==================== block 1
Block 1, clock wiring as the flow saved it:
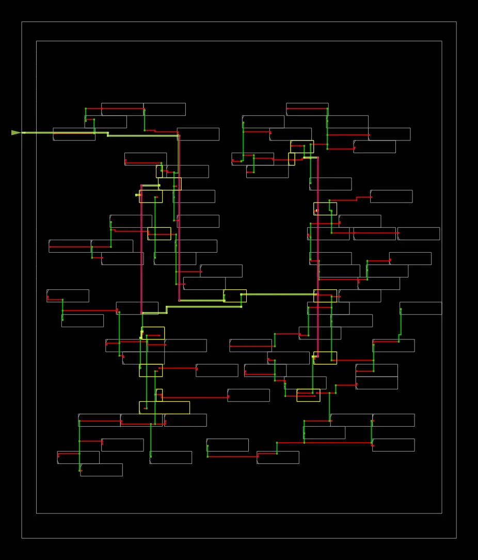

`src/rtl/addsub_serial_pkg.sv`:
```
// Shared constants for the digit-serial add/subtract unit.
//   - FSM state encodings (IDLE, RUN, DONE)
//   - Mode encodings (MODE_SUB, MODE_ADD)
//   - cntWidth(): digit counter width, never narrower than one bit
package addsub_serial_pkg;

    localparam logic [1:0] IDLE = 2'd0;
    localparam logic [1:0] RUN  = 2'd1;
    localparam logic [1:0] DONE = 2'd2;

    localparam logic MODE_SUB = 1'b0;
    localparam logic MODE_ADD = 1'b1;

    // A single-digit configuration still needs a one-bit counter.
    function automatic int cntWidth(input int n);
        return (n > 1) ? $clog2(n) : 1;
    endfunction

endpackage

```
`src/rtl/addsub_digit.sv`:
```
// One DIGIT-bit slice of the serial adder/subtractor, built as a ripple of full cells.
// Ports:
//   a, b  : operand digits
//   cIn   : carry-in (add) or borrow-in (sub)
//   mode  : MODE_ADD or MODE_SUB
//   res   : result digit
//   cOut  : carry-out (add) or borrow-out (sub) of the slice
//   cMsb  : carry/borrow into the slice's top bit (for signed overflow)
module addsub_digit
    import addsub_serial_pkg::*;
#(
    parameter int DIGIT = 4
) (
    input  logic [DIGIT-1:0] a,
    input  logic [DIGIT-1:0] b,
    input  logic             cIn,
    input  logic             mode,
    output logic [DIGIT-1:0] res,
    output logic             cOut,
    output logic             cMsb
);

    // Subtraction runs as a + ~b + ~borrow; borrows are the inverted internal carries.
    always_comb begin
        logic [DIGIT:0]   c;
        logic [DIGIT-1:0] bEff;
        logic             isAdd;
        isAdd = (mode == MODE_ADD);
        bEff  = isAdd ? b : ~b;
        c     = '0;
        res   = '0;
        c[0]  = isAdd ? cIn : ~cIn;
        for (int i = 0; i < DIGIT; i++) begin
            res[i]   = a[i] ^ bEff[i] ^ c[i];
            c[i + 1] = (a[i] & bEff[i]) | (c[i] & (a[i] ^ bEff[i]));
        end
        cOut = isAdd ? c[DIGIT] : ~c[DIGIT];
        cMsb = isAdd ? c[DIGIT-1] : ~c[DIGIT-1];
    end

endmodule

```
`src/rtl/addsub_serial.sv`:
```
// Digit-serial add/subtract unit with start/done/ack handshake.
// Processes DIGIT bits per clock; a WIDTH-bit operation takes WIDTH/DIGIT RUN cycles.
// Ports:
//   clk, rst        : clock (rising edge), asynchronous active-high reset
//   startIn         : operation request, sampled in IDLE only
//   modeIn          : 0 = a-b-crIn, 1 = a+b+crIn
//   aIn, bIn, crIn  : operands and carry/borrow-in, latched on the start edge
//   readyOut        : high in IDLE
//   diffOut, brw    : registered result and carry/borrow-out
//   ovfOut          : registered signed overflow
//   doneOut         : result valid, held until ackIn
//   ackIn           : result accepted, sampled in DONE only
module addsub_serial
    import addsub_serial_pkg::*;
#(
    parameter int WIDTH = 16,
    parameter int DIGIT = 4
) (
    input  logic             clk,
    input  logic             rst,
    input  logic             startIn,
    input  logic             modeIn,
    input  logic [WIDTH-1:0] aIn,
    input  logic [WIDTH-1:0] bIn,
    input  logic             crIn,
    output logic             readyOut,
    output logic [WIDTH-1:0] diffOut,
    output logic             brw,
    output logic             ovfOut,
    output logic             doneOut,
    input  logic             ackIn
);

    localparam int NDIG = WIDTH / DIGIT;
    localparam int CW   = cntWidth(NDIG);

    logic [1:0]       state;
    logic [CW-1:0]    cnt;
    logic [WIDTH-1:0] aSh;
    logic [WIDTH-1:0] bSh;
    logic [WIDTH-1:0] resSh;
    logic             modeQ;
    logic             carryQ;

    logic [DIGIT-1:0] digRes;
    logic             digC;
    logic             digMsb;
    logic [WIDTH-1:0] resNext;
    logic             lastDig;

    addsub_digit #(
        .DIGIT (DIGIT)
    ) uDigit (
        .a    (aSh[DIGIT-1:0]),
        .b    (bSh[DIGIT-1:0]),
        .cIn  (carryQ),
        .mode (modeQ),
        .res  (digRes),
        .cOut (digC),
        .cMsb (digMsb)
    );

    // New digit enters at the MSB end; written as shifts so DIGIT == WIDTH needs no special case.
    assign resNext  = (resSh >> DIGIT) | (WIDTH'(digRes) << (WIDTH - DIGIT));
    assign lastDig  = (cnt == CW'(NDIG - 1));
    assign readyOut = (state == IDLE);

    always_ff @(posedge clk or posedge rst) begin
        if (rst) begin
            state   <= IDLE;
            cnt     <= '0;
            aSh     <= '0;
            bSh     <= '0;
            resSh   <= '0;
            modeQ   <= MODE_SUB;
            carryQ  <= 1'b0;
            diffOut <= '0;
            brw     <= 1'b0;
            ovfOut  <= 1'b0;
            doneOut <= 1'b0;
        end else begin
            case (state)
                IDLE: begin
                    if (startIn) begin
                        aSh    <= aIn;
                        bSh    <= bIn;
                        modeQ  <= modeIn;
                        carryQ <= crIn;
                        cnt    <= '0;
                        state  <= RUN;
                    end
                end
                RUN: begin
                    aSh    <= aSh >> DIGIT;
                    bSh    <= bSh >> DIGIT;
                    resSh  <= resNext;
                    carryQ <= digC;
                    cnt    <= cnt + CW'(1);
                    if (lastDig) begin
                        diffOut <= resNext;
                        brw     <= digC;
                        // Carry into bit WIDTH-1 vs. carry out of it; borrow inversion cancels.
                        ovfOut  <= digMsb ^ digC;
                        doneOut <= 1'b1;
                        state   <= DONE;
                    end
                end
                DONE: begin
                    if (ackIn) begin
                        doneOut <= 1'b0;
                        state   <= IDLE;
                    end
                end
                default: state <= IDLE;
            endcase
        end
    end

endmodule

```
`config.mk`:
```
export PLATFORM = sky130hd
export DESIGN_NAME = addsub_serial
export DESIGN_NICKNAME = d
export VERILOG_FILES = /design/src/rtl/addsub_serial_pkg.sv /design/src/rtl/addsub_digit.sv /design/src/rtl/addsub_serial.sv
export SDC_FILE = /design/constraint.sdc
export NUM_CORES = 1
export LEC_CHECK = 0
export ABC_AREA = 1
export CAP_MARGIN = 20
export CORE_ASPECT_RATIO = 1.2
export CORE_MARGIN = 3
export CORE_UTILIZATION = 35
export DETAILED_ROUTE_END_ITERATION = 6
export SYNTH_ARGS = -nofsm -noshare
export SYNTH_HDL_FRONTEND = slang
export SYNTH_HIERARCHICAL = 1
export SYNTH_SLANG_ARGS = --single-unit
```
`constraint.sdc`:
```
create_clock -name clk -period 3.23 [get_ports clk]
set_input_delay 0.646 -clock clk [delete_from_list [all_inputs] [get_ports clk]]
set_output_delay 0.646 -clock clk [all_outputs]
set_load 0.1 [all_outputs]
```
==================== block 2
## config.mk

```make
export PLATFORM = sky130hd
export DESIGN_NAME = invader_bomb
export DESIGN_NICKNAME = d
export VERILOG_FILES = /design/src/rtl/invader_bomb.sv
export SDC_FILE = /design/constraint.sdc
export NUM_CORES = 1
export LEC_CHECK = 0
export CAP_MARGIN = 20
export CORE_MARGIN = 2
export CORE_UTILIZATION = 53
export DETAILED_ROUTE_END_ITERATION = 8
export PLACE_DENSITY = 0.8
export SYNTH_ARGS = -nofsm -noshare
export SYNTH_HDL_FRONTEND = slang
export SYNTH_SLANG_ARGS = --single-unit
```

## constraint.sdc

```tcl
create_clock -name clk -period 3.9 [get_ports clk]
set_input_delay 0.585 -clock clk [delete_from_list [all_inputs] [get_ports clk]]
set_output_delay 0.585 -clock clk [all_outputs]
set_load 0.02 [all_outputs]
```

## src/rtl/invader_bomb.sv

```systemverilog
// Invader bomb pool: three falling bombs with spawn cooldown, shield/player/floor retirement.
// Define BOMB_LFSR_JITTER_EN to add an 8-bit LFSR jitter (0..15 frames) to the spawn cooldown.
module invader_bomb #(
    parameter int BOMB_STEP     = 2,
    parameter int FIRE_INTERVAL = 32,
    parameter int FLOOR_Y       = 464,
    parameter int PLAYER_Y      = 440,
    parameter int SPRITE_W      = 32,
    parameter int SPRITE_H      = 32,
    parameter int BOMB_W        = 4,
    parameter int BOMB_H        = 12,
    parameter int PLAYER_H      = 16
) (
    input  logic        clk,
    input  logic        rst,
    input  logic        frame,
    input  logic        clear,
    input  logic        spawn_valid,
    input  logic [9:0]  spawn_x,
    input  logic [9:0]  spawn_y,
    output logic        spawn_ready,
    input  logic [9:0]  player_x,
    input  logic [2:0]  shield_hit,
    output logic [2:0]  bomb_active,
    output logic [29:0] bomb_x,
    output logic [29:0] bomb_y,
    output logic        player_hit
);

    localparam int SLOTS = 3;

    localparam logic [10:0] BOMB_W_L   = 11'(BOMB_W);
    localparam logic [10:0] BOMB_H_L   = 11'(BOMB_H);
    localparam logic [10:0] SPRITE_W_L = 11'(SPRITE_W);
    localparam logic [10:0] PLAYER_Y_L = 11'(PLAYER_Y);
    localparam logic [10:0] PLAYER_B_L = 11'(PLAYER_Y + PLAYER_H);
    localparam logic [10:0] FLOOR_Y_L  = 11'(FLOOR_Y);
    localparam logic [10:0] STEP_L     = 11'(BOMB_STEP);

    logic [2:0]  active;
    logic [9:0]  pos_x [SLOTS];
    logic [9:0]  pos_y [SLOTS];
    logic [7:0]  cooldown;
    logic [7:0]  reload;
    logic [2:0]  spawn_sel;
    logic        spawn_fire;
    logic [9:0]  new_x;
    logic [9:0]  new_y;
    logic [2:0]  overlap;
    logic [2:0]  floor_hit;
    logic [2:0]  player_strike;

`ifdef BOMB_LFSR_JITTER_EN
    logic [7:0] lfsr;
    logic       lfsr_fb;

    // Fibonacci form of x^8+x^6+x^5+x^4+1, stepped once per frame.
    assign lfsr_fb = lfsr[7] ^ lfsr[5] ^ lfsr[4] ^ lfsr[3];

    always_ff @(posedge clk or posedge rst) begin
        if (rst) begin
            lfsr <= 8'hA5;
        end else if (frame) begin
            lfsr <= {lfsr[6:0], lfsr_fb};
        end
    end

    assign reload = 8'(FIRE_INTERVAL) + {4'd0, lfsr[3:0]};
`else
    assign reload = 8'(FIRE_INTERVAL);
`endif

    // Lowest-index free slot, derived only from registered state.
    always_comb begin
        spawn_sel = 3'b000;
        if (!active[0]) begin
            spawn_sel = 3'b001;
        end else if (!active[1]) begin
            spawn_sel = 3'b010;
        end else if (!active[2]) begin
            spawn_sel = 3'b100;
        end
    end

    assign spawn_ready = (cooldown == 8'd0) && (spawn_sel != 3'b000) && !clear;
    assign spawn_fire  = spawn_valid && spawn_ready;
    assign new_x       = spawn_x + 10'(SPRITE_W / 2) - 10'(BOMB_W / 2);
    assign new_y       = spawn_y + 10'(SPRITE_H);

    // Widened to 11 bits so edges near 1023 compare without wrapping.
    always_comb begin
        overlap   = 3'b000;
        floor_hit = 3'b000;
        for (int i = 0; i < SLOTS; i++) begin
            overlap[i] = (({1'b0, pos_x[i]} + BOMB_W_L) > {1'b0, player_x})
                      && ({1'b0, pos_x[i]} < ({1'b0, player_x} + SPRITE_W_L))
                      && (({1'b0, pos_y[i]} + BOMB_H_L) > PLAYER_Y_L)
                      && ({1'b0, pos_y[i]} < PLAYER_B_L);
            floor_hit[i] = ({1'b0, pos_y[i]} + STEP_L) >= FLOOR_Y_L;
        end
    end

    assign player_strike = active & ~shield_hit & overlap;

    always_ff @(posedge clk or posedge rst) begin
        if (rst) begin
            cooldown <= 8'd0;
        end else if (clear) begin
            cooldown <= 8'd0;
        end else if (spawn_fire) begin
            cooldown <= reload;
        end else if (frame && cooldown != 8'd0) begin
            cooldown <= cooldown - 8'd1;
        end
    end

    always_ff @(posedge clk or posedge rst) begin
        if (rst) begin
            player_hit <= 1'b0;
        end else if (clear) begin
            player_hit <= 1'b0;
        end else begin
            player_hit <= frame && (player_strike != 3'b000);
        end
    end

    // Shield beats player beats floor; a freshly spawned slot is inactive so it never moves this edge.
    always_ff @(posedge clk or posedge rst) begin
        if (rst) begin
            active <= 3'b000;
            for (int i = 0; i < SLOTS; i++) begin
                pos_x[i] <= 10'd0;
                pos_y[i] <= 10'd0;
            end
        end else if (clear) begin
            active <= 3'b000;
        end else begin
            for (int i = 0; i < SLOTS; i++) begin
                if (spawn_fire && spawn_sel[i]) begin
                    active[i] <= 1'b1;
                    pos_x[i]  <= new_x;
                    pos_y[i]  <= new_y;
                end else if (frame && active[i]) begin
                    if (shield_hit[i] || overlap[i] || floor_hit[i]) begin
                        active[i] <= 1'b0;
                    end else begin
                        pos_y[i] <= pos_y[i] + 10'(BOMB_STEP);
                    end
                end
            end
        end
    end

    assign bomb_active = active;
    assign bomb_x      = {pos_x[2], pos_x[1], pos_x[0]};
    assign bomb_y      = {pos_y[2], pos_y[1], pos_y[0]};

endmodule

```

Block 1, signal wires by layer:
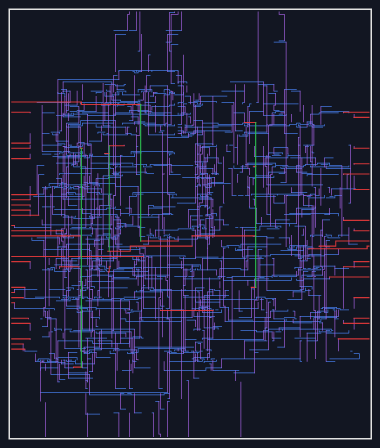
legend:
  met2:
    colour: purple
    wire_length: 3370 um
  met1:
    colour: blue
    wire_length: 3120 um
  met4:
    colour: green
    wire_length: 165 um
  met3:
    colour: red
    wire_length: 379 um
drt total wl: 7040 um
via count: 2677
WL/cell: 12.0 um
Total GRT Usage: 14.0%

Notes on 'clock wiring as the flow saved it' of block 1 above:
clk latency late pin: 0.33 ns
skew final: 0.00575 ns
flop count: 69
Num Clock Sinks: 69
CTS buffer count: 9

==> flow_metrics.tcl, block 1 <==
# flow metrics
set metrics [dict create \
    tightest_slew_ns 0.651 \
    period_needed_ns 2.82 \
    clock_path_buffers 2 \
    status "finished clean" \
    ys.flop_type "dfrtp_1" \
    wirelength_met1_um 3120 \
    seqCellArea_sq_um 1730 \
    cp_num_cells 15 \
    fp_nets 455 \
    top_cells_by_area "dfrtp_1 (52%), nand2_1 (24%), nand3_1 (5.2%), inv_1 (3.3%), buf_6 (3.0%)" \
    cp_top_family "adder cells" \
    timing.final.ws_setup_ns 0.411 \
    cts_tree "done" \
    ant_nets 0 \
    largestClassByArea "sequential cells" \
    min_from "doneOut" \
    drive_above_1_share_pct 11.6 \
    first_iter_violations 134 \
    die_w_um 95.2 \
    maxCapViolCount 0 \
    fillCellCount 916 \
    ys_cells 411 \
    synth_area_sq_um 3340 \
    post_cts_buffers 0 \
    nWellTaps 120 \
    logic_area_sq_um 1310 \
    synth.distinct_cells 23 \
    wl_met2_um 3370 \
    finalClockPeriodUsage_pct 87.3 \
    ctsResizeCount 0 \
    placed_area_sq_um 3890 \
    worst-r2r-cell-count 15 \
    die-area_sq_um 10800 \
    r2r_slack_ns 0.41 \
    place_inst 571 \
    end_kind "flip-flop" \
    maxSlewViolCount 0 \
    cts_max_level 3 \
    grt_pass1_wl_um 11800 \
    synth.cellmix.compoundShare_pct 5.62 \
]
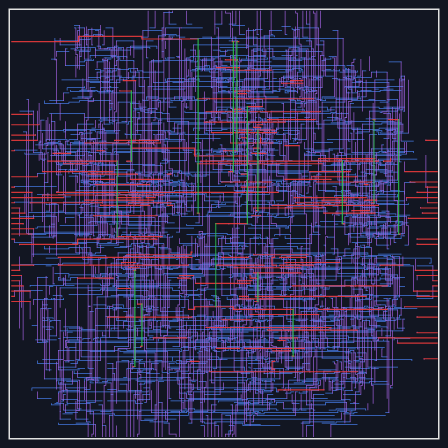
Block 2: signal wires by layer
legend:
  met1:
    colour: blue
    wire_length: 8210 um
  met2:
    colour: purple
    wire_length: 8910 um
  met3:
    colour: red
    wire_length: 1710 um
  met4:
    colour: green
    wire_length: 343 um
Total GRT Usage: 30.7%
via count: 6267
WL/cell: 19.7 um
drt total wl: 19200 um

==> flow_metrics.tcl, block 2 <==
# flow metrics
set metrics [dict create \
    clock_skew_ns 0.00900 \
    post_cts_buffers 0 \
    holdPathEnd "bomb_x[21]" \
    cts_root_buf "clkbuf_16" \
    gp_congestion 1.00 \
    placed_area_sq_um 7340 \
    finalNetCount 933 \
    synthSimpleGateAreaFrac_pct 23.3 \
    sh_comb_area_pct 52.8 \
    rsz0062_at_grt "false" \
    crit_slowest_cell "clkdlybuf4s50_1" \
    cts_sinks 72 \
    holdPathStages 2 \
    warning_count 32 \
    edf_count 0 \
    whs_ns 0.523 \
    timing.final.ws_setup_ns 0.386 \
    fmax_mhz 285 \
    signal_buffers 119 \
    status "finished clean" \
    end_kind "flip-flop" \
    fp_nets 837 \
    top_cells_by_area "dfrtp_1 (29%), ha_1 (14%), nand2_1 (4.4%), xnor2_1 (4.0%), o21ai_0 (3.2%)" \
    slew_headroom_pct 39.9 \
    core_area_sq_um 11400 \
    maxSlewViolCount 0 \
    grt_pass1_wl_um 30900 \
    cp_top_family "AND-OR/OR-AND gates" \
    adder_share_pct 14.2 \
    drt_first_pass_iters 5 \
    dr_wl_met3_um 1710 \
    layout_top_cells "clkdlybuf4s50_1 (102), nand2_1 (73), dfrtp_1 (72)" \
    synthTopLogicFamily "simple AND/OR/NAND/NOR gates" \
]

==================== block 3
Block 3, clock wiring as the flow saved it:
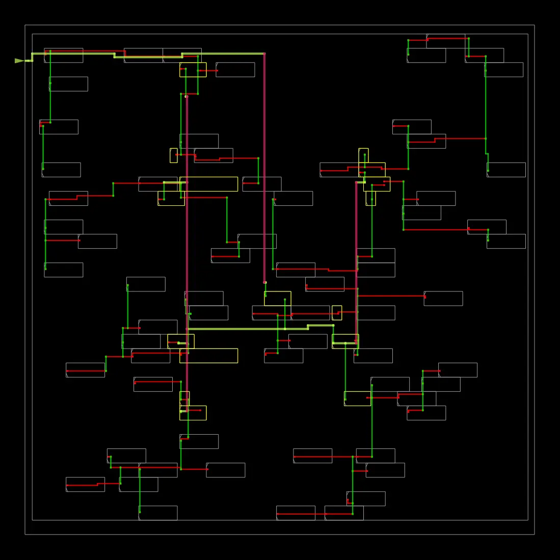

--- src/rtl/watch_pkg.sv ---
// Shared constants, mode encoding and small helpers for the watch core.
package watch_pkg;

  localparam int unsigned FIELD_W     = 8;
  localparam int unsigned SEC_MAX     = 59;
  localparam int unsigned MIN_MAX     = 59;
  localparam int unsigned HOUR_MAX    = 23;
  localparam int unsigned ALARM_RST_H = 12;
  localparam int unsigned ALARM_RST_M = 0;

  typedef enum logic [1:0] {
    TIMER,
    SET,
    ALARM
  } mode_t;

  // Increment a time field, wrapping to zero after its maximum.
  function automatic logic [FIELD_W-1:0] wrap_inc(input logic [FIELD_W-1:0] value,
                                                  input logic [FIELD_W-1:0] max);
    return (value == max) ? '0 : value + FIELD_W'(1);
  endfunction

  // Set has priority over Alarm; neither selects Timer.
  function automatic mode_t decode_mode(input logic set_lvl, input logic alerm_lvl);
    if (set_lvl) begin
      return SET;
    end
    if (alerm_lvl) begin
      return ALARM;
    end
    return TIMER;
  endfunction

endpackage

--- src/rtl/second_tick.sv ---
// Prescaler: counts 0..second_cnt-1 and flags the last count as the 1 Hz tick.
module second_tick #(
  parameter int unsigned second_cnt = 50_000_000
) (
  input  logic clock,
  input  logic reset,
  output logic tick_c
);

  localparam int unsigned CNT_W = (second_cnt > 1) ? $clog2(second_cnt) : 1;
  localparam logic [CNT_W-1:0] CNT_LAST = CNT_W'(second_cnt - 1);

  logic [CNT_W-1:0] count;

  assign tick_c = (count == CNT_LAST);

  // Free-running divider, wraps on the tick cycle.
  always_ff @(posedge clock) begin
    if (reset) begin
      count <= '0;
    end else if (tick_c) begin
      count <= '0;
    end else begin
      count <= count + CNT_W'(1);
    end
  end

endmodule

--- src/rtl/watch_control.sv ---
// Watch core: 24-hour time of day, hh:mm alarm, mode-dependent adjust and display.
module watch_control
  import watch_pkg::*;
#(
  parameter int unsigned second_cnt = 50_000_000
) (
  input  logic        clock,
  input  logic        reset,
  input  logic        set,
  input  logic        alerm,
  input  logic        alerm_switch,
  input  logic        minute_set,
  input  logic        hour_set,
  output logic [23:0] time_data,
  output logic        alerm_equal
);

  logic [FIELD_W-1:0] sec;
  logic [FIELD_W-1:0] min;
  logic [FIELD_W-1:0] hour;
  logic [FIELD_W-1:0] alarm_min;
  logic [FIELD_W-1:0] alarm_hour;
  logic               tick_c;
  mode_t              mode_c;

  second_tick #(
    .second_cnt(second_cnt)
  ) u_second_tick (
    .clock (clock),
    .reset (reset),
    .tick_c(tick_c)
  );

  assign mode_c = decode_mode(set, alerm);

  // Time of day: counts in Timer/Alarm modes, button-adjusted in Set mode.
  always_ff @(posedge clock) begin
    if (reset) begin
      sec  <= '0;
      min  <= '0;
      hour <= '0;
    end else if (tick_c) begin
      unique case (mode_c)
        SET: begin
          if (minute_set) begin
            min <= wrap_inc(min, FIELD_W'(MIN_MAX));
          end
          if (hour_set) begin
            hour <= wrap_inc(hour, FIELD_W'(HOUR_MAX));
          end
        end
        TIMER, ALARM: begin
          sec <= wrap_inc(sec, FIELD_W'(SEC_MAX));
          if (sec == FIELD_W'(SEC_MAX)) begin
            min <= wrap_inc(min, FIELD_W'(MIN_MAX));
            if (min == FIELD_W'(MIN_MAX)) begin
              hour <= wrap_inc(hour, FIELD_W'(HOUR_MAX));
            end
          end
        end
        default: begin
        end
      endcase
    end
  end

  // Alarm register: button-adjusted only in Alarm mode.
  always_ff @(posedge clock) begin
    if (reset) begin
      alarm_min  <= FIELD_W'(ALARM_RST_M);
      alarm_hour <= FIELD_W'(ALARM_RST_H);
    end else if (tick_c && (mode_c == ALARM)) begin
      if (minute_set) begin
        alarm_min <= wrap_inc(alarm_min, FIELD_W'(MIN_MAX));
      end
      if (hour_set) begin
        alarm_hour <= wrap_inc(alarm_hour, FIELD_W'(HOUR_MAX));
      end
    end
  end

  // Registered alarm match, evaluated in every mode.
  always_ff @(posedge clock) begin
    if (reset) begin
      alerm_equal <= 1'b0;
    end else begin
      alerm_equal <= alerm_switch && (hour == alarm_hour) && (min == alarm_min);
    end
  end

  // Display mux follows the mode combinationally.
  assign time_data = (mode_c == ALARM) ? {alarm_hour, alarm_min, FIELD_W'(0)}
                                       : {hour, min, sec};

endmodule

--- config.mk ---
export PLATFORM = sky130hd
export DESIGN_NAME = watch_control
export DESIGN_NICKNAME = d
export VERILOG_FILES = /design/src/rtl/watch_pkg.sv /design/src/rtl/second_tick.sv /design/src/rtl/watch_control.sv
export SDC_FILE = /design/constraint.sdc
export NUM_CORES = 1
export LEC_CHECK = 0
export ABC_AREA = 1
export ABC_CLOCK_PERIOD_IN_PS = 2400
export CORE_UTILIZATION = 45
export DETAILED_ROUTE_END_ITERATION = 8
export PLACE_DENSITY = 0.67
export SYNTH_ARGS = -nofsm -noshare
export SYNTH_HDL_FRONTEND = slang
export SYNTH_HIERARCHICAL = 1
export SYNTH_SLANG_ARGS = --single-unit
--- constraint.sdc ---
create_clock -name clock -period 2.4 [get_ports clock]
set_input_delay 0.48 -clock clock [delete_from_list [all_inputs] [get_ports clock]]
set_output_delay 0.48 -clock clock [all_outputs]
set_load 0.01 [all_outputs]
==================== block 4
$ cat src/rtl/maze_path_sequencer.sv
// Sequencer between the maze solver and the direction stack: turns advance/backtrack
// requests into single-cycle stack strobes and replays the stored path as a stream.
module maze_path_sequencer #(
  parameter int unsigned WIDTH = 2,
  parameter int unsigned DEPTH = 256,
  parameter int unsigned CNT_W = 9
) (
  input  logic             clk,
  input  logic             rst,
  input  logic             adv_req,
  input  logic [WIDTH-1:0] adv_dir,
  input  logic             back_req,
  input  logic             dump_req,
  output logic             op_ack,
  output logic             op_err,
  output logic [WIDTH-1:0] back_dir,
  output logic [CNT_W-1:0] move_cnt,
  output logic             stk_push,
  output logic             stk_pop,
  output logic             stk_read,
  output logic [WIDTH-1:0] stk_din,
  input  logic [WIDTH-1:0] stk_poped,
  input  logic [WIDTH-1:0] stk_pout,
  input  logic             stk_empty,
  input  logic             stk_full,
  input  logic             stk_all_read,
  output logic             out_valid,
  output logic [WIDTH-1:0] out_dir,
  output logic             out_last,
  input  logic             out_ready,
  output logic             dump_done
);

  localparam logic [CNT_W-1:0] CntMax = CNT_W'(DEPTH);

  typedef enum logic [3:0] {
    StIdle,
    StPush,
    StPop,
    StPopWait,
    StAck,
    StRead,
    StReadWait,
    StEmit,
    StDone
  } state_e;

  state_e           state_q, state_d;
  logic             err_q, err_d;
  logic [WIDTH-1:0] din_q, din_d;
  logic [WIDTH-1:0] back_dir_q, back_dir_d;
  logic [WIDTH-1:0] out_dir_q, out_dir_d;
  logic [CNT_W-1:0] cnt_q, cnt_d;

  always_ff @(posedge clk) begin
    if (rst) begin
      state_q    <= StIdle;
      err_q      <= 1'b0;
      din_q      <= '0;
      back_dir_q <= '0;
      out_dir_q  <= '0;
      cnt_q      <= '0;
    end else begin
      state_q    <= state_d;
      err_q      <= err_d;
      din_q      <= din_d;
      back_dir_q <= back_dir_d;
      out_dir_q  <= out_dir_d;
      cnt_q      <= cnt_d;
    end
  end

  always_comb begin
    state_d    = state_q;
    err_d      = err_q;
    din_d      = din_q;
    back_dir_d = back_dir_q;
    out_dir_d  = out_dir_q;
    cnt_d      = cnt_q;
    unique case (state_q)
      StIdle: begin
        // Priority: dump > backtrack > advance.
        if (dump_req) begin
          state_d = stk_empty ? StDone : StRead;
        end else if (back_req) begin
          err_d   = stk_empty;
          state_d = stk_empty ? StAck : StPop;
        end else if (adv_req) begin
          err_d = stk_full;
          if (stk_full) begin
            state_d = StAck;
          end else begin
            din_d   = adv_dir;
            state_d = StPush;
          end
        end
      end
      StPush: begin
        if (cnt_q != CntMax) cnt_d = cnt_q + 1'b1;
        state_d = StAck;
      end
      StPop: begin
        if (cnt_q != '0) cnt_d = cnt_q - 1'b1;
        state_d = StPopWait;
      end
      StPopWait: begin
        back_dir_d = stk_poped;
        state_d    = StAck;
      end
      StAck:      state_d = StIdle;
      StRead:     state_d = StReadWait;
      StReadWait: begin
        out_dir_d = stk_pout;
        state_d   = StEmit;
      end
      StEmit: begin
        if (out_ready) state_d = stk_all_read ? StDone : StRead;
      end
      StDone:     state_d = StDone;
      default:    state_d = StIdle;
    endcase
  end

  always_comb begin
    op_ack    = (state_q == StAck);
    op_err    = (state_q == StAck) & err_q;
    stk_push  = (state_q == StPush);
    stk_pop   = (state_q == StPop);
    stk_read  = (state_q == StRead);
    out_valid = (state_q == StEmit);
    out_last  = (state_q == StEmit) & stk_all_read;
    dump_done = (state_q == StDone);
  end

  assign stk_din  = din_q;
  assign back_dir = back_dir_q;
  assign out_dir  = out_dir_q;
  assign move_cnt = cnt_q;

endmodule

$ cat config.mk
export PLATFORM = sky130hd
export DESIGN_NAME = maze_path_sequencer
export DESIGN_NICKNAME = d
export VERILOG_FILES = /design/src/rtl/maze_path_sequencer.sv
export SDC_FILE = /design/constraint.sdc
export NUM_CORES = 1
export LEC_CHECK = 0
export CORE_MARGIN = 2
export CORE_UTILIZATION = 43
export CTS_BUF_LIST = sky130_fd_sc_hd__clkbuf_8
export DETAILED_ROUTE_END_ITERATION = 10
export GPL_ROUTABILITY_DRIVEN = 0
export PLACE_DENSITY_LB_ADDON = 0.3
export SYNTH_ARGS = -nofsm -noshare
export SYNTH_HDL_FRONTEND = slang
export SYNTH_SLANG_ARGS = --single-unit
$ cat constraint.sdc
create_clock -name clk -period 4.7 [get_ports clk]
set_clock_uncertainty 0.2 [all_clocks]
set_input_delay 0.705 -clock clk [delete_from_list [all_inputs] [get_ports clk]]
set_output_delay 0.705 -clock clk [all_outputs]
set_load 0.03 [all_outputs]
==================== block 5
File: src/rtl/dl_test_sequencer_if.sv
// Handshake/bus bundle between board controller, sequencer and latch DUT.
// master = controller plus DUT side, slave = sequencer.
interface dl_test_sequencer_if;
  logic        start;
  logic [15:0] seed;
  logic        dut_d;
  logic        dut_e;
  logic        dut_q;
  logic        dut_qb;
  logic        busy;
  logic        done;
  logic        pass;
  logic [15:0] err_cnt;
  logic [15:0] vec_cnt;
  logic        mismatch;

  modport master (
    output start, seed, dut_q, dut_qb,
    input  dut_d, dut_e, busy, done, pass,
    input  err_cnt, vec_cnt, mismatch
  );

  modport slave (
    input  start, seed, dut_q, dut_qb,
    output dut_d, dut_e, busy, done, pass,
    output err_cnt, vec_cnt, mismatch
  );
endinterface

File: src/rtl/dl_test_sequencer.sv
// Start/done sequenced D-latch tester: LFSR-driven D/E toggles,
// settle window, golden latch model compare, mismatch counting.
module dl_test_sequencer #(
  parameter int NUM_VEC = 1000,
  parameter int GAP_W   = 5,
  parameter int SETTLE  = 2
) (
  input logic               clk,
  input logic               rst_n,
  dl_test_sequencer_if.slave bus
);

  localparam int SET_W = (SETTLE < 2) ? 1 : $clog2(SETTLE);

  typedef enum logic [2:0] {
    ST_IDLE, ST_INIT, ST_APPLY, ST_SETTLE,
    ST_CHECK, ST_GAP, ST_NEXT, ST_DONE
  } state_t;

  state_t           r_state;
  logic [15:0]      r_lfsr;
  logic [15:0]      r_err;
  logic [15:0]      r_vec;
  logic [GAP_W-1:0] r_gap;
  logic [SET_W-1:0] r_set;
  logic             r_d;
  logic             r_e;
  logic             r_busy;
  logic             r_done;
  logic             r_pass;
  logic             r_mm;
  logic             r_model;
  logic             r_model_valid;

  logic             w_fb;
  logic             w_d_nxt;
  logic             w_e_nxt;
  logic             w_ok;
  logic [GAP_W-1:0] w_gap;

  assign w_fb    = r_lfsr[0] ^ r_lfsr[2] ^ r_lfsr[3] ^ r_lfsr[5];
  assign w_d_nxt = r_d ^ r_lfsr[0];
  assign w_e_nxt = r_e ^ r_lfsr[1];
  assign w_gap   = r_lfsr[8 +: GAP_W];
  assign w_ok    = r_model_valid
                 & (bus.dut_q == r_model)
                 & (bus.dut_qb != bus.dut_q);

  always_ff @(posedge clk or negedge rst_n) begin
    if (!rst_n) begin
      r_state       <= ST_IDLE;
      r_lfsr        <= 16'hACE1;
      r_err         <= '0;
      r_vec         <= '0;
      r_gap         <= '0;
      r_set         <= '0;
      r_d           <= 1'b0;
      r_e           <= 1'b0;
      r_busy        <= 1'b0;
      r_done        <= 1'b0;
      r_pass        <= 1'b0;
      r_mm          <= 1'b0;
      r_model       <= 1'b0;
      r_model_valid <= 1'b0;
    end else begin
      r_done <= 1'b0;
      r_mm   <= 1'b0;
      unique case (r_state)
        ST_IDLE: begin
          if (bus.start) begin
            r_lfsr  <= (bus.seed == 16'h0) ? 16'hACE1 : bus.seed;
            r_err   <= '0;
            r_vec   <= '0;
            r_pass  <= 1'b0;
            r_busy  <= 1'b1;
            r_state <= ST_INIT;
          end
        end
        ST_INIT: begin
          r_d           <= 1'b0;
          r_e           <= 1'b1;
          r_model       <= 1'b0;
          r_model_valid <= 1'b1;
          r_set         <= '0;
          r_state       <= ST_SETTLE;
        end
        ST_APPLY: begin
          r_d <= w_d_nxt;
          r_e <= w_e_nxt;
          if (w_e_nxt) r_model <= w_d_nxt;
          r_set   <= '0;
          r_state <= ST_SETTLE;
        end
        ST_SETTLE: begin
          if (r_set == SET_W'(SETTLE - 1)) r_state <= ST_CHECK;
          else r_set <= r_set + 1'b1;
        end
        ST_CHECK: begin
          // X/Z on Q/Qb falls to the else branch and counts as a fail
          if (w_ok) begin
            r_mm <= 1'b0;
          end else begin
            r_mm <= 1'b1;
            if (r_err != 16'hFFFF) r_err <= r_err + 1'b1;
          end
          r_vec   <= r_vec + 1'b1;
          r_gap   <= w_gap;
          r_state <= (w_gap == '0) ? ST_NEXT : ST_GAP;
        end
        ST_GAP: begin
          r_gap <= r_gap - 1'b1;
          if (r_gap == GAP_W'(1)) r_state <= ST_NEXT;
        end
        ST_NEXT: begin
          r_lfsr  <= {w_fb, r_lfsr[15:1]};
          r_state <= (r_vec == 16'(NUM_VEC)) ? ST_DONE : ST_APPLY;
        end
        ST_DONE: begin
          r_done  <= 1'b1;
          r_pass  <= (r_err == 16'h0);
          r_busy  <= 1'b0;
          r_e     <= 1'b0;
          r_state <= ST_IDLE;
        end
        default: r_state <= ST_IDLE;
      endcase
    end
  end

  assign bus.dut_d    = r_d;
  assign bus.dut_e    = r_e;
  assign bus.busy     = r_busy;
  assign bus.done     = r_done;
  assign bus.pass     = r_pass;
  assign bus.err_cnt  = r_err;
  assign bus.vec_cnt  = r_vec;
  assign bus.mismatch = r_mm;

endmodule
File: src/flat_wrapper.sv
// flat-port wrapper written by rule: the top's interface ports become plain ports
module dl_test_sequencer_flat 
#(
  parameter int NUM_VEC = 1000,
  parameter int GAP_W   = 5,
  parameter int SETTLE  = 2
)
  (clk, rst_n, bus_start, bus_seed, bus_dut_q, bus_dut_qb, bus_dut_d, bus_dut_e, bus_busy, bus_done, bus_pass, bus_err_cnt, bus_vec_cnt, bus_mismatch);
  dl_test_sequencer_if bus_i ();
  input logic clk;
  input logic rst_n;
  input wire logic [$bits(bus_i.start)-1:0] bus_start;
  input wire logic [$bits(bus_i.seed)-1:0] bus_seed;
  input wire logic [$bits(bus_i.dut_q)-1:0] bus_dut_q;
  input wire logic [$bits(bus_i.dut_qb)-1:0] bus_dut_qb;
  output wire logic [$bits(bus_i.dut_d)-1:0] bus_dut_d;
  output wire logic [$bits(bus_i.dut_e)-1:0] bus_dut_e;
  output wire logic [$bits(bus_i.busy)-1:0] bus_busy;
  output wire logic [$bits(bus_i.done)-1:0] bus_done;
  output wire logic [$bits(bus_i.pass)-1:0] bus_pass;
  output wire logic [$bits(bus_i.err_cnt)-1:0] bus_err_cnt;
  output wire logic [$bits(bus_i.vec_cnt)-1:0] bus_vec_cnt;
  output wire logic [$bits(bus_i.mismatch)-1:0] bus_mismatch;
  assign bus_i.start = bus_start;
  assign bus_i.seed = bus_seed;
  assign bus_i.dut_q = bus_dut_q;
  assign bus_i.dut_qb = bus_dut_qb;
  assign bus_dut_d = bus_i.dut_d;
  assign bus_dut_e = bus_i.dut_e;
  assign bus_busy = bus_i.busy;
  assign bus_done = bus_i.done;
  assign bus_pass = bus_i.pass;
  assign bus_err_cnt = bus_i.err_cnt;
  assign bus_vec_cnt = bus_i.vec_cnt;
  assign bus_mismatch = bus_i.mismatch;
  dl_test_sequencer #(.NUM_VEC(NUM_VEC), .GAP_W(GAP_W), .SETTLE(SETTLE)) u_core (.clk(clk), .rst_n(rst_n), .bus(bus_i));
endmodule
File: config.mk
export PLATFORM = sky130hd
export DESIGN_NAME = dl_test_sequencer_flat
export DESIGN_NICKNAME = d
export VERILOG_FILES = /design/src/rtl/dl_test_sequencer_if.sv /design/src/rtl/dl_test_sequencer.sv /design/src/flat_wrapper.sv
export SDC_FILE = /design/constraint.sdc
export NUM_CORES = 1
export LEC_CHECK = 0
export ABC_AREA = 1
export CORE_UTILIZATION = 54
export DETAILED_ROUTE_END_ITERATION = 16
export HOLD_SLACK_MARGIN = 0.15
export PLACE_DENSITY = 0.8
export SLEW_MARGIN = 10
export SYNTH_ARGS = -nofsm -noshare
export SYNTH_HDL_FRONTEND = slang
export SYNTH_SLANG_ARGS = --single-unit
File: constraint.sdc
create_clock -name clk -period 1.8 [get_ports clk]
set_input_delay 0.36 -clock clk [delete_from_list [all_inputs] [get_ports clk]]
set_output_delay 0.36 -clock clk [all_outputs]
set_load 0.1 [all_outputs]
==================== block 6
### config.mk
export PLATFORM = sky130hd
export DESIGN_NAME = cart_loader
export DESIGN_NICKNAME = d
export VERILOG_FILES = /design/src/rtl/cart_loader.sv
export SDC_FILE = /design/constraint.sdc
export NUM_CORES = 1
export LEC_CHECK = 0
export ABC_CLOCK_PERIOD_IN_PS = 6950
export CORE_MARGIN = 5
export CORE_UTILIZATION = 40
export CTS_CLUSTER_SIZE = 25
export DETAILED_ROUTE_END_ITERATION = 10
export SETUP_SLACK_MARGIN = 0.05
export SLEW_MARGIN = 30
export SYNTH_ARGS = -nofsm -noshare
export SYNTH_HDL_FRONTEND = slang
export SYNTH_SLANG_ARGS = --single-unit
### constraint.sdc
create_clock -name clk -period 6.95 [get_ports clk]
set_input_delay 1.0425 -clock clk [delete_from_list [all_inputs] [get_ports clk]]
set_output_delay 1.0425 -clock clk [all_outputs]
set_load 0.01 [all_outputs]
### src/rtl/cart_loader.sv
// Framed byte-stream loader for the cartridge image BRAM.
// Validates magic/length/checksum and writes payload from address 0.
module cart_loader #(
    parameter int unsigned a_bits = 14,
    parameter logic [7:0]  magic  = 8'hCA
) (
    input  logic              clk,
    input  logic              rst_n,
    input  logic              start,
    input  logic [7:0]        in_data,
    input  logic              in_valid,
    output logic              in_ready,
    output logic [a_bits-1:0] bram_addr,
    output logic [7:0]        bram_data,
    output logic              bram_we,
    output logic              busy,
    output logic              done,
    output logic              error,
    output logic [1:0]        err_code
);

    typedef enum logic [2:0] {
        S_IDLE,
        S_MAGIC,
        S_LEN_LO,
        S_LEN_HI,
        S_DATA,
        S_CSUM,
        S_DONE,
        S_ERROR
    } state_t;

    localparam logic [16:0] cap = 17'd1 << a_bits;

    state_t            state_q, state_d;
    logic [7:0]        len_lo_q, len_lo_d;
    logic [16:0]       count_q, count_d;
    logic [7:0]        sum_q, sum_d;
    logic [a_bits-1:0] wptr_q, wptr_d;
    logic [a_bits-1:0] addr_q, addr_d;
    logic [7:0]        data_q, data_d;
    logic              we_q, we_d;
    logic              done_q, done_d;
    logic              error_q, error_d;
    logic [1:0]        code_q, code_d;

    logic              ready;
    logic              beat;
    logic [16:0]       len_n;

    assign ready = (state_q == S_MAGIC)  ||
                   (state_q == S_LEN_LO) ||
                   (state_q == S_LEN_HI) ||
                   (state_q == S_DATA)   ||
                   (state_q == S_CSUM);

    assign beat  = in_valid & ready;
    assign len_n = {1'b0, in_data, len_lo_q};

    always_comb begin
        state_d  = state_q;
        len_lo_d = len_lo_q;
        count_d  = count_q;
        sum_d    = sum_q;
        wptr_d   = wptr_q;
        addr_d   = addr_q;
        data_d   = data_q;
        we_d     = 1'b0;
        done_d   = done_q;
        error_d  = error_q;
        code_d   = code_q;

        unique case (state_q)
            S_IDLE, S_DONE, S_ERROR: begin
                if (start) begin
                    state_d = S_MAGIC;
                    done_d  = 1'b0;
                    error_d = 1'b0;
                    code_d  = 2'b00;
                end
            end
            S_MAGIC: begin
                if (beat) begin
                    if (in_data == magic) begin
                        state_d = S_LEN_LO;
                    end else begin
                        state_d = S_ERROR;
                        error_d = 1'b1;
                        code_d  = 2'b01;
                    end
                end
            end
            S_LEN_LO: begin
                if (beat) begin
                    len_lo_d = in_data;
                    state_d  = S_LEN_HI;
                end
            end
            S_LEN_HI: begin
                if (beat) begin
                    if (len_n == 17'd0 || len_n > cap) begin
                        state_d = S_ERROR;
                        error_d = 1'b1;
                        code_d  = 2'b10;
                    end else begin
                        state_d = S_DATA;
                        count_d = len_n;
                        wptr_d  = '0;
                        sum_d   = 8'd0;
                    end
                end
            end
            S_DATA: begin
                if (beat) begin
                    // write lands one cycle after the accepting beat
                    we_d    = 1'b1;
                    addr_d  = wptr_q;
                    data_d  = in_data;
                    wptr_d  = wptr_q + 1'b1;
                    sum_d   = sum_q + in_data;
                    count_d = count_q - 17'd1;
                    if (count_q == 17'd1) begin
                        state_d = S_CSUM;
                    end
                end
            end
            S_CSUM: begin
                if (beat) begin
                    if (in_data == sum_q) begin
                        state_d = S_DONE;
                        done_d  = 1'b1;
                    end else begin
                        state_d = S_ERROR;
                        error_d = 1'b1;
                        code_d  = 2'b11;
                    end
                end
            end
            default: begin
                state_d = S_IDLE;
            end
        endcase
    end

    always_ff @(posedge clk) begin
        if (!rst_n) begin
            state_q  <= S_IDLE;
            len_lo_q <= 8'd0;
            count_q  <= 17'd0;
            sum_q    <= 8'd0;
            wptr_q   <= '0;
            addr_q   <= '0;
            data_q   <= 8'd0;
            we_q     <= 1'b0;
            done_q   <= 1'b0;
            error_q  <= 1'b0;
            code_q   <= 2'b00;
        end else begin
            state_q  <= state_d;
            len_lo_q <= len_lo_d;
            count_q  <= count_d;
            sum_q    <= sum_d;
            wptr_q   <= wptr_d;
            addr_q   <= addr_d;
            data_q   <= data_d;
            we_q     <= we_d;
            done_q   <= done_d;
            error_q  <= error_d;
            code_q   <= code_d;
        end
    end

    assign in_ready  = ready;
    assign bram_addr = addr_q;
    assign bram_data = data_q;
    assign bram_we   = we_q;
    assign busy      = ready | we_q;
    assign done      = done_q;
    assign error     = error_q;
    assign err_code  = code_q;

endmodule

==================== block 7
**src/rtl/fetch_pkg.sv**
```systemverilog
// Fetch-stage types and constants: entry layout, FSM states, PC step/offset widths.
// Purely declarative; no latency or backpressure of its own.
package fetch_pkg;

    localparam int FETCH_DATA_WIDTH = 32;
    localparam int FETCH_ADDR_WIDTH = 32;
    localparam int PC_STEP          = FETCH_DATA_WIDTH / 8;
    localparam int OFFSET_BITS      = $clog2(PC_STEP);

    typedef enum logic [1:0] {
        IDLE = 2'd0,
        RUN  = 2'd1,
        TRAP = 2'd2
    } fetch_state_t;

    typedef struct packed {
        logic [FETCH_ADDR_WIDTH-1:0] pc;
        logic [FETCH_DATA_WIDTH-1:0] instr;
    } fetch_entry_t;

endpackage

```
**src/rtl/fetch_fifo.sv**
```systemverilog
// Small {pc, instr} buffer; head registered, visible one cycle after push.
// Pushes while full are dropped (caller gates them); flush empties it in one cycle.
module fetch_fifo
    import fetch_pkg::*;
#(
    parameter int DEPTH = 2
) (
    input  logic         clk,
    input  logic         rst,
    input  logic         push,
    input  fetch_entry_t push_entry,
    input  logic         pop,
    input  logic         flush,
    output fetch_entry_t head,
    output logic         full,
    output logic         empty
);

    localparam int PW = $clog2(DEPTH);
    localparam logic [PW:0] PTR_ONE = {{PW{1'b0}}, 1'b1};

    // Extra pointer MSB distinguishes full from empty when the index bits match.
    logic [PW:0]  wr_ptr;
    logic [PW:0]  rd_ptr;
    fetch_entry_t mem [DEPTH];
    logic         do_push;
    logic         do_pop;

    assign empty   = (wr_ptr == rd_ptr);
    assign full    = (wr_ptr[PW] != rd_ptr[PW]) && (wr_ptr[PW-1:0] == rd_ptr[PW-1:0]);
    assign do_push = push && !full && !flush;
    assign do_pop  = pop && !empty && !flush;

    always_ff @(posedge clk or posedge rst) begin
        if (rst) begin
            wr_ptr <= '0;
            rd_ptr <= '0;
        end else if (flush) begin
            wr_ptr <= '0;
            rd_ptr <= '0;
        end else begin
            if (do_push) wr_ptr <= wr_ptr + PTR_ONE;
            if (do_pop)  rd_ptr <= rd_ptr + PTR_ONE;
        end
    end

    always_ff @(posedge clk) begin
        if (do_push) mem[wr_ptr[PW-1:0]] <= push_entry;
    end

    assign head = empty ? '0 : mem[rd_ptr[PW-1:0]];

endmodule

```
**src/rtl/fetch_unit.sv**
```systemverilog
// Fetch stage: PC/FSM/redirect driving the ROM; valid one cycle after the fetch address, ready_i never gates addr_o.
// Misaligned-redirect trap is built only when FETCH_MISALIGN_TRAP_EN is defined.
module fetch_unit
    import fetch_pkg::*;
#(
    parameter int                    DATA_WIDTH = FETCH_DATA_WIDTH,
    parameter int                    ADDR_WIDTH = FETCH_ADDR_WIDTH,
    parameter logic [ADDR_WIDTH-1:0] RESET_PC   = '0,
    parameter int                    FIFO_DEPTH = 2
) (
    input  logic                  clk_i,
    input  logic                  rst_i,
    input  logic                  en_i,
    input  logic                  redirect_i,
    input  logic [ADDR_WIDTH-1:0] redirect_pc_i,
    output logic [ADDR_WIDTH-1:0] addr_o,
    input  logic [DATA_WIDTH-1:0] data_i,
    output logic                  valid_o,
    input  logic                  ready_i,
    output logic [DATA_WIDTH-1:0] instr_o,
    output logic [ADDR_WIDTH-1:0] pc_o,
    output logic                  misalign_o
);

    localparam logic [ADDR_WIDTH-1:0] STEP        = ADDR_WIDTH'(DATA_WIDTH / 8);
    localparam logic [ADDR_WIDTH-1:0] OFFSET_MASK = ADDR_WIDTH'(DATA_WIDTH / 8 - 1);

    fetch_state_t          state;
    fetch_state_t          state_next;
    logic [ADDR_WIDTH-1:0] pc;
    logic [ADDR_WIDTH-1:0] redirect_target;
    logic                  redirect_take;
    logic                  misaligned;
    logic                  push;
    logic                  pop;
    logic                  flush;
    logic                  full;
    logic                  empty;
    fetch_entry_t          wr_entry;
    fetch_entry_t          head;

    // Once trapped, the PC must keep the offending address, so redirects are ignored.
    assign redirect_take = redirect_i && (state != TRAP);

`ifdef FETCH_MISALIGN_TRAP_EN
    assign misaligned      = |(redirect_pc_i & OFFSET_MASK);
    assign redirect_target = redirect_pc_i;
`else
    assign misaligned      = 1'b0;
    assign redirect_target = redirect_pc_i & ~OFFSET_MASK;
`endif

    always_ff @(posedge clk_i or posedge rst_i) begin
        if (rst_i) state <= IDLE;
        else       state <= state_next;
    end

    always_comb begin
        state_next = state;
        unique case (state)
            IDLE: begin
                if (redirect_take && misaligned) state_next = TRAP;
                else if (en_i && !redirect_i)    state_next = RUN;
            end
            RUN: begin
                if (redirect_take && misaligned) state_next = TRAP;
                else if (!en_i)                  state_next = IDLE;
            end
            TRAP:    state_next = TRAP;
            default: state_next = IDLE;
        endcase
    end

    always_comb begin
        push       = (state == RUN) && !full && !redirect_i;
        flush      = redirect_take;
`ifdef FETCH_MISALIGN_TRAP_EN
        misalign_o = (state == TRAP);
`else
        misalign_o = 1'b0;
`endif
    end

    always_ff @(posedge clk_i or posedge rst_i) begin
        if (rst_i)              pc <= RESET_PC;
        else if (redirect_take) pc <= redirect_target;
        else if (push)          pc <= pc + STEP;
    end

    assign addr_o         = pc;
    assign pop            = valid_o && ready_i;
    assign wr_entry.pc    = pc;
    assign wr_entry.instr = data_i;

    fetch_fifo #(
        .DEPTH(FIFO_DEPTH)
    ) u_fifo (
        .clk        (clk_i),
        .rst        (rst_i),
        .push       (push),
        .push_entry (wr_entry),
        .pop        (pop),
        .flush      (flush),
        .head       (head),
        .full       (full),
        .empty      (empty)
    );

    assign valid_o = !empty;
    assign instr_o = head.instr;
    assign pc_o    = head.pc;

endmodule

```
**config.mk**
```make
export PLATFORM = sky130hd
export DESIGN_NAME = fetch_unit
export DESIGN_NICKNAME = d
export VERILOG_FILES = /design/src/rtl/fetch_pkg.sv /design/src/rtl/fetch_fifo.sv /design/src/rtl/fetch_unit.sv
export SDC_FILE = /design/constraint.sdc
export NUM_CORES = 1
export LEC_CHECK = 0
export ABC_AREA = 1
export CAP_MARGIN = 20
export CORE_UTILIZATION = 40
export DETAILED_ROUTE_END_ITERATION = 8
export PLACE_DENSITY_LB_ADDON = 0.05
export SYNTH_ARGS = -nofsm -noshare
export SYNTH_HDL_FRONTEND = slang
export SYNTH_HIERARCHICAL = 1
export SYNTH_SLANG_ARGS = --single-unit
```
**constraint.sdc**
```tcl
create_clock -name clk_i -period 15.9 [get_ports clk_i]
set_clock_uncertainty 0.2 [all_clocks]
set_input_delay 2.385 -clock clk_i [delete_from_list [all_inputs] [get_ports clk_i]]
set_output_delay 2.385 -clock clk_i [all_outputs]
set_load 0.02 [all_outputs]
```

==> gallery <==
Clock wiring as the flow saved it.
shot_01.png
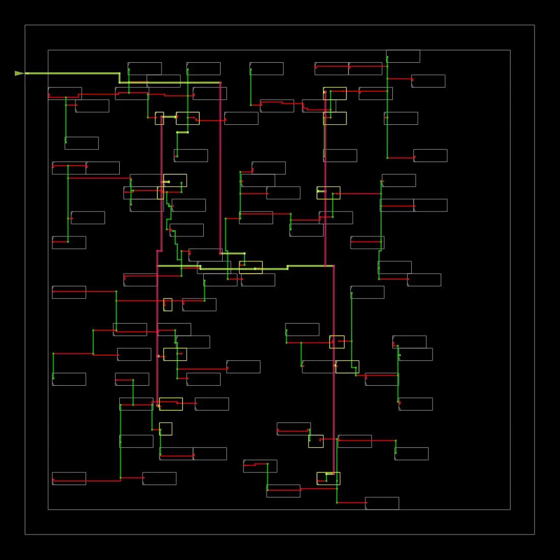
shot_02.png
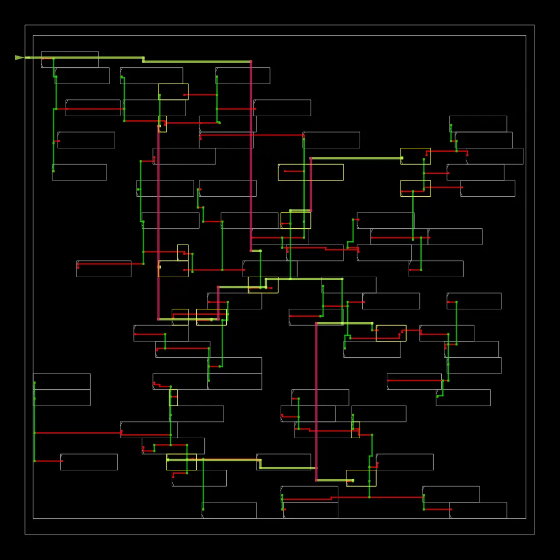
shot_03.png
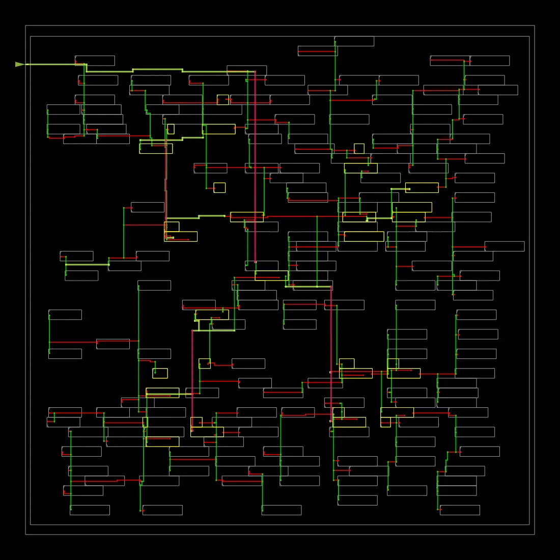
shot_04.png
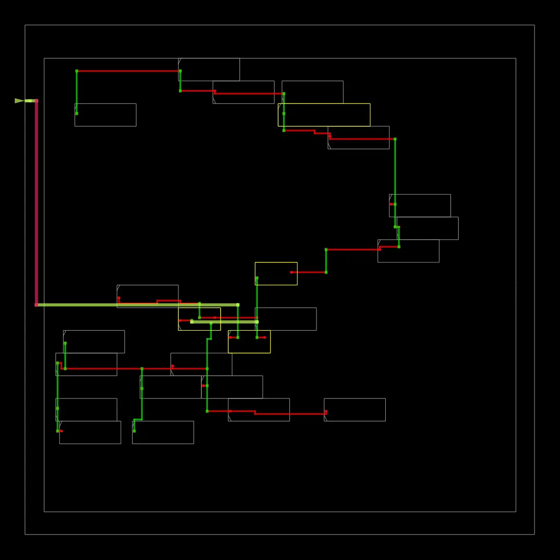
shot_01.png: block 6
shot_04.png: block 4
shot_02.png: block 5
shot_03.png: block 7
Of these, fewest clock buffers: shot_04.png
Of these, most clock buffers: shot_03.png

Block 5, gate families picked out:
Scale bar: 20 um.
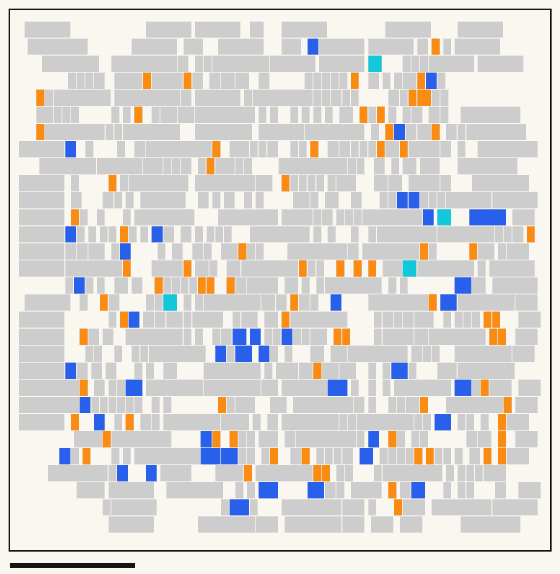
legend:
  AND and OR gates:
    colour: cyan
    cells: 4
    most_used: or2_2
  inverters:
    colour: orange
    cells: 75
    most_used: inv_1
    where: spread over the die
  inverting AOI/OAI gates:
    colour: blue
    cells: 42
    most_used: o21ai_0
Top cell excl fill/tap: nand2_1
multi-input gate share of total cell area: 35.6%
Finished Layout Cells: 711

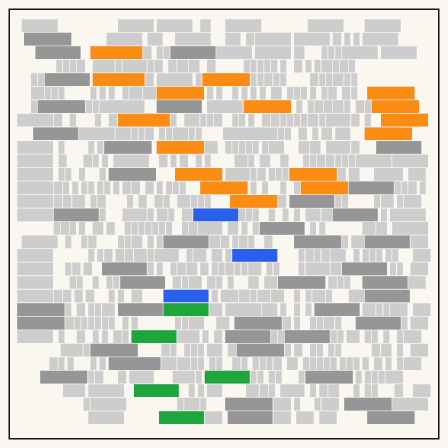
Block 5: where the registers sit
Other sequential cells in the stronger grey, the rest of the logic in the fainter grey.
legend:
  u_core.bus.err_cnt:
    colour: orange
    sequential_cells: 16
  u_core.r_state:
    colour: blue
    sequential_cells: 3
  u_core.r_gap:
    colour: green
    sequential_cells: 5
    where: south
not coloured: 41
Seq area share: 32.1%
P_seq: 1460 uW

==> flow_metrics.tcl, block 5 <==
# flow metrics
set metrics [dict create \
    worstSetupPathType "reg -> reg" \
    status "finished clean" \
    final_area_sq_um 5230 \
    post_cts_buffers 0 \
    synthTopLogicFamily "simple AND/OR/NAND/NOR gates" \
    inverters_excl_clock 75 \
    ys.flops 65 \
    cp-endpoint "u_core.bus.err_cnt[6]" \
    hold_path_class "reg -> reg" \
    ys_chip_area_sq_um 3820 \
    grt_pass1_wl_um 16600 \
    ant_nets 0 \
    r2r-end "u_core.bus.err_cnt[6]" \
    cts_root_buf "clkbuf_8" \
    fp_nets 564 \
    grt_max_degree 66 \
    met2_usage_pct 47.4 \
    period_needed_ns 1.67 \
    synth_cells 537 \
    power_top_consumer "sequential cells" \
    tns_ns 0 \
    r2r_slack_ns 0.13 \
    path_buffers 3 \
    seq_cell_count 65 \
]
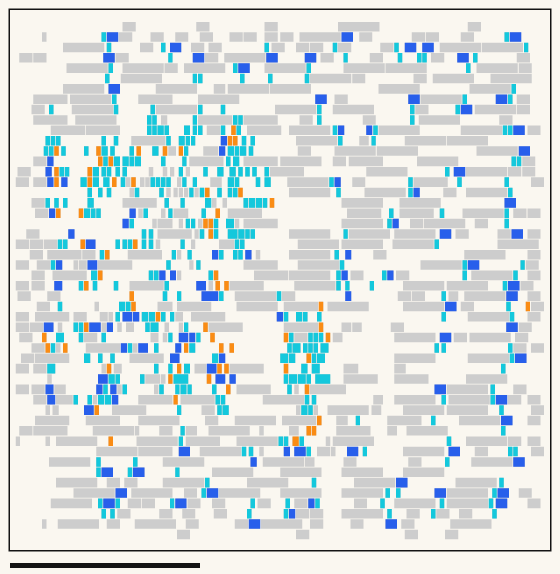
Block 7: gate families picked out
Scale bar: 50 um.
legend:
  NAND gates:
    colour: cyan
    cells: 357
    most_used: nand2_1
    where: spread over the die
  inverters:
    colour: orange
    cells: 67
    most_used: inv_1
  inverting AOI/OAI gates:
    colour: blue
    cells: 106
    most_used: a21oi_2
    where: spread over the die
Top cell excl fill/tap: nand2_1
Finished Layout Cells: 1229
multi-input gate share of total cell area: 25.1%

==> flow_metrics.tcl, block 7 <==
# flow metrics
set metrics [dict create \
    top_cells_by_area "edfxtp_1 (49%), nand2_1 (14%), dfrtp_1 (12%), a21oi_2 (5.6%), inv_1 (3.0%)" \
    yosysTopAreaCellShare_pct 49.2 \
    wl_met2_um 9280 \
    slew_headroom_pct 38.5 \
    worstSkewPairLatency_ns 0.42 \
    critPathMaxFanout 64 \
    ys_async_sr_fraction_pct 22.0 \
    pg_clk_uw 413 \
    n_clock_buffer 17 \
    min_from "state[1]" \
    ys.flop_type "edfxtp_1" \
    holdPathEnd "state[0]" \
    met2_usage_pct 33.7 \
    ir_worst_vdd_uv 80.5 \
    grt-busiest-layer "met2" \
    cp.required_ns 13.32 \
    combinationalPowerShare_pct 14.8 \
    common_cells "nand2_1 (301), edfxtp_1 (128), inv_1 (62), nor2_1 (52), a21oi_2 (50)" \
    timing.rr.start "u_fifo/rd_ptr[0]" \
    holdPathStages 1 \
    fillCellCount 1698 \
    n_antenna_cell 0 \
    first_iter_violations 326 \
    signal_buffers 169 \
    edf_count 128 \
    status "finished clean" \
    highest_layer "met4" \
    synthSimpleGateAreaFrac_pct 22.2 \
    clkCellAreaFrac_pct 5.87 \
    worst-r2r-cell-count 12 \
    antenna_found_initial 0 \
    ys.flops 164 \
    ys_chip_area_sq_um 7810 \
    path_buffers 5 \
    whs_ns 0.269 \
    gp_congestion 0.891 \
    pwr-share-clk_pct 38.3 \
    grt_pass1_vias 5870 \
]
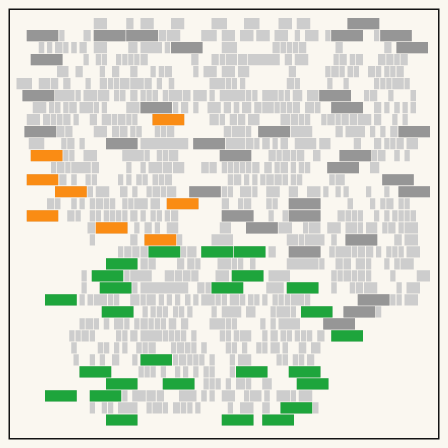
Block 3: where the registers sit
Other sequential cells in the stronger grey, the rest of the logic in the fainter grey.
legend:
  u_second_tick/count:
    colour: green
    sequential_cells: 26
  min:
    colour: orange
    sequential_cells: 8
    where: west
sequential cell area: 1340 sq um
Seq area share: 28.0%
P_seq: 1120 uW

About 'clock wiring as the flow saved it' of block 3:
Num Clock Sinks: 67
Clock buffer cells: 10

==> flow_metrics.tcl, block 3 <==
# flow metrics
set metrics [dict create \
    final_area_sq_um 4780 \
    finalClockPeriodUsage_pct 93.4 \
    ys_cells 653 \
    layout.cells.non_filler 810 \
    r2r_slack_ns 0.26 \
    combinationalPowerShare_pct 4.0 \
    use_met1_pct 29.1 \
    hold_viol 0 \
    cp_num_cells 7 \
    mux_area_share_pct 0 \
    xor_area_share_pct 6.27 \
    highest_layer "met4" \
    synth_cells 653 \
    crit_slowest_cell "clkdlybuf4s50_1" \
    synth.distinct_cells 30 \
    routed_wl_um 9920 \
    nonClkBufAreaFrac_pct 9.36 \
    status "finished clean" \
    total_power_uw 2210 \
    synth_area_sq_um 4050 \
    dr_wl_met3_um 562 \
    synthSimpleGateAreaFrac_pct 40.2 \
    clkCellAreaFrac_pct 4.34 \
    wl_met2_um 4320 \
    tightest_slew_ns 0.440 \
    edf_count 0 \
    drt_first_pass_iters 6 \
    cellLeakagePower_uw 0.00200 \
    pg_clk_uw 1000 \
    power_switching_share_pct 21.9 \
    grt-busiest-layer "met2" \
    cp.arrival_ns 1.76 \
    p_comb_uw 87.4 \
    signal_buffers 50 \
    post_cts_buffers 0 \
    timing.final.ws_setup_ns 0.159 \
    ir_worst_vdd_uv 283 \
    layout.cells.most_common "nand2_1" \
]
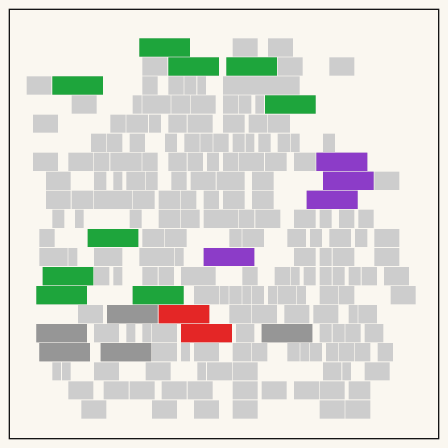
Block 4: where the registers sit
Other sequential cells in the stronger grey, the rest of the logic in the fainter grey.
legend:
  move_cnt:
    colour: green
    sequential_cells: 9
  state_q:
    colour: purple
    sequential_cells: 4
    where: east
  stk_din:
    colour: red
    sequential_cells: 2
P_seq: 295 uW
Seq area share: 21.8%
sequential cell area: 400 sq um
post-layout util: 59.8%

==> flow_metrics.tcl, block 4 <==
# flow metrics
set metrics [dict create \
    status "finished clean" \
    cts_buffers 3 \
    holdPathEnd "back_dir[1]" \
    highest_layer "met4" \
    synth.avg_cell_area_sq_um 8.06 \
    top_cells_by_area "dfxtp_1 (29%), mux2i_1 (7.9%), nor2_1 (4.8%), nand2b_1 (4.5%), a21oi_1 (4.3%)" \
    initial_core_util_pct 45.6 \
    min_from "back_dir[1]" \
    largest_area_cell "dfxtp_1" \
    antenna_found_initial 0 \
    setup_viol_count_final 0 \
    p_comb_uw 576 \
    via_per_inst 5.78 \
    seq_cell_count 20 \
    signal_buffers 37 \
    largestClassByArea "combinational gates" \
    finalNetCount 219 \
    timing.rr.start "state_q[1]" \
    ys_seq_share_pct 28.5 \
    cp_top_family "buffers and inverters" \
    ant_nets 0 \
    combinationalPowerShare_pct 55.5 \
    die_w_um 61.1 \
    cp-start-kind "flip-flop" \
    synth_area_sq_um 1400 \
    fillCellCount 293 \
    grt_use_total_pct 20.0 \
    dr_wl_met3_um 147 \
    cellLeakagePower_uw 0.000639 \
    r2r_slack_ns 1.55 \
    place_hpwl_um 2540 \
    grt_pass1_wl_um 5690 \
    total_power_uw 1040 \
    cp.required_ns 3.80 \
    synthToLayoutAreaGrowth_pct 31.1 \
    ios 38 \
    n_clock_buffer 3 \
    sequentialPowerShare_pct 28.4 \
    drt_first_pass_iters 4 \
    sh_comb_area_pct 50.8 \
]
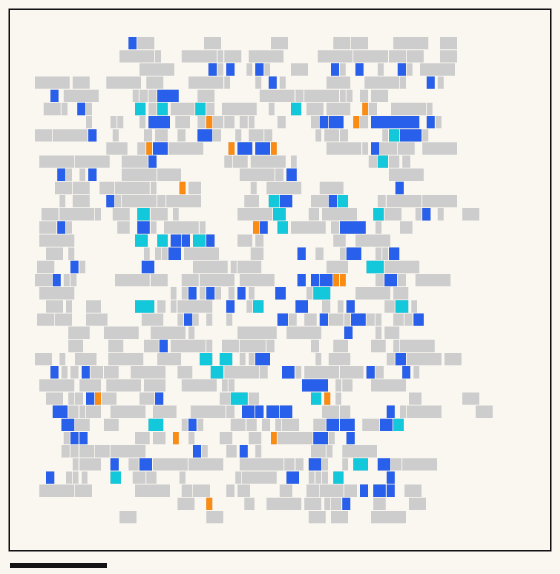
Block 6: gate families picked out
Scale bar: 20 um.
legend:
  AND and OR gates:
    colour: cyan
    cells: 30
    most_used: or3_1
  inverters:
    colour: orange
    cells: 15
    most_used: inv_1
  inverting AOI/OAI gates:
    colour: blue
    cells: 103
    most_used: a21oi_1
multi-input gate share of total cell area: 50.1%
Finished Layout Cells: 672
Top cell excl fill/tap: nand2_1

==> flow_metrics.tcl, block 6 <==
# flow metrics
set metrics [dict create \
    cts_root_buf "clkbuf_8" \
    combinationalPowerShare_pct 26.2 \
    place_inst 656 \
    power_switching_share_pct 34.4 \
    die_w_um 112 \
    ant_nets 0 \
    via_per_inst 5.74 \
    synth_area_sq_um 4130 \
    worst-r2r-cell-count 6 \
    path_cells "clkdlybuf4s50_1, or4_1, or4_1, mux2i_4, nor3_1, buf_4, a221o_1" \
    tightest_slew_ns 0.925 \
    cp_top_family "simple AND/OR/NAND/NOR gates" \
    post_cts_buffers 0 \
    largest_register_ffs 17 \
    io_buffer_count 40 \
    clkCellAreaFrac_pct 3.69 \
    adder_share_pct 3.52 \
    cts.clk_slew.worst_paths_ns 0.08 \
    synth.distinct_cells 66 \
    worstSkewPairLatency_ns 0.36 \
    dr_wl_met3_um 474 \
    ys_chip_area_sq_um 4130 \
    power.density_nw_per_um2 235 \
    hold_viol 0 \
    status "finished clean" \
    largestClassByArea "combinational gates" \
    drive_above_1_share_pct 7.28 \
    synthToLayoutAreaGrowth_pct 15.7 \
    core_area_sq_um 10200 \
    fillCellCount 1058 \
    num-multi-input-gates 383 \
    maxSlewViolCount 0 \
    p_seq_uw 512 \
    logic_area_sq_um 2390 \
    n_antenna_cell 0 \
    antenna_found_initial 0 \
    nWellTaps 136 \
    ir_worst_vdd_uv 96.6 \
    dp_slack_ns 2.51 \
    initial_core_util_pct 40.5 \
    nonClkBufAreaFrac_pct 9.17 \
    power_top_consumer "sequential cells" \
    met2_usage_pct 28.2 \
    top_cells_by_area "dfxtp_1 (37%), nand2_1 (8.5%), a21oi_1 (6.4%), nand3_1 (3.4%), ha_1 (3.0%)" \
    tns_ns 0 \
]

==================== block 8
`src/rtl/note_frame_receiver_if.sv`:
```
// note_frame_receiver_if: note link pins plus decoded note outputs.
interface note_frame_receiver_if #(parameter int NBITS = 10);
    logic             USB_CLK;
    logic             USB_DATA;
    logic [NBITS-1:0] notes;
    logic             note_valid;
    logic [NBITS-1:0] note_on;
    logic [NBITS-1:0] note_off;
    logic             frame_err;
    logic             busy;
    modport master (output USB_CLK, USB_DATA, input notes, note_valid, note_on, note_off, frame_err, busy);
    modport slave  (input USB_CLK, USB_DATA, output notes, note_valid, note_on, note_off, frame_err, busy);
endinterface

```
`src/rtl/note_frame_receiver.sv`:
```
// note_frame_receiver: deserializes the note bitmap from the USB_CLK/USB_DATA link.
// Define NOTE_RX_PARITY_EN to append and check an even parity bit after the data bits.
module note_frame_receiver #(
    parameter int NBITS          = 10,
    parameter int SYNC_STAGES    = 2,
    parameter int TIMEOUT_CYCLES = 1024,
    parameter int TO_W           = 11
) (
    input logic clk,
    input logic rst,
    note_frame_receiver_if.slave link
);
`ifdef NOTE_RX_PARITY_EN
    localparam int FLEN = NBITS + 1;
`else
    localparam int FLEN = NBITS;
`endif
    localparam int CW = $clog2(FLEN + 1);
    typedef enum logic [1:0] {IDLE, SHIFT, COMMIT} state_t;
    state_t                 state;
    logic [SYNC_STAGES-1:0] clk_sync, data_sync;
    logic                   clk_d, pend;
    logic [CW-1:0]          bit_cnt;
    logic [TO_W-1:0]        to_cnt;
    logic [FLEN-1:0]        shift;
    logic                   clk_s, data_s, rise, fall, par_ok;
    assign clk_s  = clk_sync[SYNC_STAGES-1];
    assign data_s = data_sync[SYNC_STAGES-1];
    assign rise   = clk_s & ~clk_d;
    assign fall   = ~clk_s & clk_d;
`ifdef NOTE_RX_PARITY_EN
    assign par_ok = (^shift[NBITS-1:0]) == shift[NBITS];
`else
    assign par_ok = 1'b1;
`endif
    always_ff @(posedge clk) begin
        if (rst) begin
            state           <= IDLE;
            clk_sync        <= '1;
            data_sync       <= '1;
            clk_d           <= 1'b1;
            pend            <= 1'b0;
            bit_cnt         <= '0;
            to_cnt          <= '0;
            shift           <= '0;
            link.notes      <= '0;
            link.note_valid <= 1'b0;
            link.note_on    <= '0;
            link.note_off   <= '0;
            link.frame_err  <= 1'b0;
            link.busy       <= 1'b0;
        end else begin
            clk_sync        <= {clk_sync[SYNC_STAGES-2:0], link.USB_CLK};
            data_sync       <= {data_sync[SYNC_STAGES-2:0], link.USB_DATA};
            clk_d           <= clk_s;
            link.note_valid <= 1'b0;
            link.note_on    <= '0;
            link.note_off   <= '0;
            link.frame_err  <= 1'b0;
            case (state)
                IDLE: if (fall || pend) begin
                    state     <= SHIFT;
                    link.busy <= 1'b1;
                    bit_cnt   <= '0;
                    to_cnt    <= '0;
                    pend      <= 1'b0;
                end
                SHIFT: if (rise) begin
                    shift[bit_cnt] <= data_s;
                    bit_cnt        <= bit_cnt + 1'b1;
                    to_cnt         <= '0;
                    if (bit_cnt == CW'(FLEN - 1)) state <= COMMIT;
                end else if (fall) begin
                    to_cnt <= '0;
                end else if (to_cnt == TO_W'(TIMEOUT_CYCLES - 1)) begin
                    link.frame_err <= 1'b1;
                    link.busy      <= 1'b0;
                    shift          <= '0;
                    state          <= IDLE;
                end else begin
                    to_cnt <= to_cnt + 1'b1;
                end
                default: begin
                    // A start edge landing here is held so the next frame is not lost
                    state     <= IDLE;
                    pend      <= fall;
                    link.busy <= 1'b0;
                    if (par_ok) begin
                        link.notes      <= shift[NBITS-1:0];
                        link.note_on    <= shift[NBITS-1:0] & ~link.notes;
                        link.note_off   <= ~shift[NBITS-1:0] & link.notes;
                        link.note_valid <= 1'b1;
                    end else begin
                        link.frame_err <= 1'b1;
                    end
                end
            endcase
        end
    end
endmodule

```
`src/flat_wrapper.sv`:
```
// flat-port wrapper written by rule: the top's interface ports become plain ports
module note_frame_receiver_flat 
#(
    parameter int NBITS          = 10,
    parameter int SYNC_STAGES    = 2,
    parameter int TIMEOUT_CYCLES = 1024,
    parameter int TO_W           = 11
)
  (clk, rst, link_USB_CLK, link_USB_DATA, link_notes, link_note_valid, link_note_on, link_note_off, link_frame_err, link_busy);
  note_frame_receiver_if #(.NBITS(NBITS)) link_i ();
  input logic clk;
  input logic rst;
  input wire logic [$bits(link_i.USB_CLK)-1:0] link_USB_CLK;
  input wire logic [$bits(link_i.USB_DATA)-1:0] link_USB_DATA;
  output wire logic [$bits(link_i.notes)-1:0] link_notes;
  output wire logic [$bits(link_i.note_valid)-1:0] link_note_valid;
  output wire logic [$bits(link_i.note_on)-1:0] link_note_on;
  output wire logic [$bits(link_i.note_off)-1:0] link_note_off;
  output wire logic [$bits(link_i.frame_err)-1:0] link_frame_err;
  output wire logic [$bits(link_i.busy)-1:0] link_busy;
  assign link_i.USB_CLK = link_USB_CLK;
  assign link_i.USB_DATA = link_USB_DATA;
  assign link_notes = link_i.notes;
  assign link_note_valid = link_i.note_valid;
  assign link_note_on = link_i.note_on;
  assign link_note_off = link_i.note_off;
  assign link_frame_err = link_i.frame_err;
  assign link_busy = link_i.busy;
  note_frame_receiver #(.NBITS(NBITS), .SYNC_STAGES(SYNC_STAGES), .TIMEOUT_CYCLES(TIMEOUT_CYCLES), .TO_W(TO_W)) u_core (.clk(clk), .rst(rst), .link(link_i));
endmodule
```
`config.mk`:
```
export PLATFORM = sky130hd
export DESIGN_NAME = note_frame_receiver_flat
export DESIGN_NICKNAME = d
export VERILOG_FILES = /design/src/rtl/note_frame_receiver_if.sv /design/src/rtl/note_frame_receiver.sv /design/src/flat_wrapper.sv
export SDC_FILE = /design/constraint.sdc
export NUM_CORES = 1
export LEC_CHECK = 0
export ABC_AREA = 0
export CAP_MARGIN = 0
export CORE_AREA = 2 2 87 72
export DETAILED_ROUTE_END_ITERATION = 8
export DIE_AREA = 0 0 89 74
export PLACE_DENSITY_LB_ADDON = 0.2
export SKIP_LAST_GASP = 1
export SYNTH_ARGS = -nofsm -noshare
export SYNTH_HDL_FRONTEND = slang
export SYNTH_SLANG_ARGS = --single-unit
```
`constraint.sdc`:
```
create_clock -name clk -period 1.7 [get_ports clk]
set_input_delay 0.17 -clock clk [delete_from_list [all_inputs] [get_ports clk]]
set_output_delay 0.17 -clock clk [all_outputs]
set_load 0.02 [all_outputs]
```
==================== block 9
[config.mk]
export PLATFORM = sky130hd
export DESIGN_NAME = ero_trng_ctrl
export DESIGN_NICKNAME = d
export VERILOG_FILES = /design/src/rtl/ero_trng_ctrl.sv
export SDC_FILE = /design/constraint.sdc
export NUM_CORES = 1
export LEC_CHECK = 0
export ABC_CLOCK_PERIOD_IN_PS = 6500
export CELL_PAD_IN_SITES_DETAIL_PLACEMENT = 1
export CELL_PAD_IN_SITES_GLOBAL_PLACEMENT = 2
export CORE_MARGIN = 2
export CORE_UTILIZATION = 30
export CTS_BUF_LIST = sky130_fd_sc_hd__clkbuf_8
export DETAILED_ROUTE_END_ITERATION = 8
export GPL_TIMING_DRIVEN = 1
export PLACE_DENSITY = 0.63
export SLEW_MARGIN = 20
export SYNTH_ARGS = -nofsm -noshare
export SYNTH_HDL_FRONTEND = slang
export SYNTH_SLANG_ARGS = --single-unit
[constraint.sdc]
create_clock -name clk_in -period 6.5 [get_ports clk_in]
set_input_delay 1.3 -clock clk_in [delete_from_list [all_inputs] [get_ports clk_in]]
set_output_delay 1.3 -clock clk_in [all_outputs]
set_load 0.05 [all_outputs]
[src/rtl/ero_trng_ctrl.sv]
// Sequencer for the ERO TRNG: warms up the ring oscillators, samples the synchronised raw bit on a
// fixed tick, optionally von Neumann debiases, runs a repetition-count health test and packs words.
module ero_trng_ctrl #(
  parameter int W          = 32,
  parameter int WARMUP_CYC = 1024,
  parameter int SAMPLE_DIV = 64,
  parameter int REP_LIMIT  = 32,
  parameter int VN_EN      = 1
) (
  input  logic         clk_in,
  input  logic         rst_,
  input  logic         en,
  input  logic         prn_in,
  input  logic         rdy_in,
  output logic         ro_en,
  output logic [W-1:0] data_out,
  output logic         valid,
  output logic         busy,
  output logic         fail,
  output logic [2:0]   dbg_state
);

  // Handshake: a word transfers on any clk_in edge where valid && rdy_in; valid never drops
  // before that edge and data_out does not change while valid is high.

  typedef enum logic [2:0] {
    ST_IDLE    = 3'd0,
    ST_WARMUP  = 3'd1,
    ST_COLLECT = 3'd2,
    ST_OUTPUT  = 3'd3,
    ST_FAIL    = 3'd4
  } state_t;

  localparam int CNT_MAX = (WARMUP_CYC > SAMPLE_DIV) ? WARMUP_CYC : SAMPLE_DIV;
  localparam int CW      = $clog2(CNT_MAX);
  localparam int RW      = $clog2(REP_LIMIT + 1);
  localparam int BW      = $clog2(W);

  localparam logic [CW-1:0] WU_LAST  = CW'(WARMUP_CYC - 1);
  localparam logic [CW-1:0] DIV_LAST = CW'(SAMPLE_DIV - 1);
  localparam logic [RW-1:0] REP_MAX  = RW'(REP_LIMIT);
  localparam logic [BW-1:0] BIT_LAST = BW'(W - 1);

  state_t        r_state;
  state_t        w_state_nxt;
  logic          r_sync1, r_sync2;
  logic [CW-1:0] r_cnt;
  logic [RW-1:0] r_rep;
  logic          r_prev;
  logic          r_phase;
  logic          r_a;
  logic [BW-1:0] r_bcnt;
  logic [W-2:0]  r_shreg;
  logic [W-1:0]  r_data;
  logic          r_ro_en, r_valid, r_busy, r_fail;

  logic          w_tick;
  logic [RW-1:0] w_rep_nxt;
  logic          w_rep_trip;
  logic          w_accept;
  logic          w_bit;
  logic          w_last;
  logic [W-1:0]  w_word;

  assign ro_en     = r_ro_en;
  assign data_out  = r_data;
  assign valid     = r_valid;
  assign busy      = r_busy;
  assign fail      = r_fail;
  assign dbg_state = r_state;

  always_ff @(posedge clk_in or posedge rst_) begin
    if (rst_) begin
      r_sync1 <= 1'b0;
      r_sync2 <= 1'b0;
    end else begin
      r_sync1 <= prn_in;
      r_sync2 <= r_sync1;
    end
  end

  always_comb begin
    w_tick     = (r_state == ST_COLLECT) && (r_cnt == DIV_LAST);
    w_rep_nxt  = (r_sync2 == r_prev) ? r_rep + 1'b1 : RW'(1);
    w_rep_trip = w_tick && (w_rep_nxt == REP_MAX);
    w_accept   = w_tick;
    w_bit      = r_sync2;
    if (VN_EN != 0) begin
      // Second sample of a pair: keep the first one only when the two differ.
      w_accept = w_tick && r_phase && (r_a != r_sync2);
      w_bit    = r_a;
    end
    w_word = {r_shreg, w_bit};
    w_last = w_accept && (r_bcnt == BIT_LAST);
  end

  always_comb begin
    w_state_nxt = r_state;
    case (r_state)
      ST_IDLE:    if (en) w_state_nxt = ST_WARMUP;
      ST_WARMUP: begin
        if (!en)                    w_state_nxt = ST_IDLE;
        else if (r_cnt == WU_LAST)  w_state_nxt = ST_COLLECT;
      end
      ST_COLLECT: begin
        if (!en)             w_state_nxt = ST_IDLE;
        else if (w_rep_trip) w_state_nxt = ST_FAIL;
        else if (w_last)     w_state_nxt = ST_OUTPUT;
      end
      ST_OUTPUT:  if (r_valid && rdy_in) w_state_nxt = en ? ST_COLLECT : ST_IDLE;
      ST_FAIL:    if (!en) w_state_nxt = ST_IDLE;
      default:    w_state_nxt = ST_IDLE;
    endcase
  end

  always_ff @(posedge clk_in or posedge rst_) begin
    if (rst_) begin
      r_state <= ST_IDLE;
      r_ro_en <= 1'b0;
      r_valid <= 1'b0;
      r_busy  <= 1'b0;
      r_fail  <= 1'b0;
    end else begin
      r_state <= w_state_nxt;
      r_ro_en <= (w_state_nxt == ST_WARMUP) || (w_state_nxt == ST_COLLECT) ||
                 (w_state_nxt == ST_OUTPUT);
      r_valid <= (w_state_nxt == ST_OUTPUT);
      r_busy  <= (w_state_nxt != ST_IDLE);
      r_fail  <= (w_state_nxt == ST_FAIL);
    end
  end

  always_ff @(posedge clk_in or posedge rst_) begin
    if (rst_) begin
      r_cnt   <= '0;
      r_rep   <= '0;
      r_prev  <= 1'b0;
      r_phase <= 1'b0;
      r_a     <= 1'b0;
      r_bcnt  <= '0;
      r_shreg <= '0;
      r_data  <= '0;
    end else begin
      case (r_state)
        ST_WARMUP:  r_cnt <= (r_cnt == WU_LAST) ? '0 : r_cnt + 1'b1;
        ST_COLLECT: r_cnt <= w_tick ? '0 : r_cnt + 1'b1;
        default:    r_cnt <= '0;
      endcase
      // Repetition history survives OUTPUT so back-to-back words share one health run.
      if (r_state == ST_WARMUP) r_rep <= '0;
      else if (w_tick)          r_rep <= w_rep_nxt;
      if (w_tick) r_prev <= r_sync2;
      r_phase <= (r_state == ST_COLLECT) ? (r_phase ^ w_tick) : 1'b0;
      if (w_tick && !r_phase) r_a <= r_sync2;
      if (r_state != ST_COLLECT) begin
        r_bcnt  <= '0;
        r_shreg <= '0;
      end else if (w_accept) begin
        r_bcnt  <= w_last ? '0 : r_bcnt + 1'b1;
        r_shreg <= w_word[W-2:0];
      end
      if ((r_state == ST_COLLECT) && (w_state_nxt == ST_OUTPUT)) r_data <= w_word;
    end
  end

endmodule

==================== block 10
<file path="src/rtl/sar_search_cmp_if.sv">
// Bundle between the SAR search controller (master) and the magnitude comparator
// plus the requester that starts a search and reads the result (slave).
interface sar_search_cmp_if #(
    parameter int WIDTH = 4
);
    logic             start;
    logic             cmp_gt;
    logic             cmp_lt;
    logic             cmp_eq;
    logic [WIDTH-1:0] trial;
    logic             busy;
    logic             done;
    logic [WIDTH-1:0] result;
    logic             found;
    logic             err;

    modport master (
        input  start, cmp_gt, cmp_lt, cmp_eq,
        output trial, busy, done, result, found, err
    );

    modport slave (
        output start, cmp_gt, cmp_lt, cmp_eq,
        input  trial, busy, done, result, found, err
    );
endinterface

</file>
<file path="src/rtl/sar_search_cmp.sv">
// Successive-approximation search: drives trial words into an external comparator
// and binary-searches MSB first for the word equal to the comparator's target.
module sar_search_cmp #(
    parameter int WIDTH = 4
) (
    input  logic              clk,
    input  logic              rst_n,
    sar_search_cmp_if.master  bus
);
    localparam int KW = (WIDTH > 1) ? $clog2(WIDTH) : 1;
    localparam logic [KW-1:0] K_ONE = KW'(1);
    localparam logic [KW-1:0] K_MSB = KW'(WIDTH - 1);

    typedef enum logic [1:0] {
        S_IDLE,
        S_TEST,
        S_CHECK,
        S_DONE
    } state_e;

    state_e           state_q, state_d;
    logic [KW-1:0]    k_q, k_d;
    logic [WIDTH-1:0] trial_q, trial_d;
    logic [WIDTH-1:0] result_q, result_d;
    logic             found_q, found_d;
    logic             err_q, err_d;
    logic             busy_q, busy_d;
    logic             done_q, done_d;
    logic             flags_ok;

    assign flags_ok = $onehot({bus.cmp_gt, bus.cmp_lt, bus.cmp_eq});

    always_comb begin
        // NOTE: every next-state signal gets its hold value first so no path
        // through the case below can leave one unassigned and infer a latch.
        state_d  = state_q;
        k_d      = k_q;
        trial_d  = trial_q;
        result_d = result_q;
        found_d  = found_q;
        err_d    = err_q;

        unique case (state_q)
            S_IDLE: begin
                if (bus.start) begin
                    trial_d            = '0;
                    trial_d[WIDTH-1]   = 1'b1;
                    k_d                = K_MSB;
                    result_d           = '0;
                    found_d            = 1'b0;
                    err_d              = 1'b0;
                    state_d            = S_TEST;
                end
            end

            S_TEST: begin
                if (!flags_ok) begin
                    err_d    = 1'b1;
                    found_d  = 1'b0;
                    result_d = trial_q;
                    state_d  = S_DONE;
                end else if (bus.cmp_eq) begin
                    result_d = trial_q;
                    found_d  = 1'b1;
                    state_d  = S_DONE;
                end else begin
                    // Trial too big drops bit k; too small keeps it.
                    trial_d[k_q] = ~bus.cmp_gt;
                    if (k_q != '0) begin
                        trial_d[k_q - K_ONE] = 1'b1;
                        k_d                  = k_q - K_ONE;
                    end else begin
                        state_d = S_CHECK;
                    end
                end
            end

            // The decided word has never been compared itself (e.g. target 0).
            S_CHECK: begin
                result_d = trial_q;
                if (!flags_ok) begin
                    err_d   = 1'b1;
                    found_d = 1'b0;
                end else begin
                    found_d = bus.cmp_eq;
                end
                state_d = S_DONE;
            end

            S_DONE: begin
                state_d = S_IDLE;
            end

            default: state_d = S_IDLE;
        endcase

        busy_d = (state_d == S_TEST) || (state_d == S_CHECK);
        done_d = (state_d == S_DONE);
    end

    // NOTE: every register here is control or datapath state that must be clean
    // immediately on reset, so all of them sit on the asynchronous reset.
    always_ff @(posedge clk or negedge rst_n) begin
        if (!rst_n) begin
            state_q  <= S_IDLE;
            k_q      <= '0;
            trial_q  <= '0;
            result_q <= '0;
            found_q  <= 1'b0;
            err_q    <= 1'b0;
            busy_q   <= 1'b0;
            done_q   <= 1'b0;
        end else begin
            // NOTE: non-blocking updates so every register samples the values
            // from before this edge, independent of statement order.
            state_q  <= state_d;
            k_q      <= k_d;
            trial_q  <= trial_d;
            result_q <= result_d;
            found_q  <= found_d;
            err_q    <= err_d;
            busy_q   <= busy_d;
            done_q   <= done_d;
        end
    end

    assign bus.trial  = trial_q;
    assign bus.busy   = busy_q;
    assign bus.done   = done_q;
    assign bus.result = result_q;
    assign bus.found  = found_q;
    assign bus.err    = err_q;
endmodule

</file>
<file path="src/flat_wrapper.sv">
// flat-port wrapper written by rule: the top's interface ports become plain ports
module sar_search_cmp_flat 
#(
    parameter int WIDTH = 4
)
  (clk, rst_n, bus_start, bus_cmp_gt, bus_cmp_lt, bus_cmp_eq, bus_trial, bus_busy, bus_done, bus_result, bus_found, bus_err);
  sar_search_cmp_if #(.WIDTH(WIDTH)) bus_i ();
  input  logic clk;
  input  logic rst_n;
  input wire logic [$bits(bus_i.start)-1:0] bus_start;
  input wire logic [$bits(bus_i.cmp_gt)-1:0] bus_cmp_gt;
  input wire logic [$bits(bus_i.cmp_lt)-1:0] bus_cmp_lt;
  input wire logic [$bits(bus_i.cmp_eq)-1:0] bus_cmp_eq;
  output wire logic [$bits(bus_i.trial)-1:0] bus_trial;
  output wire logic [$bits(bus_i.busy)-1:0] bus_busy;
  output wire logic [$bits(bus_i.done)-1:0] bus_done;
  output wire logic [$bits(bus_i.result)-1:0] bus_result;
  output wire logic [$bits(bus_i.found)-1:0] bus_found;
  output wire logic [$bits(bus_i.err)-1:0] bus_err;
  assign bus_i.start = bus_start;
  assign bus_i.cmp_gt = bus_cmp_gt;
  assign bus_i.cmp_lt = bus_cmp_lt;
  assign bus_i.cmp_eq = bus_cmp_eq;
  assign bus_trial = bus_i.trial;
  assign bus_busy = bus_i.busy;
  assign bus_done = bus_i.done;
  assign bus_result = bus_i.result;
  assign bus_found = bus_i.found;
  assign bus_err = bus_i.err;
  sar_search_cmp #(.WIDTH(WIDTH)) u_core (.clk(clk), .rst_n(rst_n), .bus(bus_i));
endmodule
</file>
<file path="config.mk">
export PLATFORM = sky130hd
export DESIGN_NAME = sar_search_cmp_flat
export DESIGN_NICKNAME = d
export VERILOG_FILES = /design/src/rtl/sar_search_cmp_if.sv /design/src/rtl/sar_search_cmp.sv /design/src/flat_wrapper.sv
export SDC_FILE = /design/constraint.sdc
export NUM_CORES = 1
export LEC_CHECK = 0
export CORE_MARGIN = 4
export CORE_UTILIZATION = 35
export CTS_CLUSTER_DIAMETER = 80
export DETAILED_ROUTE_END_ITERATION = 12
export PLACE_DENSITY = 0.57
export REMOVE_ABC_BUFFERS = 1
export SYNTH_ARGS = -nofsm -noshare
export SYNTH_HDL_FRONTEND = slang
export SYNTH_SLANG_ARGS = --single-unit
</file>
<file path="constraint.sdc">
create_clock -name clk -period 2.15 [get_ports clk]
set_input_delay 0.3225 -clock clk [delete_from_list [all_inputs] [get_ports clk]]
set_output_delay 0.3225 -clock clk [all_outputs]
set_load 0.02 [all_outputs]
</file>
==================== block 11
### src/rtl/a0_trace_pkg.sv
// rtl/a0_trace_pkg.sv - shared types and constants for the a0 trace buffer
// Purpose: default trace entry layout and the drop-counter saturation value.
// Ports: none (package).
package a0_trace_pkg;

   localparam int DEF_DATA_WIDTH = 32;
   localparam int DEF_TS_WIDTH   = 32;

   localparam logic [15:0] DROP_MAX = 16'hFFFF;

   typedef struct packed {
      logic [DEF_DATA_WIDTH-1:0] data;
      logic [DEF_TS_WIDTH-1:0]   ts;
   } trace_entry_t;

endpackage

### src/rtl/a0_trace_buffer_sync_fifo.sv
// rtl/a0_trace_buffer_sync_fifo.sv - show-ahead single-clock FIFO with flush
// Purpose: stores entries of a parameterised type; head is visible on rdata
//          without a read request.
// Ports:
//   clk, rst      clock, asynchronous active-low reset
//   push, wdata   write request and entry; accepted when not full or when a
//                 pop frees a slot on the same edge
//   pop           consume head; ignored when empty
//   clear         synchronous flush, overrides push and pop
//   rdata         head entry, zero when empty
//   count         occupancy, full, empty
module sync_fifo
   import a0_trace_pkg::*;
#(
   parameter type entry_t = trace_entry_t,
   parameter int  DEPTH   = 16,
   localparam int AW      = $clog2(DEPTH)
) (
   input  logic          clk,
   input  logic          rst,
   input  logic          push,
   input  logic          pop,
   input  logic          clear,
   input  entry_t        wdata,
   output entry_t        rdata,
   output logic [AW:0]   count,
   output logic          full,
   output logic          empty
);

   entry_t        mem [DEPTH];
   logic [AW-1:0] wr_ptr;
   logic [AW-1:0] rd_ptr;
   logic          pop_ok;
   logic          push_ok;

   assign full    = (count == (AW+1)'(DEPTH));
   assign empty   = (count == '0);
   assign pop_ok  = pop && !empty;
   // a pop on a full FIFO frees the slot the push needs
   assign push_ok = push && (!full || pop_ok);
   assign rdata   = empty ? '0 : mem[rd_ptr];

   always_ff @(posedge clk or negedge rst) begin
      if (!rst) begin
         wr_ptr <= '0;
         rd_ptr <= '0;
         count  <= '0;
      end else if (clear) begin
         wr_ptr <= '0;
         rd_ptr <= '0;
         count  <= '0;
      end else begin
         if (push_ok) wr_ptr <= wr_ptr + 1'b1;
         if (pop_ok)  rd_ptr <= rd_ptr + 1'b1;
         case ({push_ok, pop_ok})
            2'b10:   count <= count + 1'b1;
            2'b01:   count <= count - 1'b1;
            default: count <= count;
         endcase
      end
   end

   // storage is not reset; rdata is masked by empty instead
   always_ff @(posedge clk) begin
      if (push_ok && !clear) mem[wr_ptr] <= wdata;
   end

endmodule

### src/rtl/a0_trace_buffer.sv
// rtl/a0_trace_buffer.sv - timestamped change log of the core a0 register
// Purpose: pushes {a0, ts} into a show-ahead FIFO whenever a0 changes while
//          enabled; never back-pressures the core, counts dropped entries.
// Ports:
//   clk, rst                 clock, asynchronous active-low reset
//   a0, en, clear            observed value, capture enable, flush
//   out_valid/out_ready      head handshake; out_data/out_ts head entry
//   count                    occupancy
//   overflow, drop_count     sticky drop flag, saturating drop counter
module a0_trace_buffer
   import a0_trace_pkg::*;
#(
   parameter int  DATA_WIDTH = 32,
   parameter int  DEPTH      = 16,
   parameter int  TS_WIDTH   = 32,
   localparam int CW         = $clog2(DEPTH) + 1
) (
   input  logic                  clk,
   input  logic                  rst,
   input  logic [DATA_WIDTH-1:0] a0,
   input  logic                  en,
   input  logic                  clear,
   output logic                  out_valid,
   input  logic                  out_ready,
   output logic [DATA_WIDTH-1:0] out_data,
   output logic [TS_WIDTH-1:0]   out_ts,
   output logic [CW-1:0]         count,
   output logic                  overflow,
   output logic [15:0]           drop_count
);

   typedef struct packed {
      logic [DATA_WIDTH-1:0] data;
      logic [TS_WIDTH-1:0]   ts;
   } entry_t;

   logic [TS_WIDTH-1:0]   ts;
   logic [DATA_WIDTH-1:0] a0_prev;
   logic                  change;
   logic                  pop;
   logic                  drop;
   logic                  full;
   logic                  empty;
   entry_t                wentry;
   entry_t                rentry;

   assign change    = en && (a0 != a0_prev);
   assign out_valid = !empty;
   assign pop       = out_valid && out_ready;
   // full implies valid, so any ready pop makes room for the new entry
   assign drop      = change && full && !pop && !clear;
   assign wentry    = '{data: a0, ts: ts};
   assign out_data  = rentry.data;
   assign out_ts    = rentry.ts;

   sync_fifo #(
      .entry_t (entry_t),
      .DEPTH   (DEPTH)
   ) u_fifo (
      .clk   (clk),
      .rst   (rst),
      .push  (change),
      .pop   (pop),
      .clear (clear),
      .wdata (wentry),
      .rdata (rentry),
      .count (count),
      .full  (full),
      .empty (empty)
   );

   // ts and a0_prev run independently of en and clear
   always_ff @(posedge clk or negedge rst) begin
      if (!rst) begin
         ts      <= '0;
         a0_prev <= '0;
      end else begin
         ts      <= ts + 1'b1;
         a0_prev <= a0;
      end
   end

   always_ff @(posedge clk or negedge rst) begin
      if (!rst) begin
         overflow   <= 1'b0;
         drop_count <= '0;
      end else if (clear) begin
         overflow   <= 1'b0;
         drop_count <= '0;
      end else if (drop) begin
         overflow <= 1'b1;
         if (drop_count != DROP_MAX) drop_count <= drop_count + 1'b1;
      end
   end

endmodule

### config.mk
export PLATFORM = sky130hd
export DESIGN_NAME = a0_trace_buffer
export DESIGN_NICKNAME = d
export VERILOG_FILES = /design/src/rtl/a0_trace_pkg.sv /design/src/rtl/a0_trace_buffer_sync_fifo.sv /design/src/rtl/a0_trace_buffer.sv
export SDC_FILE = /design/constraint.sdc
export NUM_CORES = 1
export LEC_CHECK = 0
export CAP_MARGIN = 10
export CORE_MARGIN = 5
export CORE_UTILIZATION = 40
export CTS_BUF_LIST = sky130_fd_sc_hd__clkbuf_4
export CTS_CLUSTER_DIAMETER = 150
export DETAILED_ROUTE_END_ITERATION = 10
export GPL_TIMING_DRIVEN = 0
export SYNTH_ARGS = -nofsm -noshare
export SYNTH_HDL_FRONTEND = slang
export SYNTH_SLANG_ARGS = --single-unit
### constraint.sdc
create_clock -name clk -period 5.7 [get_ports clk]
set_clock_uncertainty 0.05 [all_clocks]
set_input_delay 1.71 -clock clk [delete_from_list [all_inputs] [get_ports clk]]
set_output_delay 1.71 -clock clk [all_outputs]
set_load 0.02 [all_outputs]
Block 8, gate families picked out:
Scale bar: 20 um.
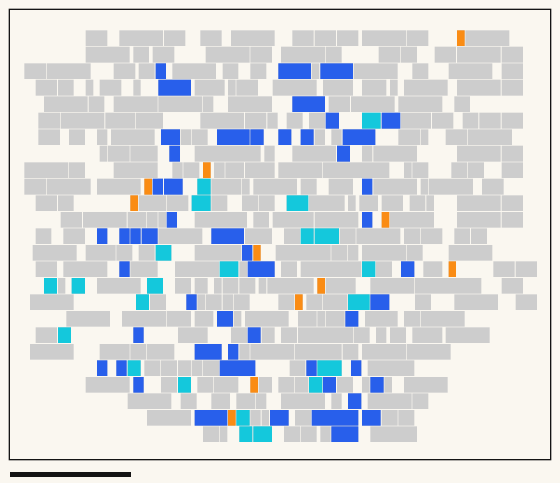
legend:
  inverters:
    colour: orange
    cells: 11
    most_used: inv_1
  inverting AOI/OAI gates:
    colour: blue
    cells: 51
    most_used: a31oi_1
  AND and OR gates:
    colour: cyan
    cells: 22
    most_used: or2_2
multi-input gate share of total cell area: 36.9%
Top cell excl fill/tap: dfxtp_1
Finished Layout Cells: 445

==> flow_metrics.tcl, block 8 <==
# flow metrics
set metrics [dict create \
    tightest_slew_ns 0.405 \
    path_buffers 3 \
    timing.final.ws_setup_ns -0.227 \
    finalClockPeriodUsage_pct 113 \
    drc 0 \
    r2r_slack_ns -0.23 \
    layout_top_cells "dfxtp_1 (64), buf_4 (46), clkdlybuf4s50_1 (36)" \
    cts.clk_slew.worst_paths_ns 0.08 \
    cts_sinks 66 \
    fillCellCount 439 \
    tns_ns -2.33 \
    die_h_um 74 \
    min_from "link_USB_CLK" \
    violations "setup timing" \
    sequentialPowerShare_pct 46.1 \
    setup_viol_count_final 18 \
    grt-busiest-layer "met1" \
    gp_congestion 0.849 \
    dp_slack_ns -0.180 \
    synth.distinct_cells 51 \
    largest_area_cell "dfxtp_1" \
    adder_share_pct 3.21 \
    crit_slowest_cell "dfxtp_2" \
    maxCapViolCount 0 \
    grt_use_total_pct 23.1 \
    signal_buffers 88 \
    first_iter_violations 221 \
    timing.rr.start "u_core.clk_d" \
    top_cells_by_area "dfxtp_1 (48%), nor3b_1 (5.5%), mux2i_1 (3.7%), ha_1 (3.2%), nand3_1 (2.9%)" \
    die_w_um 89 \
    wire_per_inst_um 16.4 \
    nWellTaps 81 \
    met3_usage_pct 7.44 \
    inverters_excl_clock 11 \
    n_antenna_cell 0 \
    highest_layer "met4" \
    status "finished with violations" \
    seq_share_pct 33.0 \
    use_met1_pct 33.4 \
    overflow 0 \
    whs_ns 0.379 \
    pg_clk_uw 1640 \
    largestClassByArea "combinational gates" \
    utilization_pct 69.7 \
    worstSetupPathType "reg -> reg" \
]
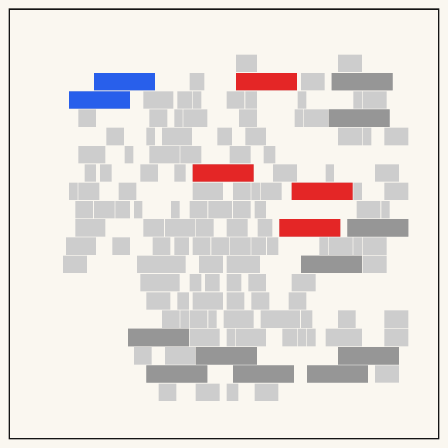
Block 10: where the registers sit
Other sequential cells in the stronger grey, the rest of the logic in the fainter grey.
legend:
  u_core.k_q:
    colour: blue
    sequential_cells: 2
  u_core.bus.trial:
    colour: red
    sequential_cells: 4
not coloured: 10
Seq area share: 28.6%
sequential cell area: 400 sq um
P_seq: 531 uW
post-layout util: 49.0%

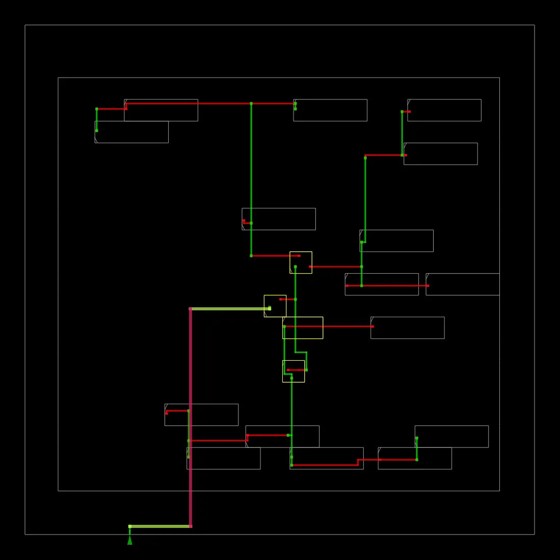
Block 10: clock wiring as the flow saved it
clk latency late pin: 0.29 ns
flop count: 16

==> flow_metrics.tcl, block 10 <==
# flow metrics
set metrics [dict create \
    sh_comb_area_pct 45.1 \
    wire_per_inst_um 14.6 \
    top_cells_by_area "dfrtp_1 (37%), ha_1 (10%), mux2i_1 (4.6%), inv_1 (4.1%), nor3_1 (2.3%)" \
    num-multi-input-gates 77 \
    cp_top_family "adder cells" \
    synth_cells 108 \
    adder_share_pct 12.2 \
    fmax_mhz 492 \
    maxCapViolCount 0 \
    r2r_slack_ns 0.31 \
    wirelength_met1_um 1250 \
    warning_count 31 \
    vias 900 \
    overflow 0 \
    total_power_uw 2050 \
    path_buffers 1 \
    drive_above_1_share_pct 17.6 \
    hold_path_class "in -> async" \
    cp_num_cells 6 \
    crit_start "bus_cmp_lt" \
    maxSlewViolCount 0 \
    n_clock_buffer 4 \
    worstSetupPathType "in -> reg" \
    period_needed_ns 2.03 \
    ys_chip_area_sq_um 1090 \
    synth.cellmix.compoundShare_pct 14.3 \
    ir_worst_vdd_uv 436 \
    largest_area_cell "dfrtp_1" \
    p_comb_uw 1320 \
    common_cells "dfrtp_1 (16), inv_1 (12), ha_1 (9)" \
    synthTopLogicFamily "simple AND/OR/NAND/NOR gates" \
    clock_skew_ns 0.0127 \
    worst-r2r-cell-count 6 \
    whs_ns 0.462 \
    power_switching_share_pct 43.3 \
    mux_area_share_pct 5.99 \
    timing.rr.start "u_core.state_q[0]" \
    cp-start-kind "primary input" \
    cts_hold_buf 0 \
    status "finished clean" \
    yosysWarnings 0 \
    cts_max_level 1 \
]
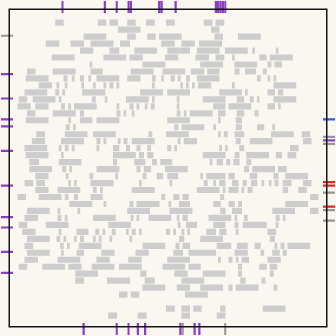
Block 9: pin map
Pins as bars across the die edge, other pins in grey.
legend:
  dbg_state:
    colour: red
    pins: 3
    direction: output
    edge: east
  data_out:
    colour: purple
    pins: 32
    direction: output
    edge: 13 north, 10 west, 8 south, 1 east
  ro_en:
    colour: blue
    pins: 1
    direction: output
    edge: east
number of I/O port buffers: 43
Die W: 123 um
Die H: 123 um

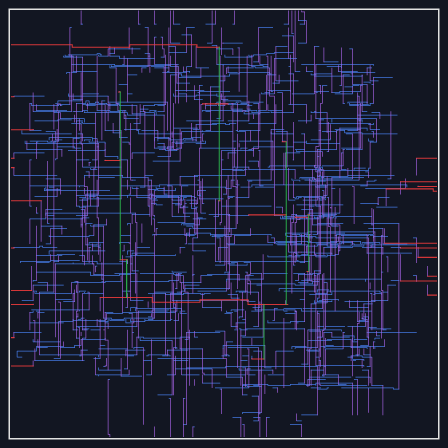
Block 9: signal wires by layer
legend:
  met1:
    colour: blue
    wire_length: 4310 um
  met2:
    colour: purple
    wire_length: 4260 um
  met4:
    colour: green
    wire_length: 182 um
  met3:
    colour: red
    wire_length: 272 um
Total GRT Usage: 12.9%
drt total wl: 9020 um
via count: 2838

==> flow_metrics.tcl, block 9 <==
# flow metrics
set metrics [dict create \
    finalNetCount 424 \
    dr_wl_met3_um 271 \
    cellLeakagePower_uw 0.00222 \
    hold_path_class "reg -> reg" \
    synthToLayoutAreaGrowth_pct 17.7 \
    clkCellAreaFrac_pct 3.76 \
    overflow 0 \
    wirelength_met1_um 4310 \
    highest_layer "met4" \
    combinationalPowerShare_pct 4.1 \
    n_antenna_cell 0 \
    most_common_cell "dfrtp_1" \
    cts_buffers 9 \
    status "finished clean" \
    seqCellArea_sq_um 2400 \
    first_iter_violations 95 \
]
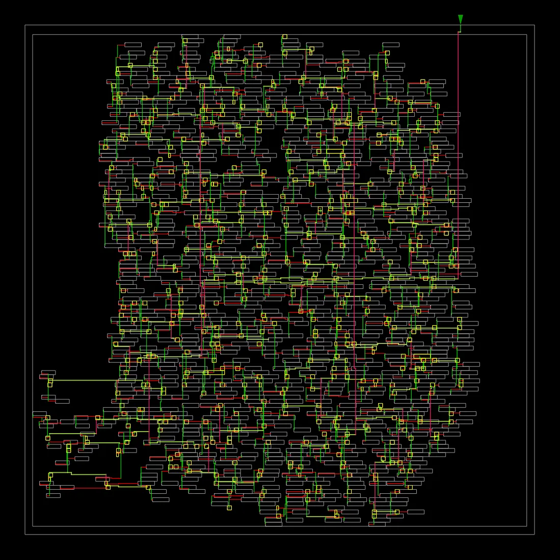
Block 11: clock wiring as the flow saved it
CTS buffer count: 297
clk latency late pin: 1.12 ns

==> flow_metrics.tcl, block 11 <==
# flow metrics
set metrics [dict create \
    pwr-share-clk_pct 34.7 \
    cp.arrival_ns 3.70 \
    ys.flop_type "edfxtp_1" \
    r2r-end "u_fifo.mem[0][25]" \
    worstSetupPathType "reg -> out" \
    pg_clk_uw 6930 \
    holdPathStages 2 \
    ys_chip_area_sq_um 43100 \
    min_from "overflow" \
    sequentialPowerShare_pct 45.3 \
    largest_register_ffs 1024 \
    utilization_pct 48.0 \
    wirelength_met1_um 41900 \
    period_needed_ns 5.46 \
    met3_usage_pct 4.33 \
    synthToLayoutAreaGrowth_pct 19.3 \
    clock_path_buffers 4 \
    mux_area_share_pct 17.0 \
    cp_common_cell "mux4_2" \
    seqCellArea_sq_um 33100 \
    place_inst 3459 \
    power_switching_share_pct 26.8 \
    ios 124 \
    fmax_mhz 183 \
    largest_register "u_fifo.mem" \
    yosysWarnings 0 \
    synth_area_sq_um 43100 \
    die_h_um 338 \
    total_power_uw 20000 \
    post_cts_buffers 0 \
    vias 21237 \
    status "finished clean" \
    sh_comb_area_pct 18.8 \
    ctsResizeCount 246 \
    combinationalPowerShare_pct 20.0 \
    cts_hold_buf 0 \
]


==> gallery <==
Pin map.
Pins as bars across the die edge, other pins in grey.
picture 1
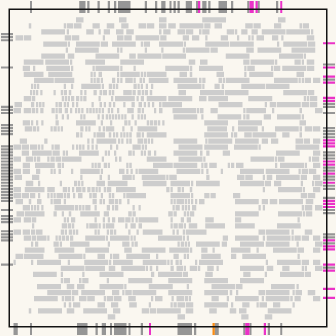
picture 2
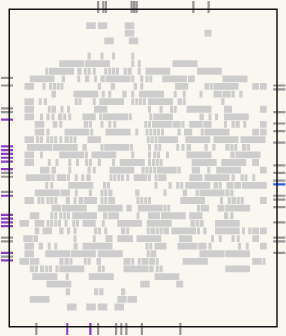
picture 3
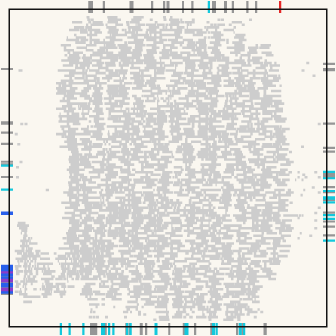
picture 4
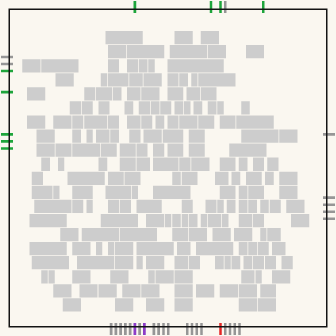
picture 5
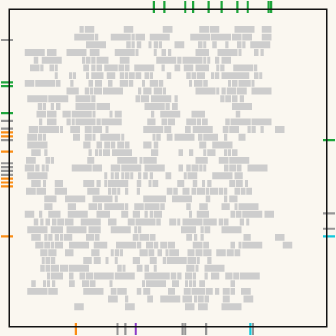
picture 6
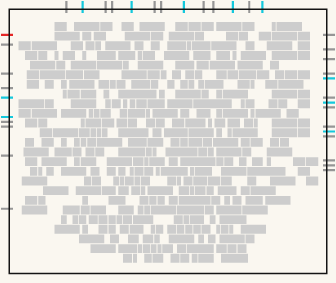
Picture 4 is block 4.
Picture 5 is block 6.
Picture 3 is block 11.
Picture 6 is block 8.
Picture 1 is block 7.
Picture 2 is block 1.
Of these, most pins: picture 1


==> screenshots <==
Gate families picked out.
image #1
Scale bar: 20 um.
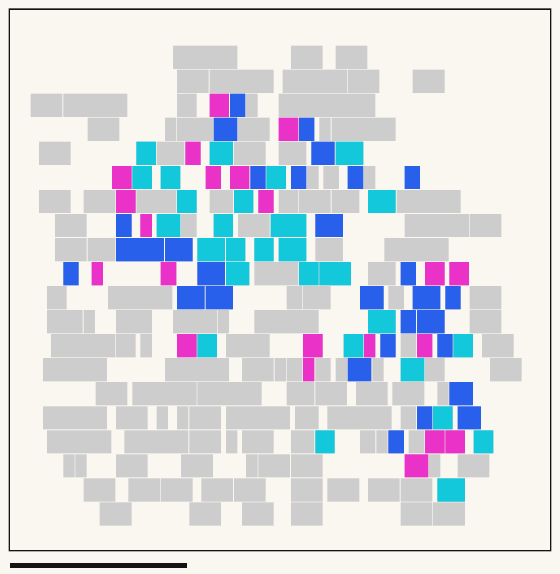
image #2
Scale bar: 20 um.
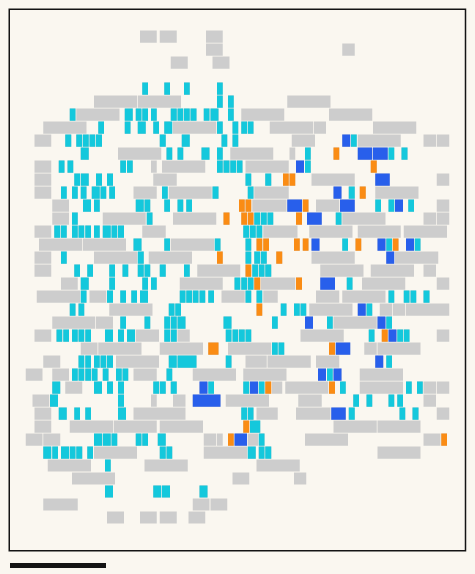
image #3
Scale bar: 20 um.
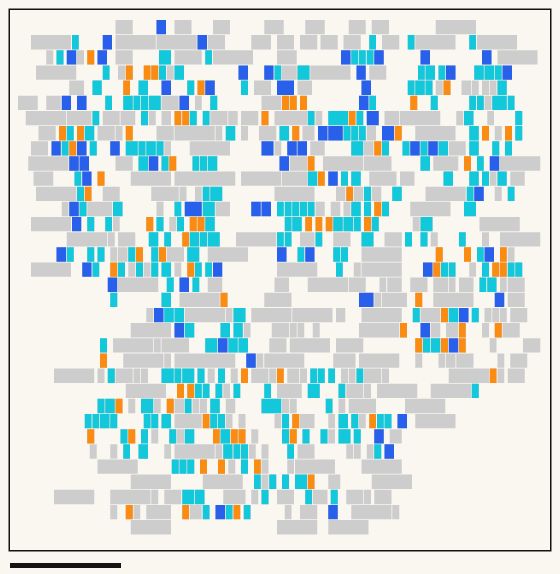
image #4
Scale bar: 20 um.
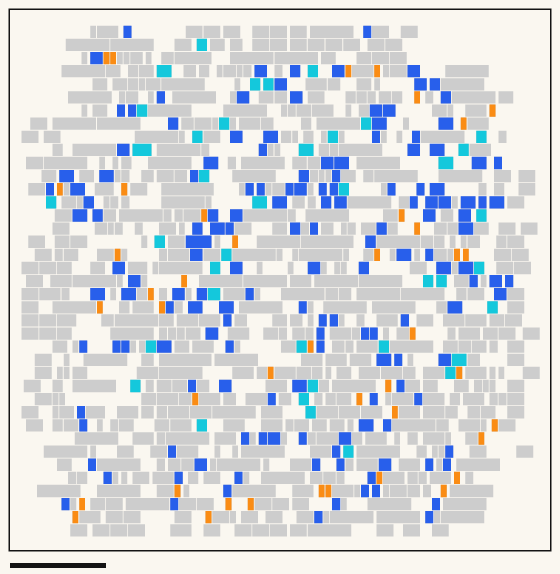
image #5
Scale bar: 20 um.
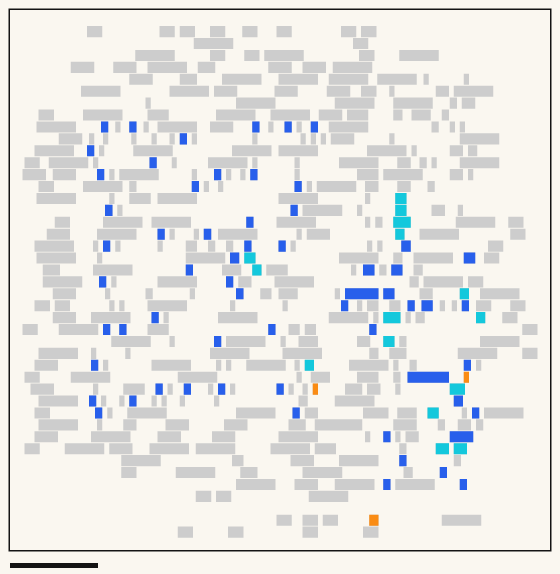
image #6
Scale bar: 100 um.
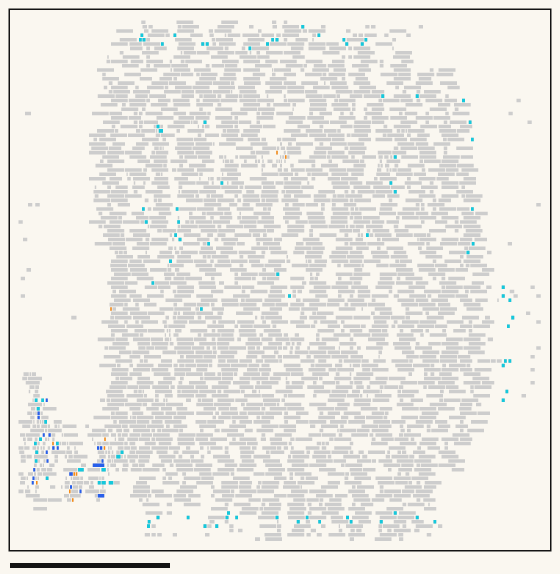
The one with the most cells is image #6.
The one with the largest die is image #6.
image #1: block 4
image #6: block 11
image #4: block 2
image #2: block 1
image #3: block 3
image #5: block 9

Key to image #4:
legend:
  inverting AOI/OAI gates:
    colour: blue
    cells: 155
    most_used: o21ai_0
    where: spread over the die
  AND and OR gates:
    colour: cyan
    cells: 39
    most_used: and3_1
  inverters:
    colour: orange
    cells: 42
    most_used: inv_1
    where: spread over the die

No activity file was given, so power comes from the tool's default toggle rates.
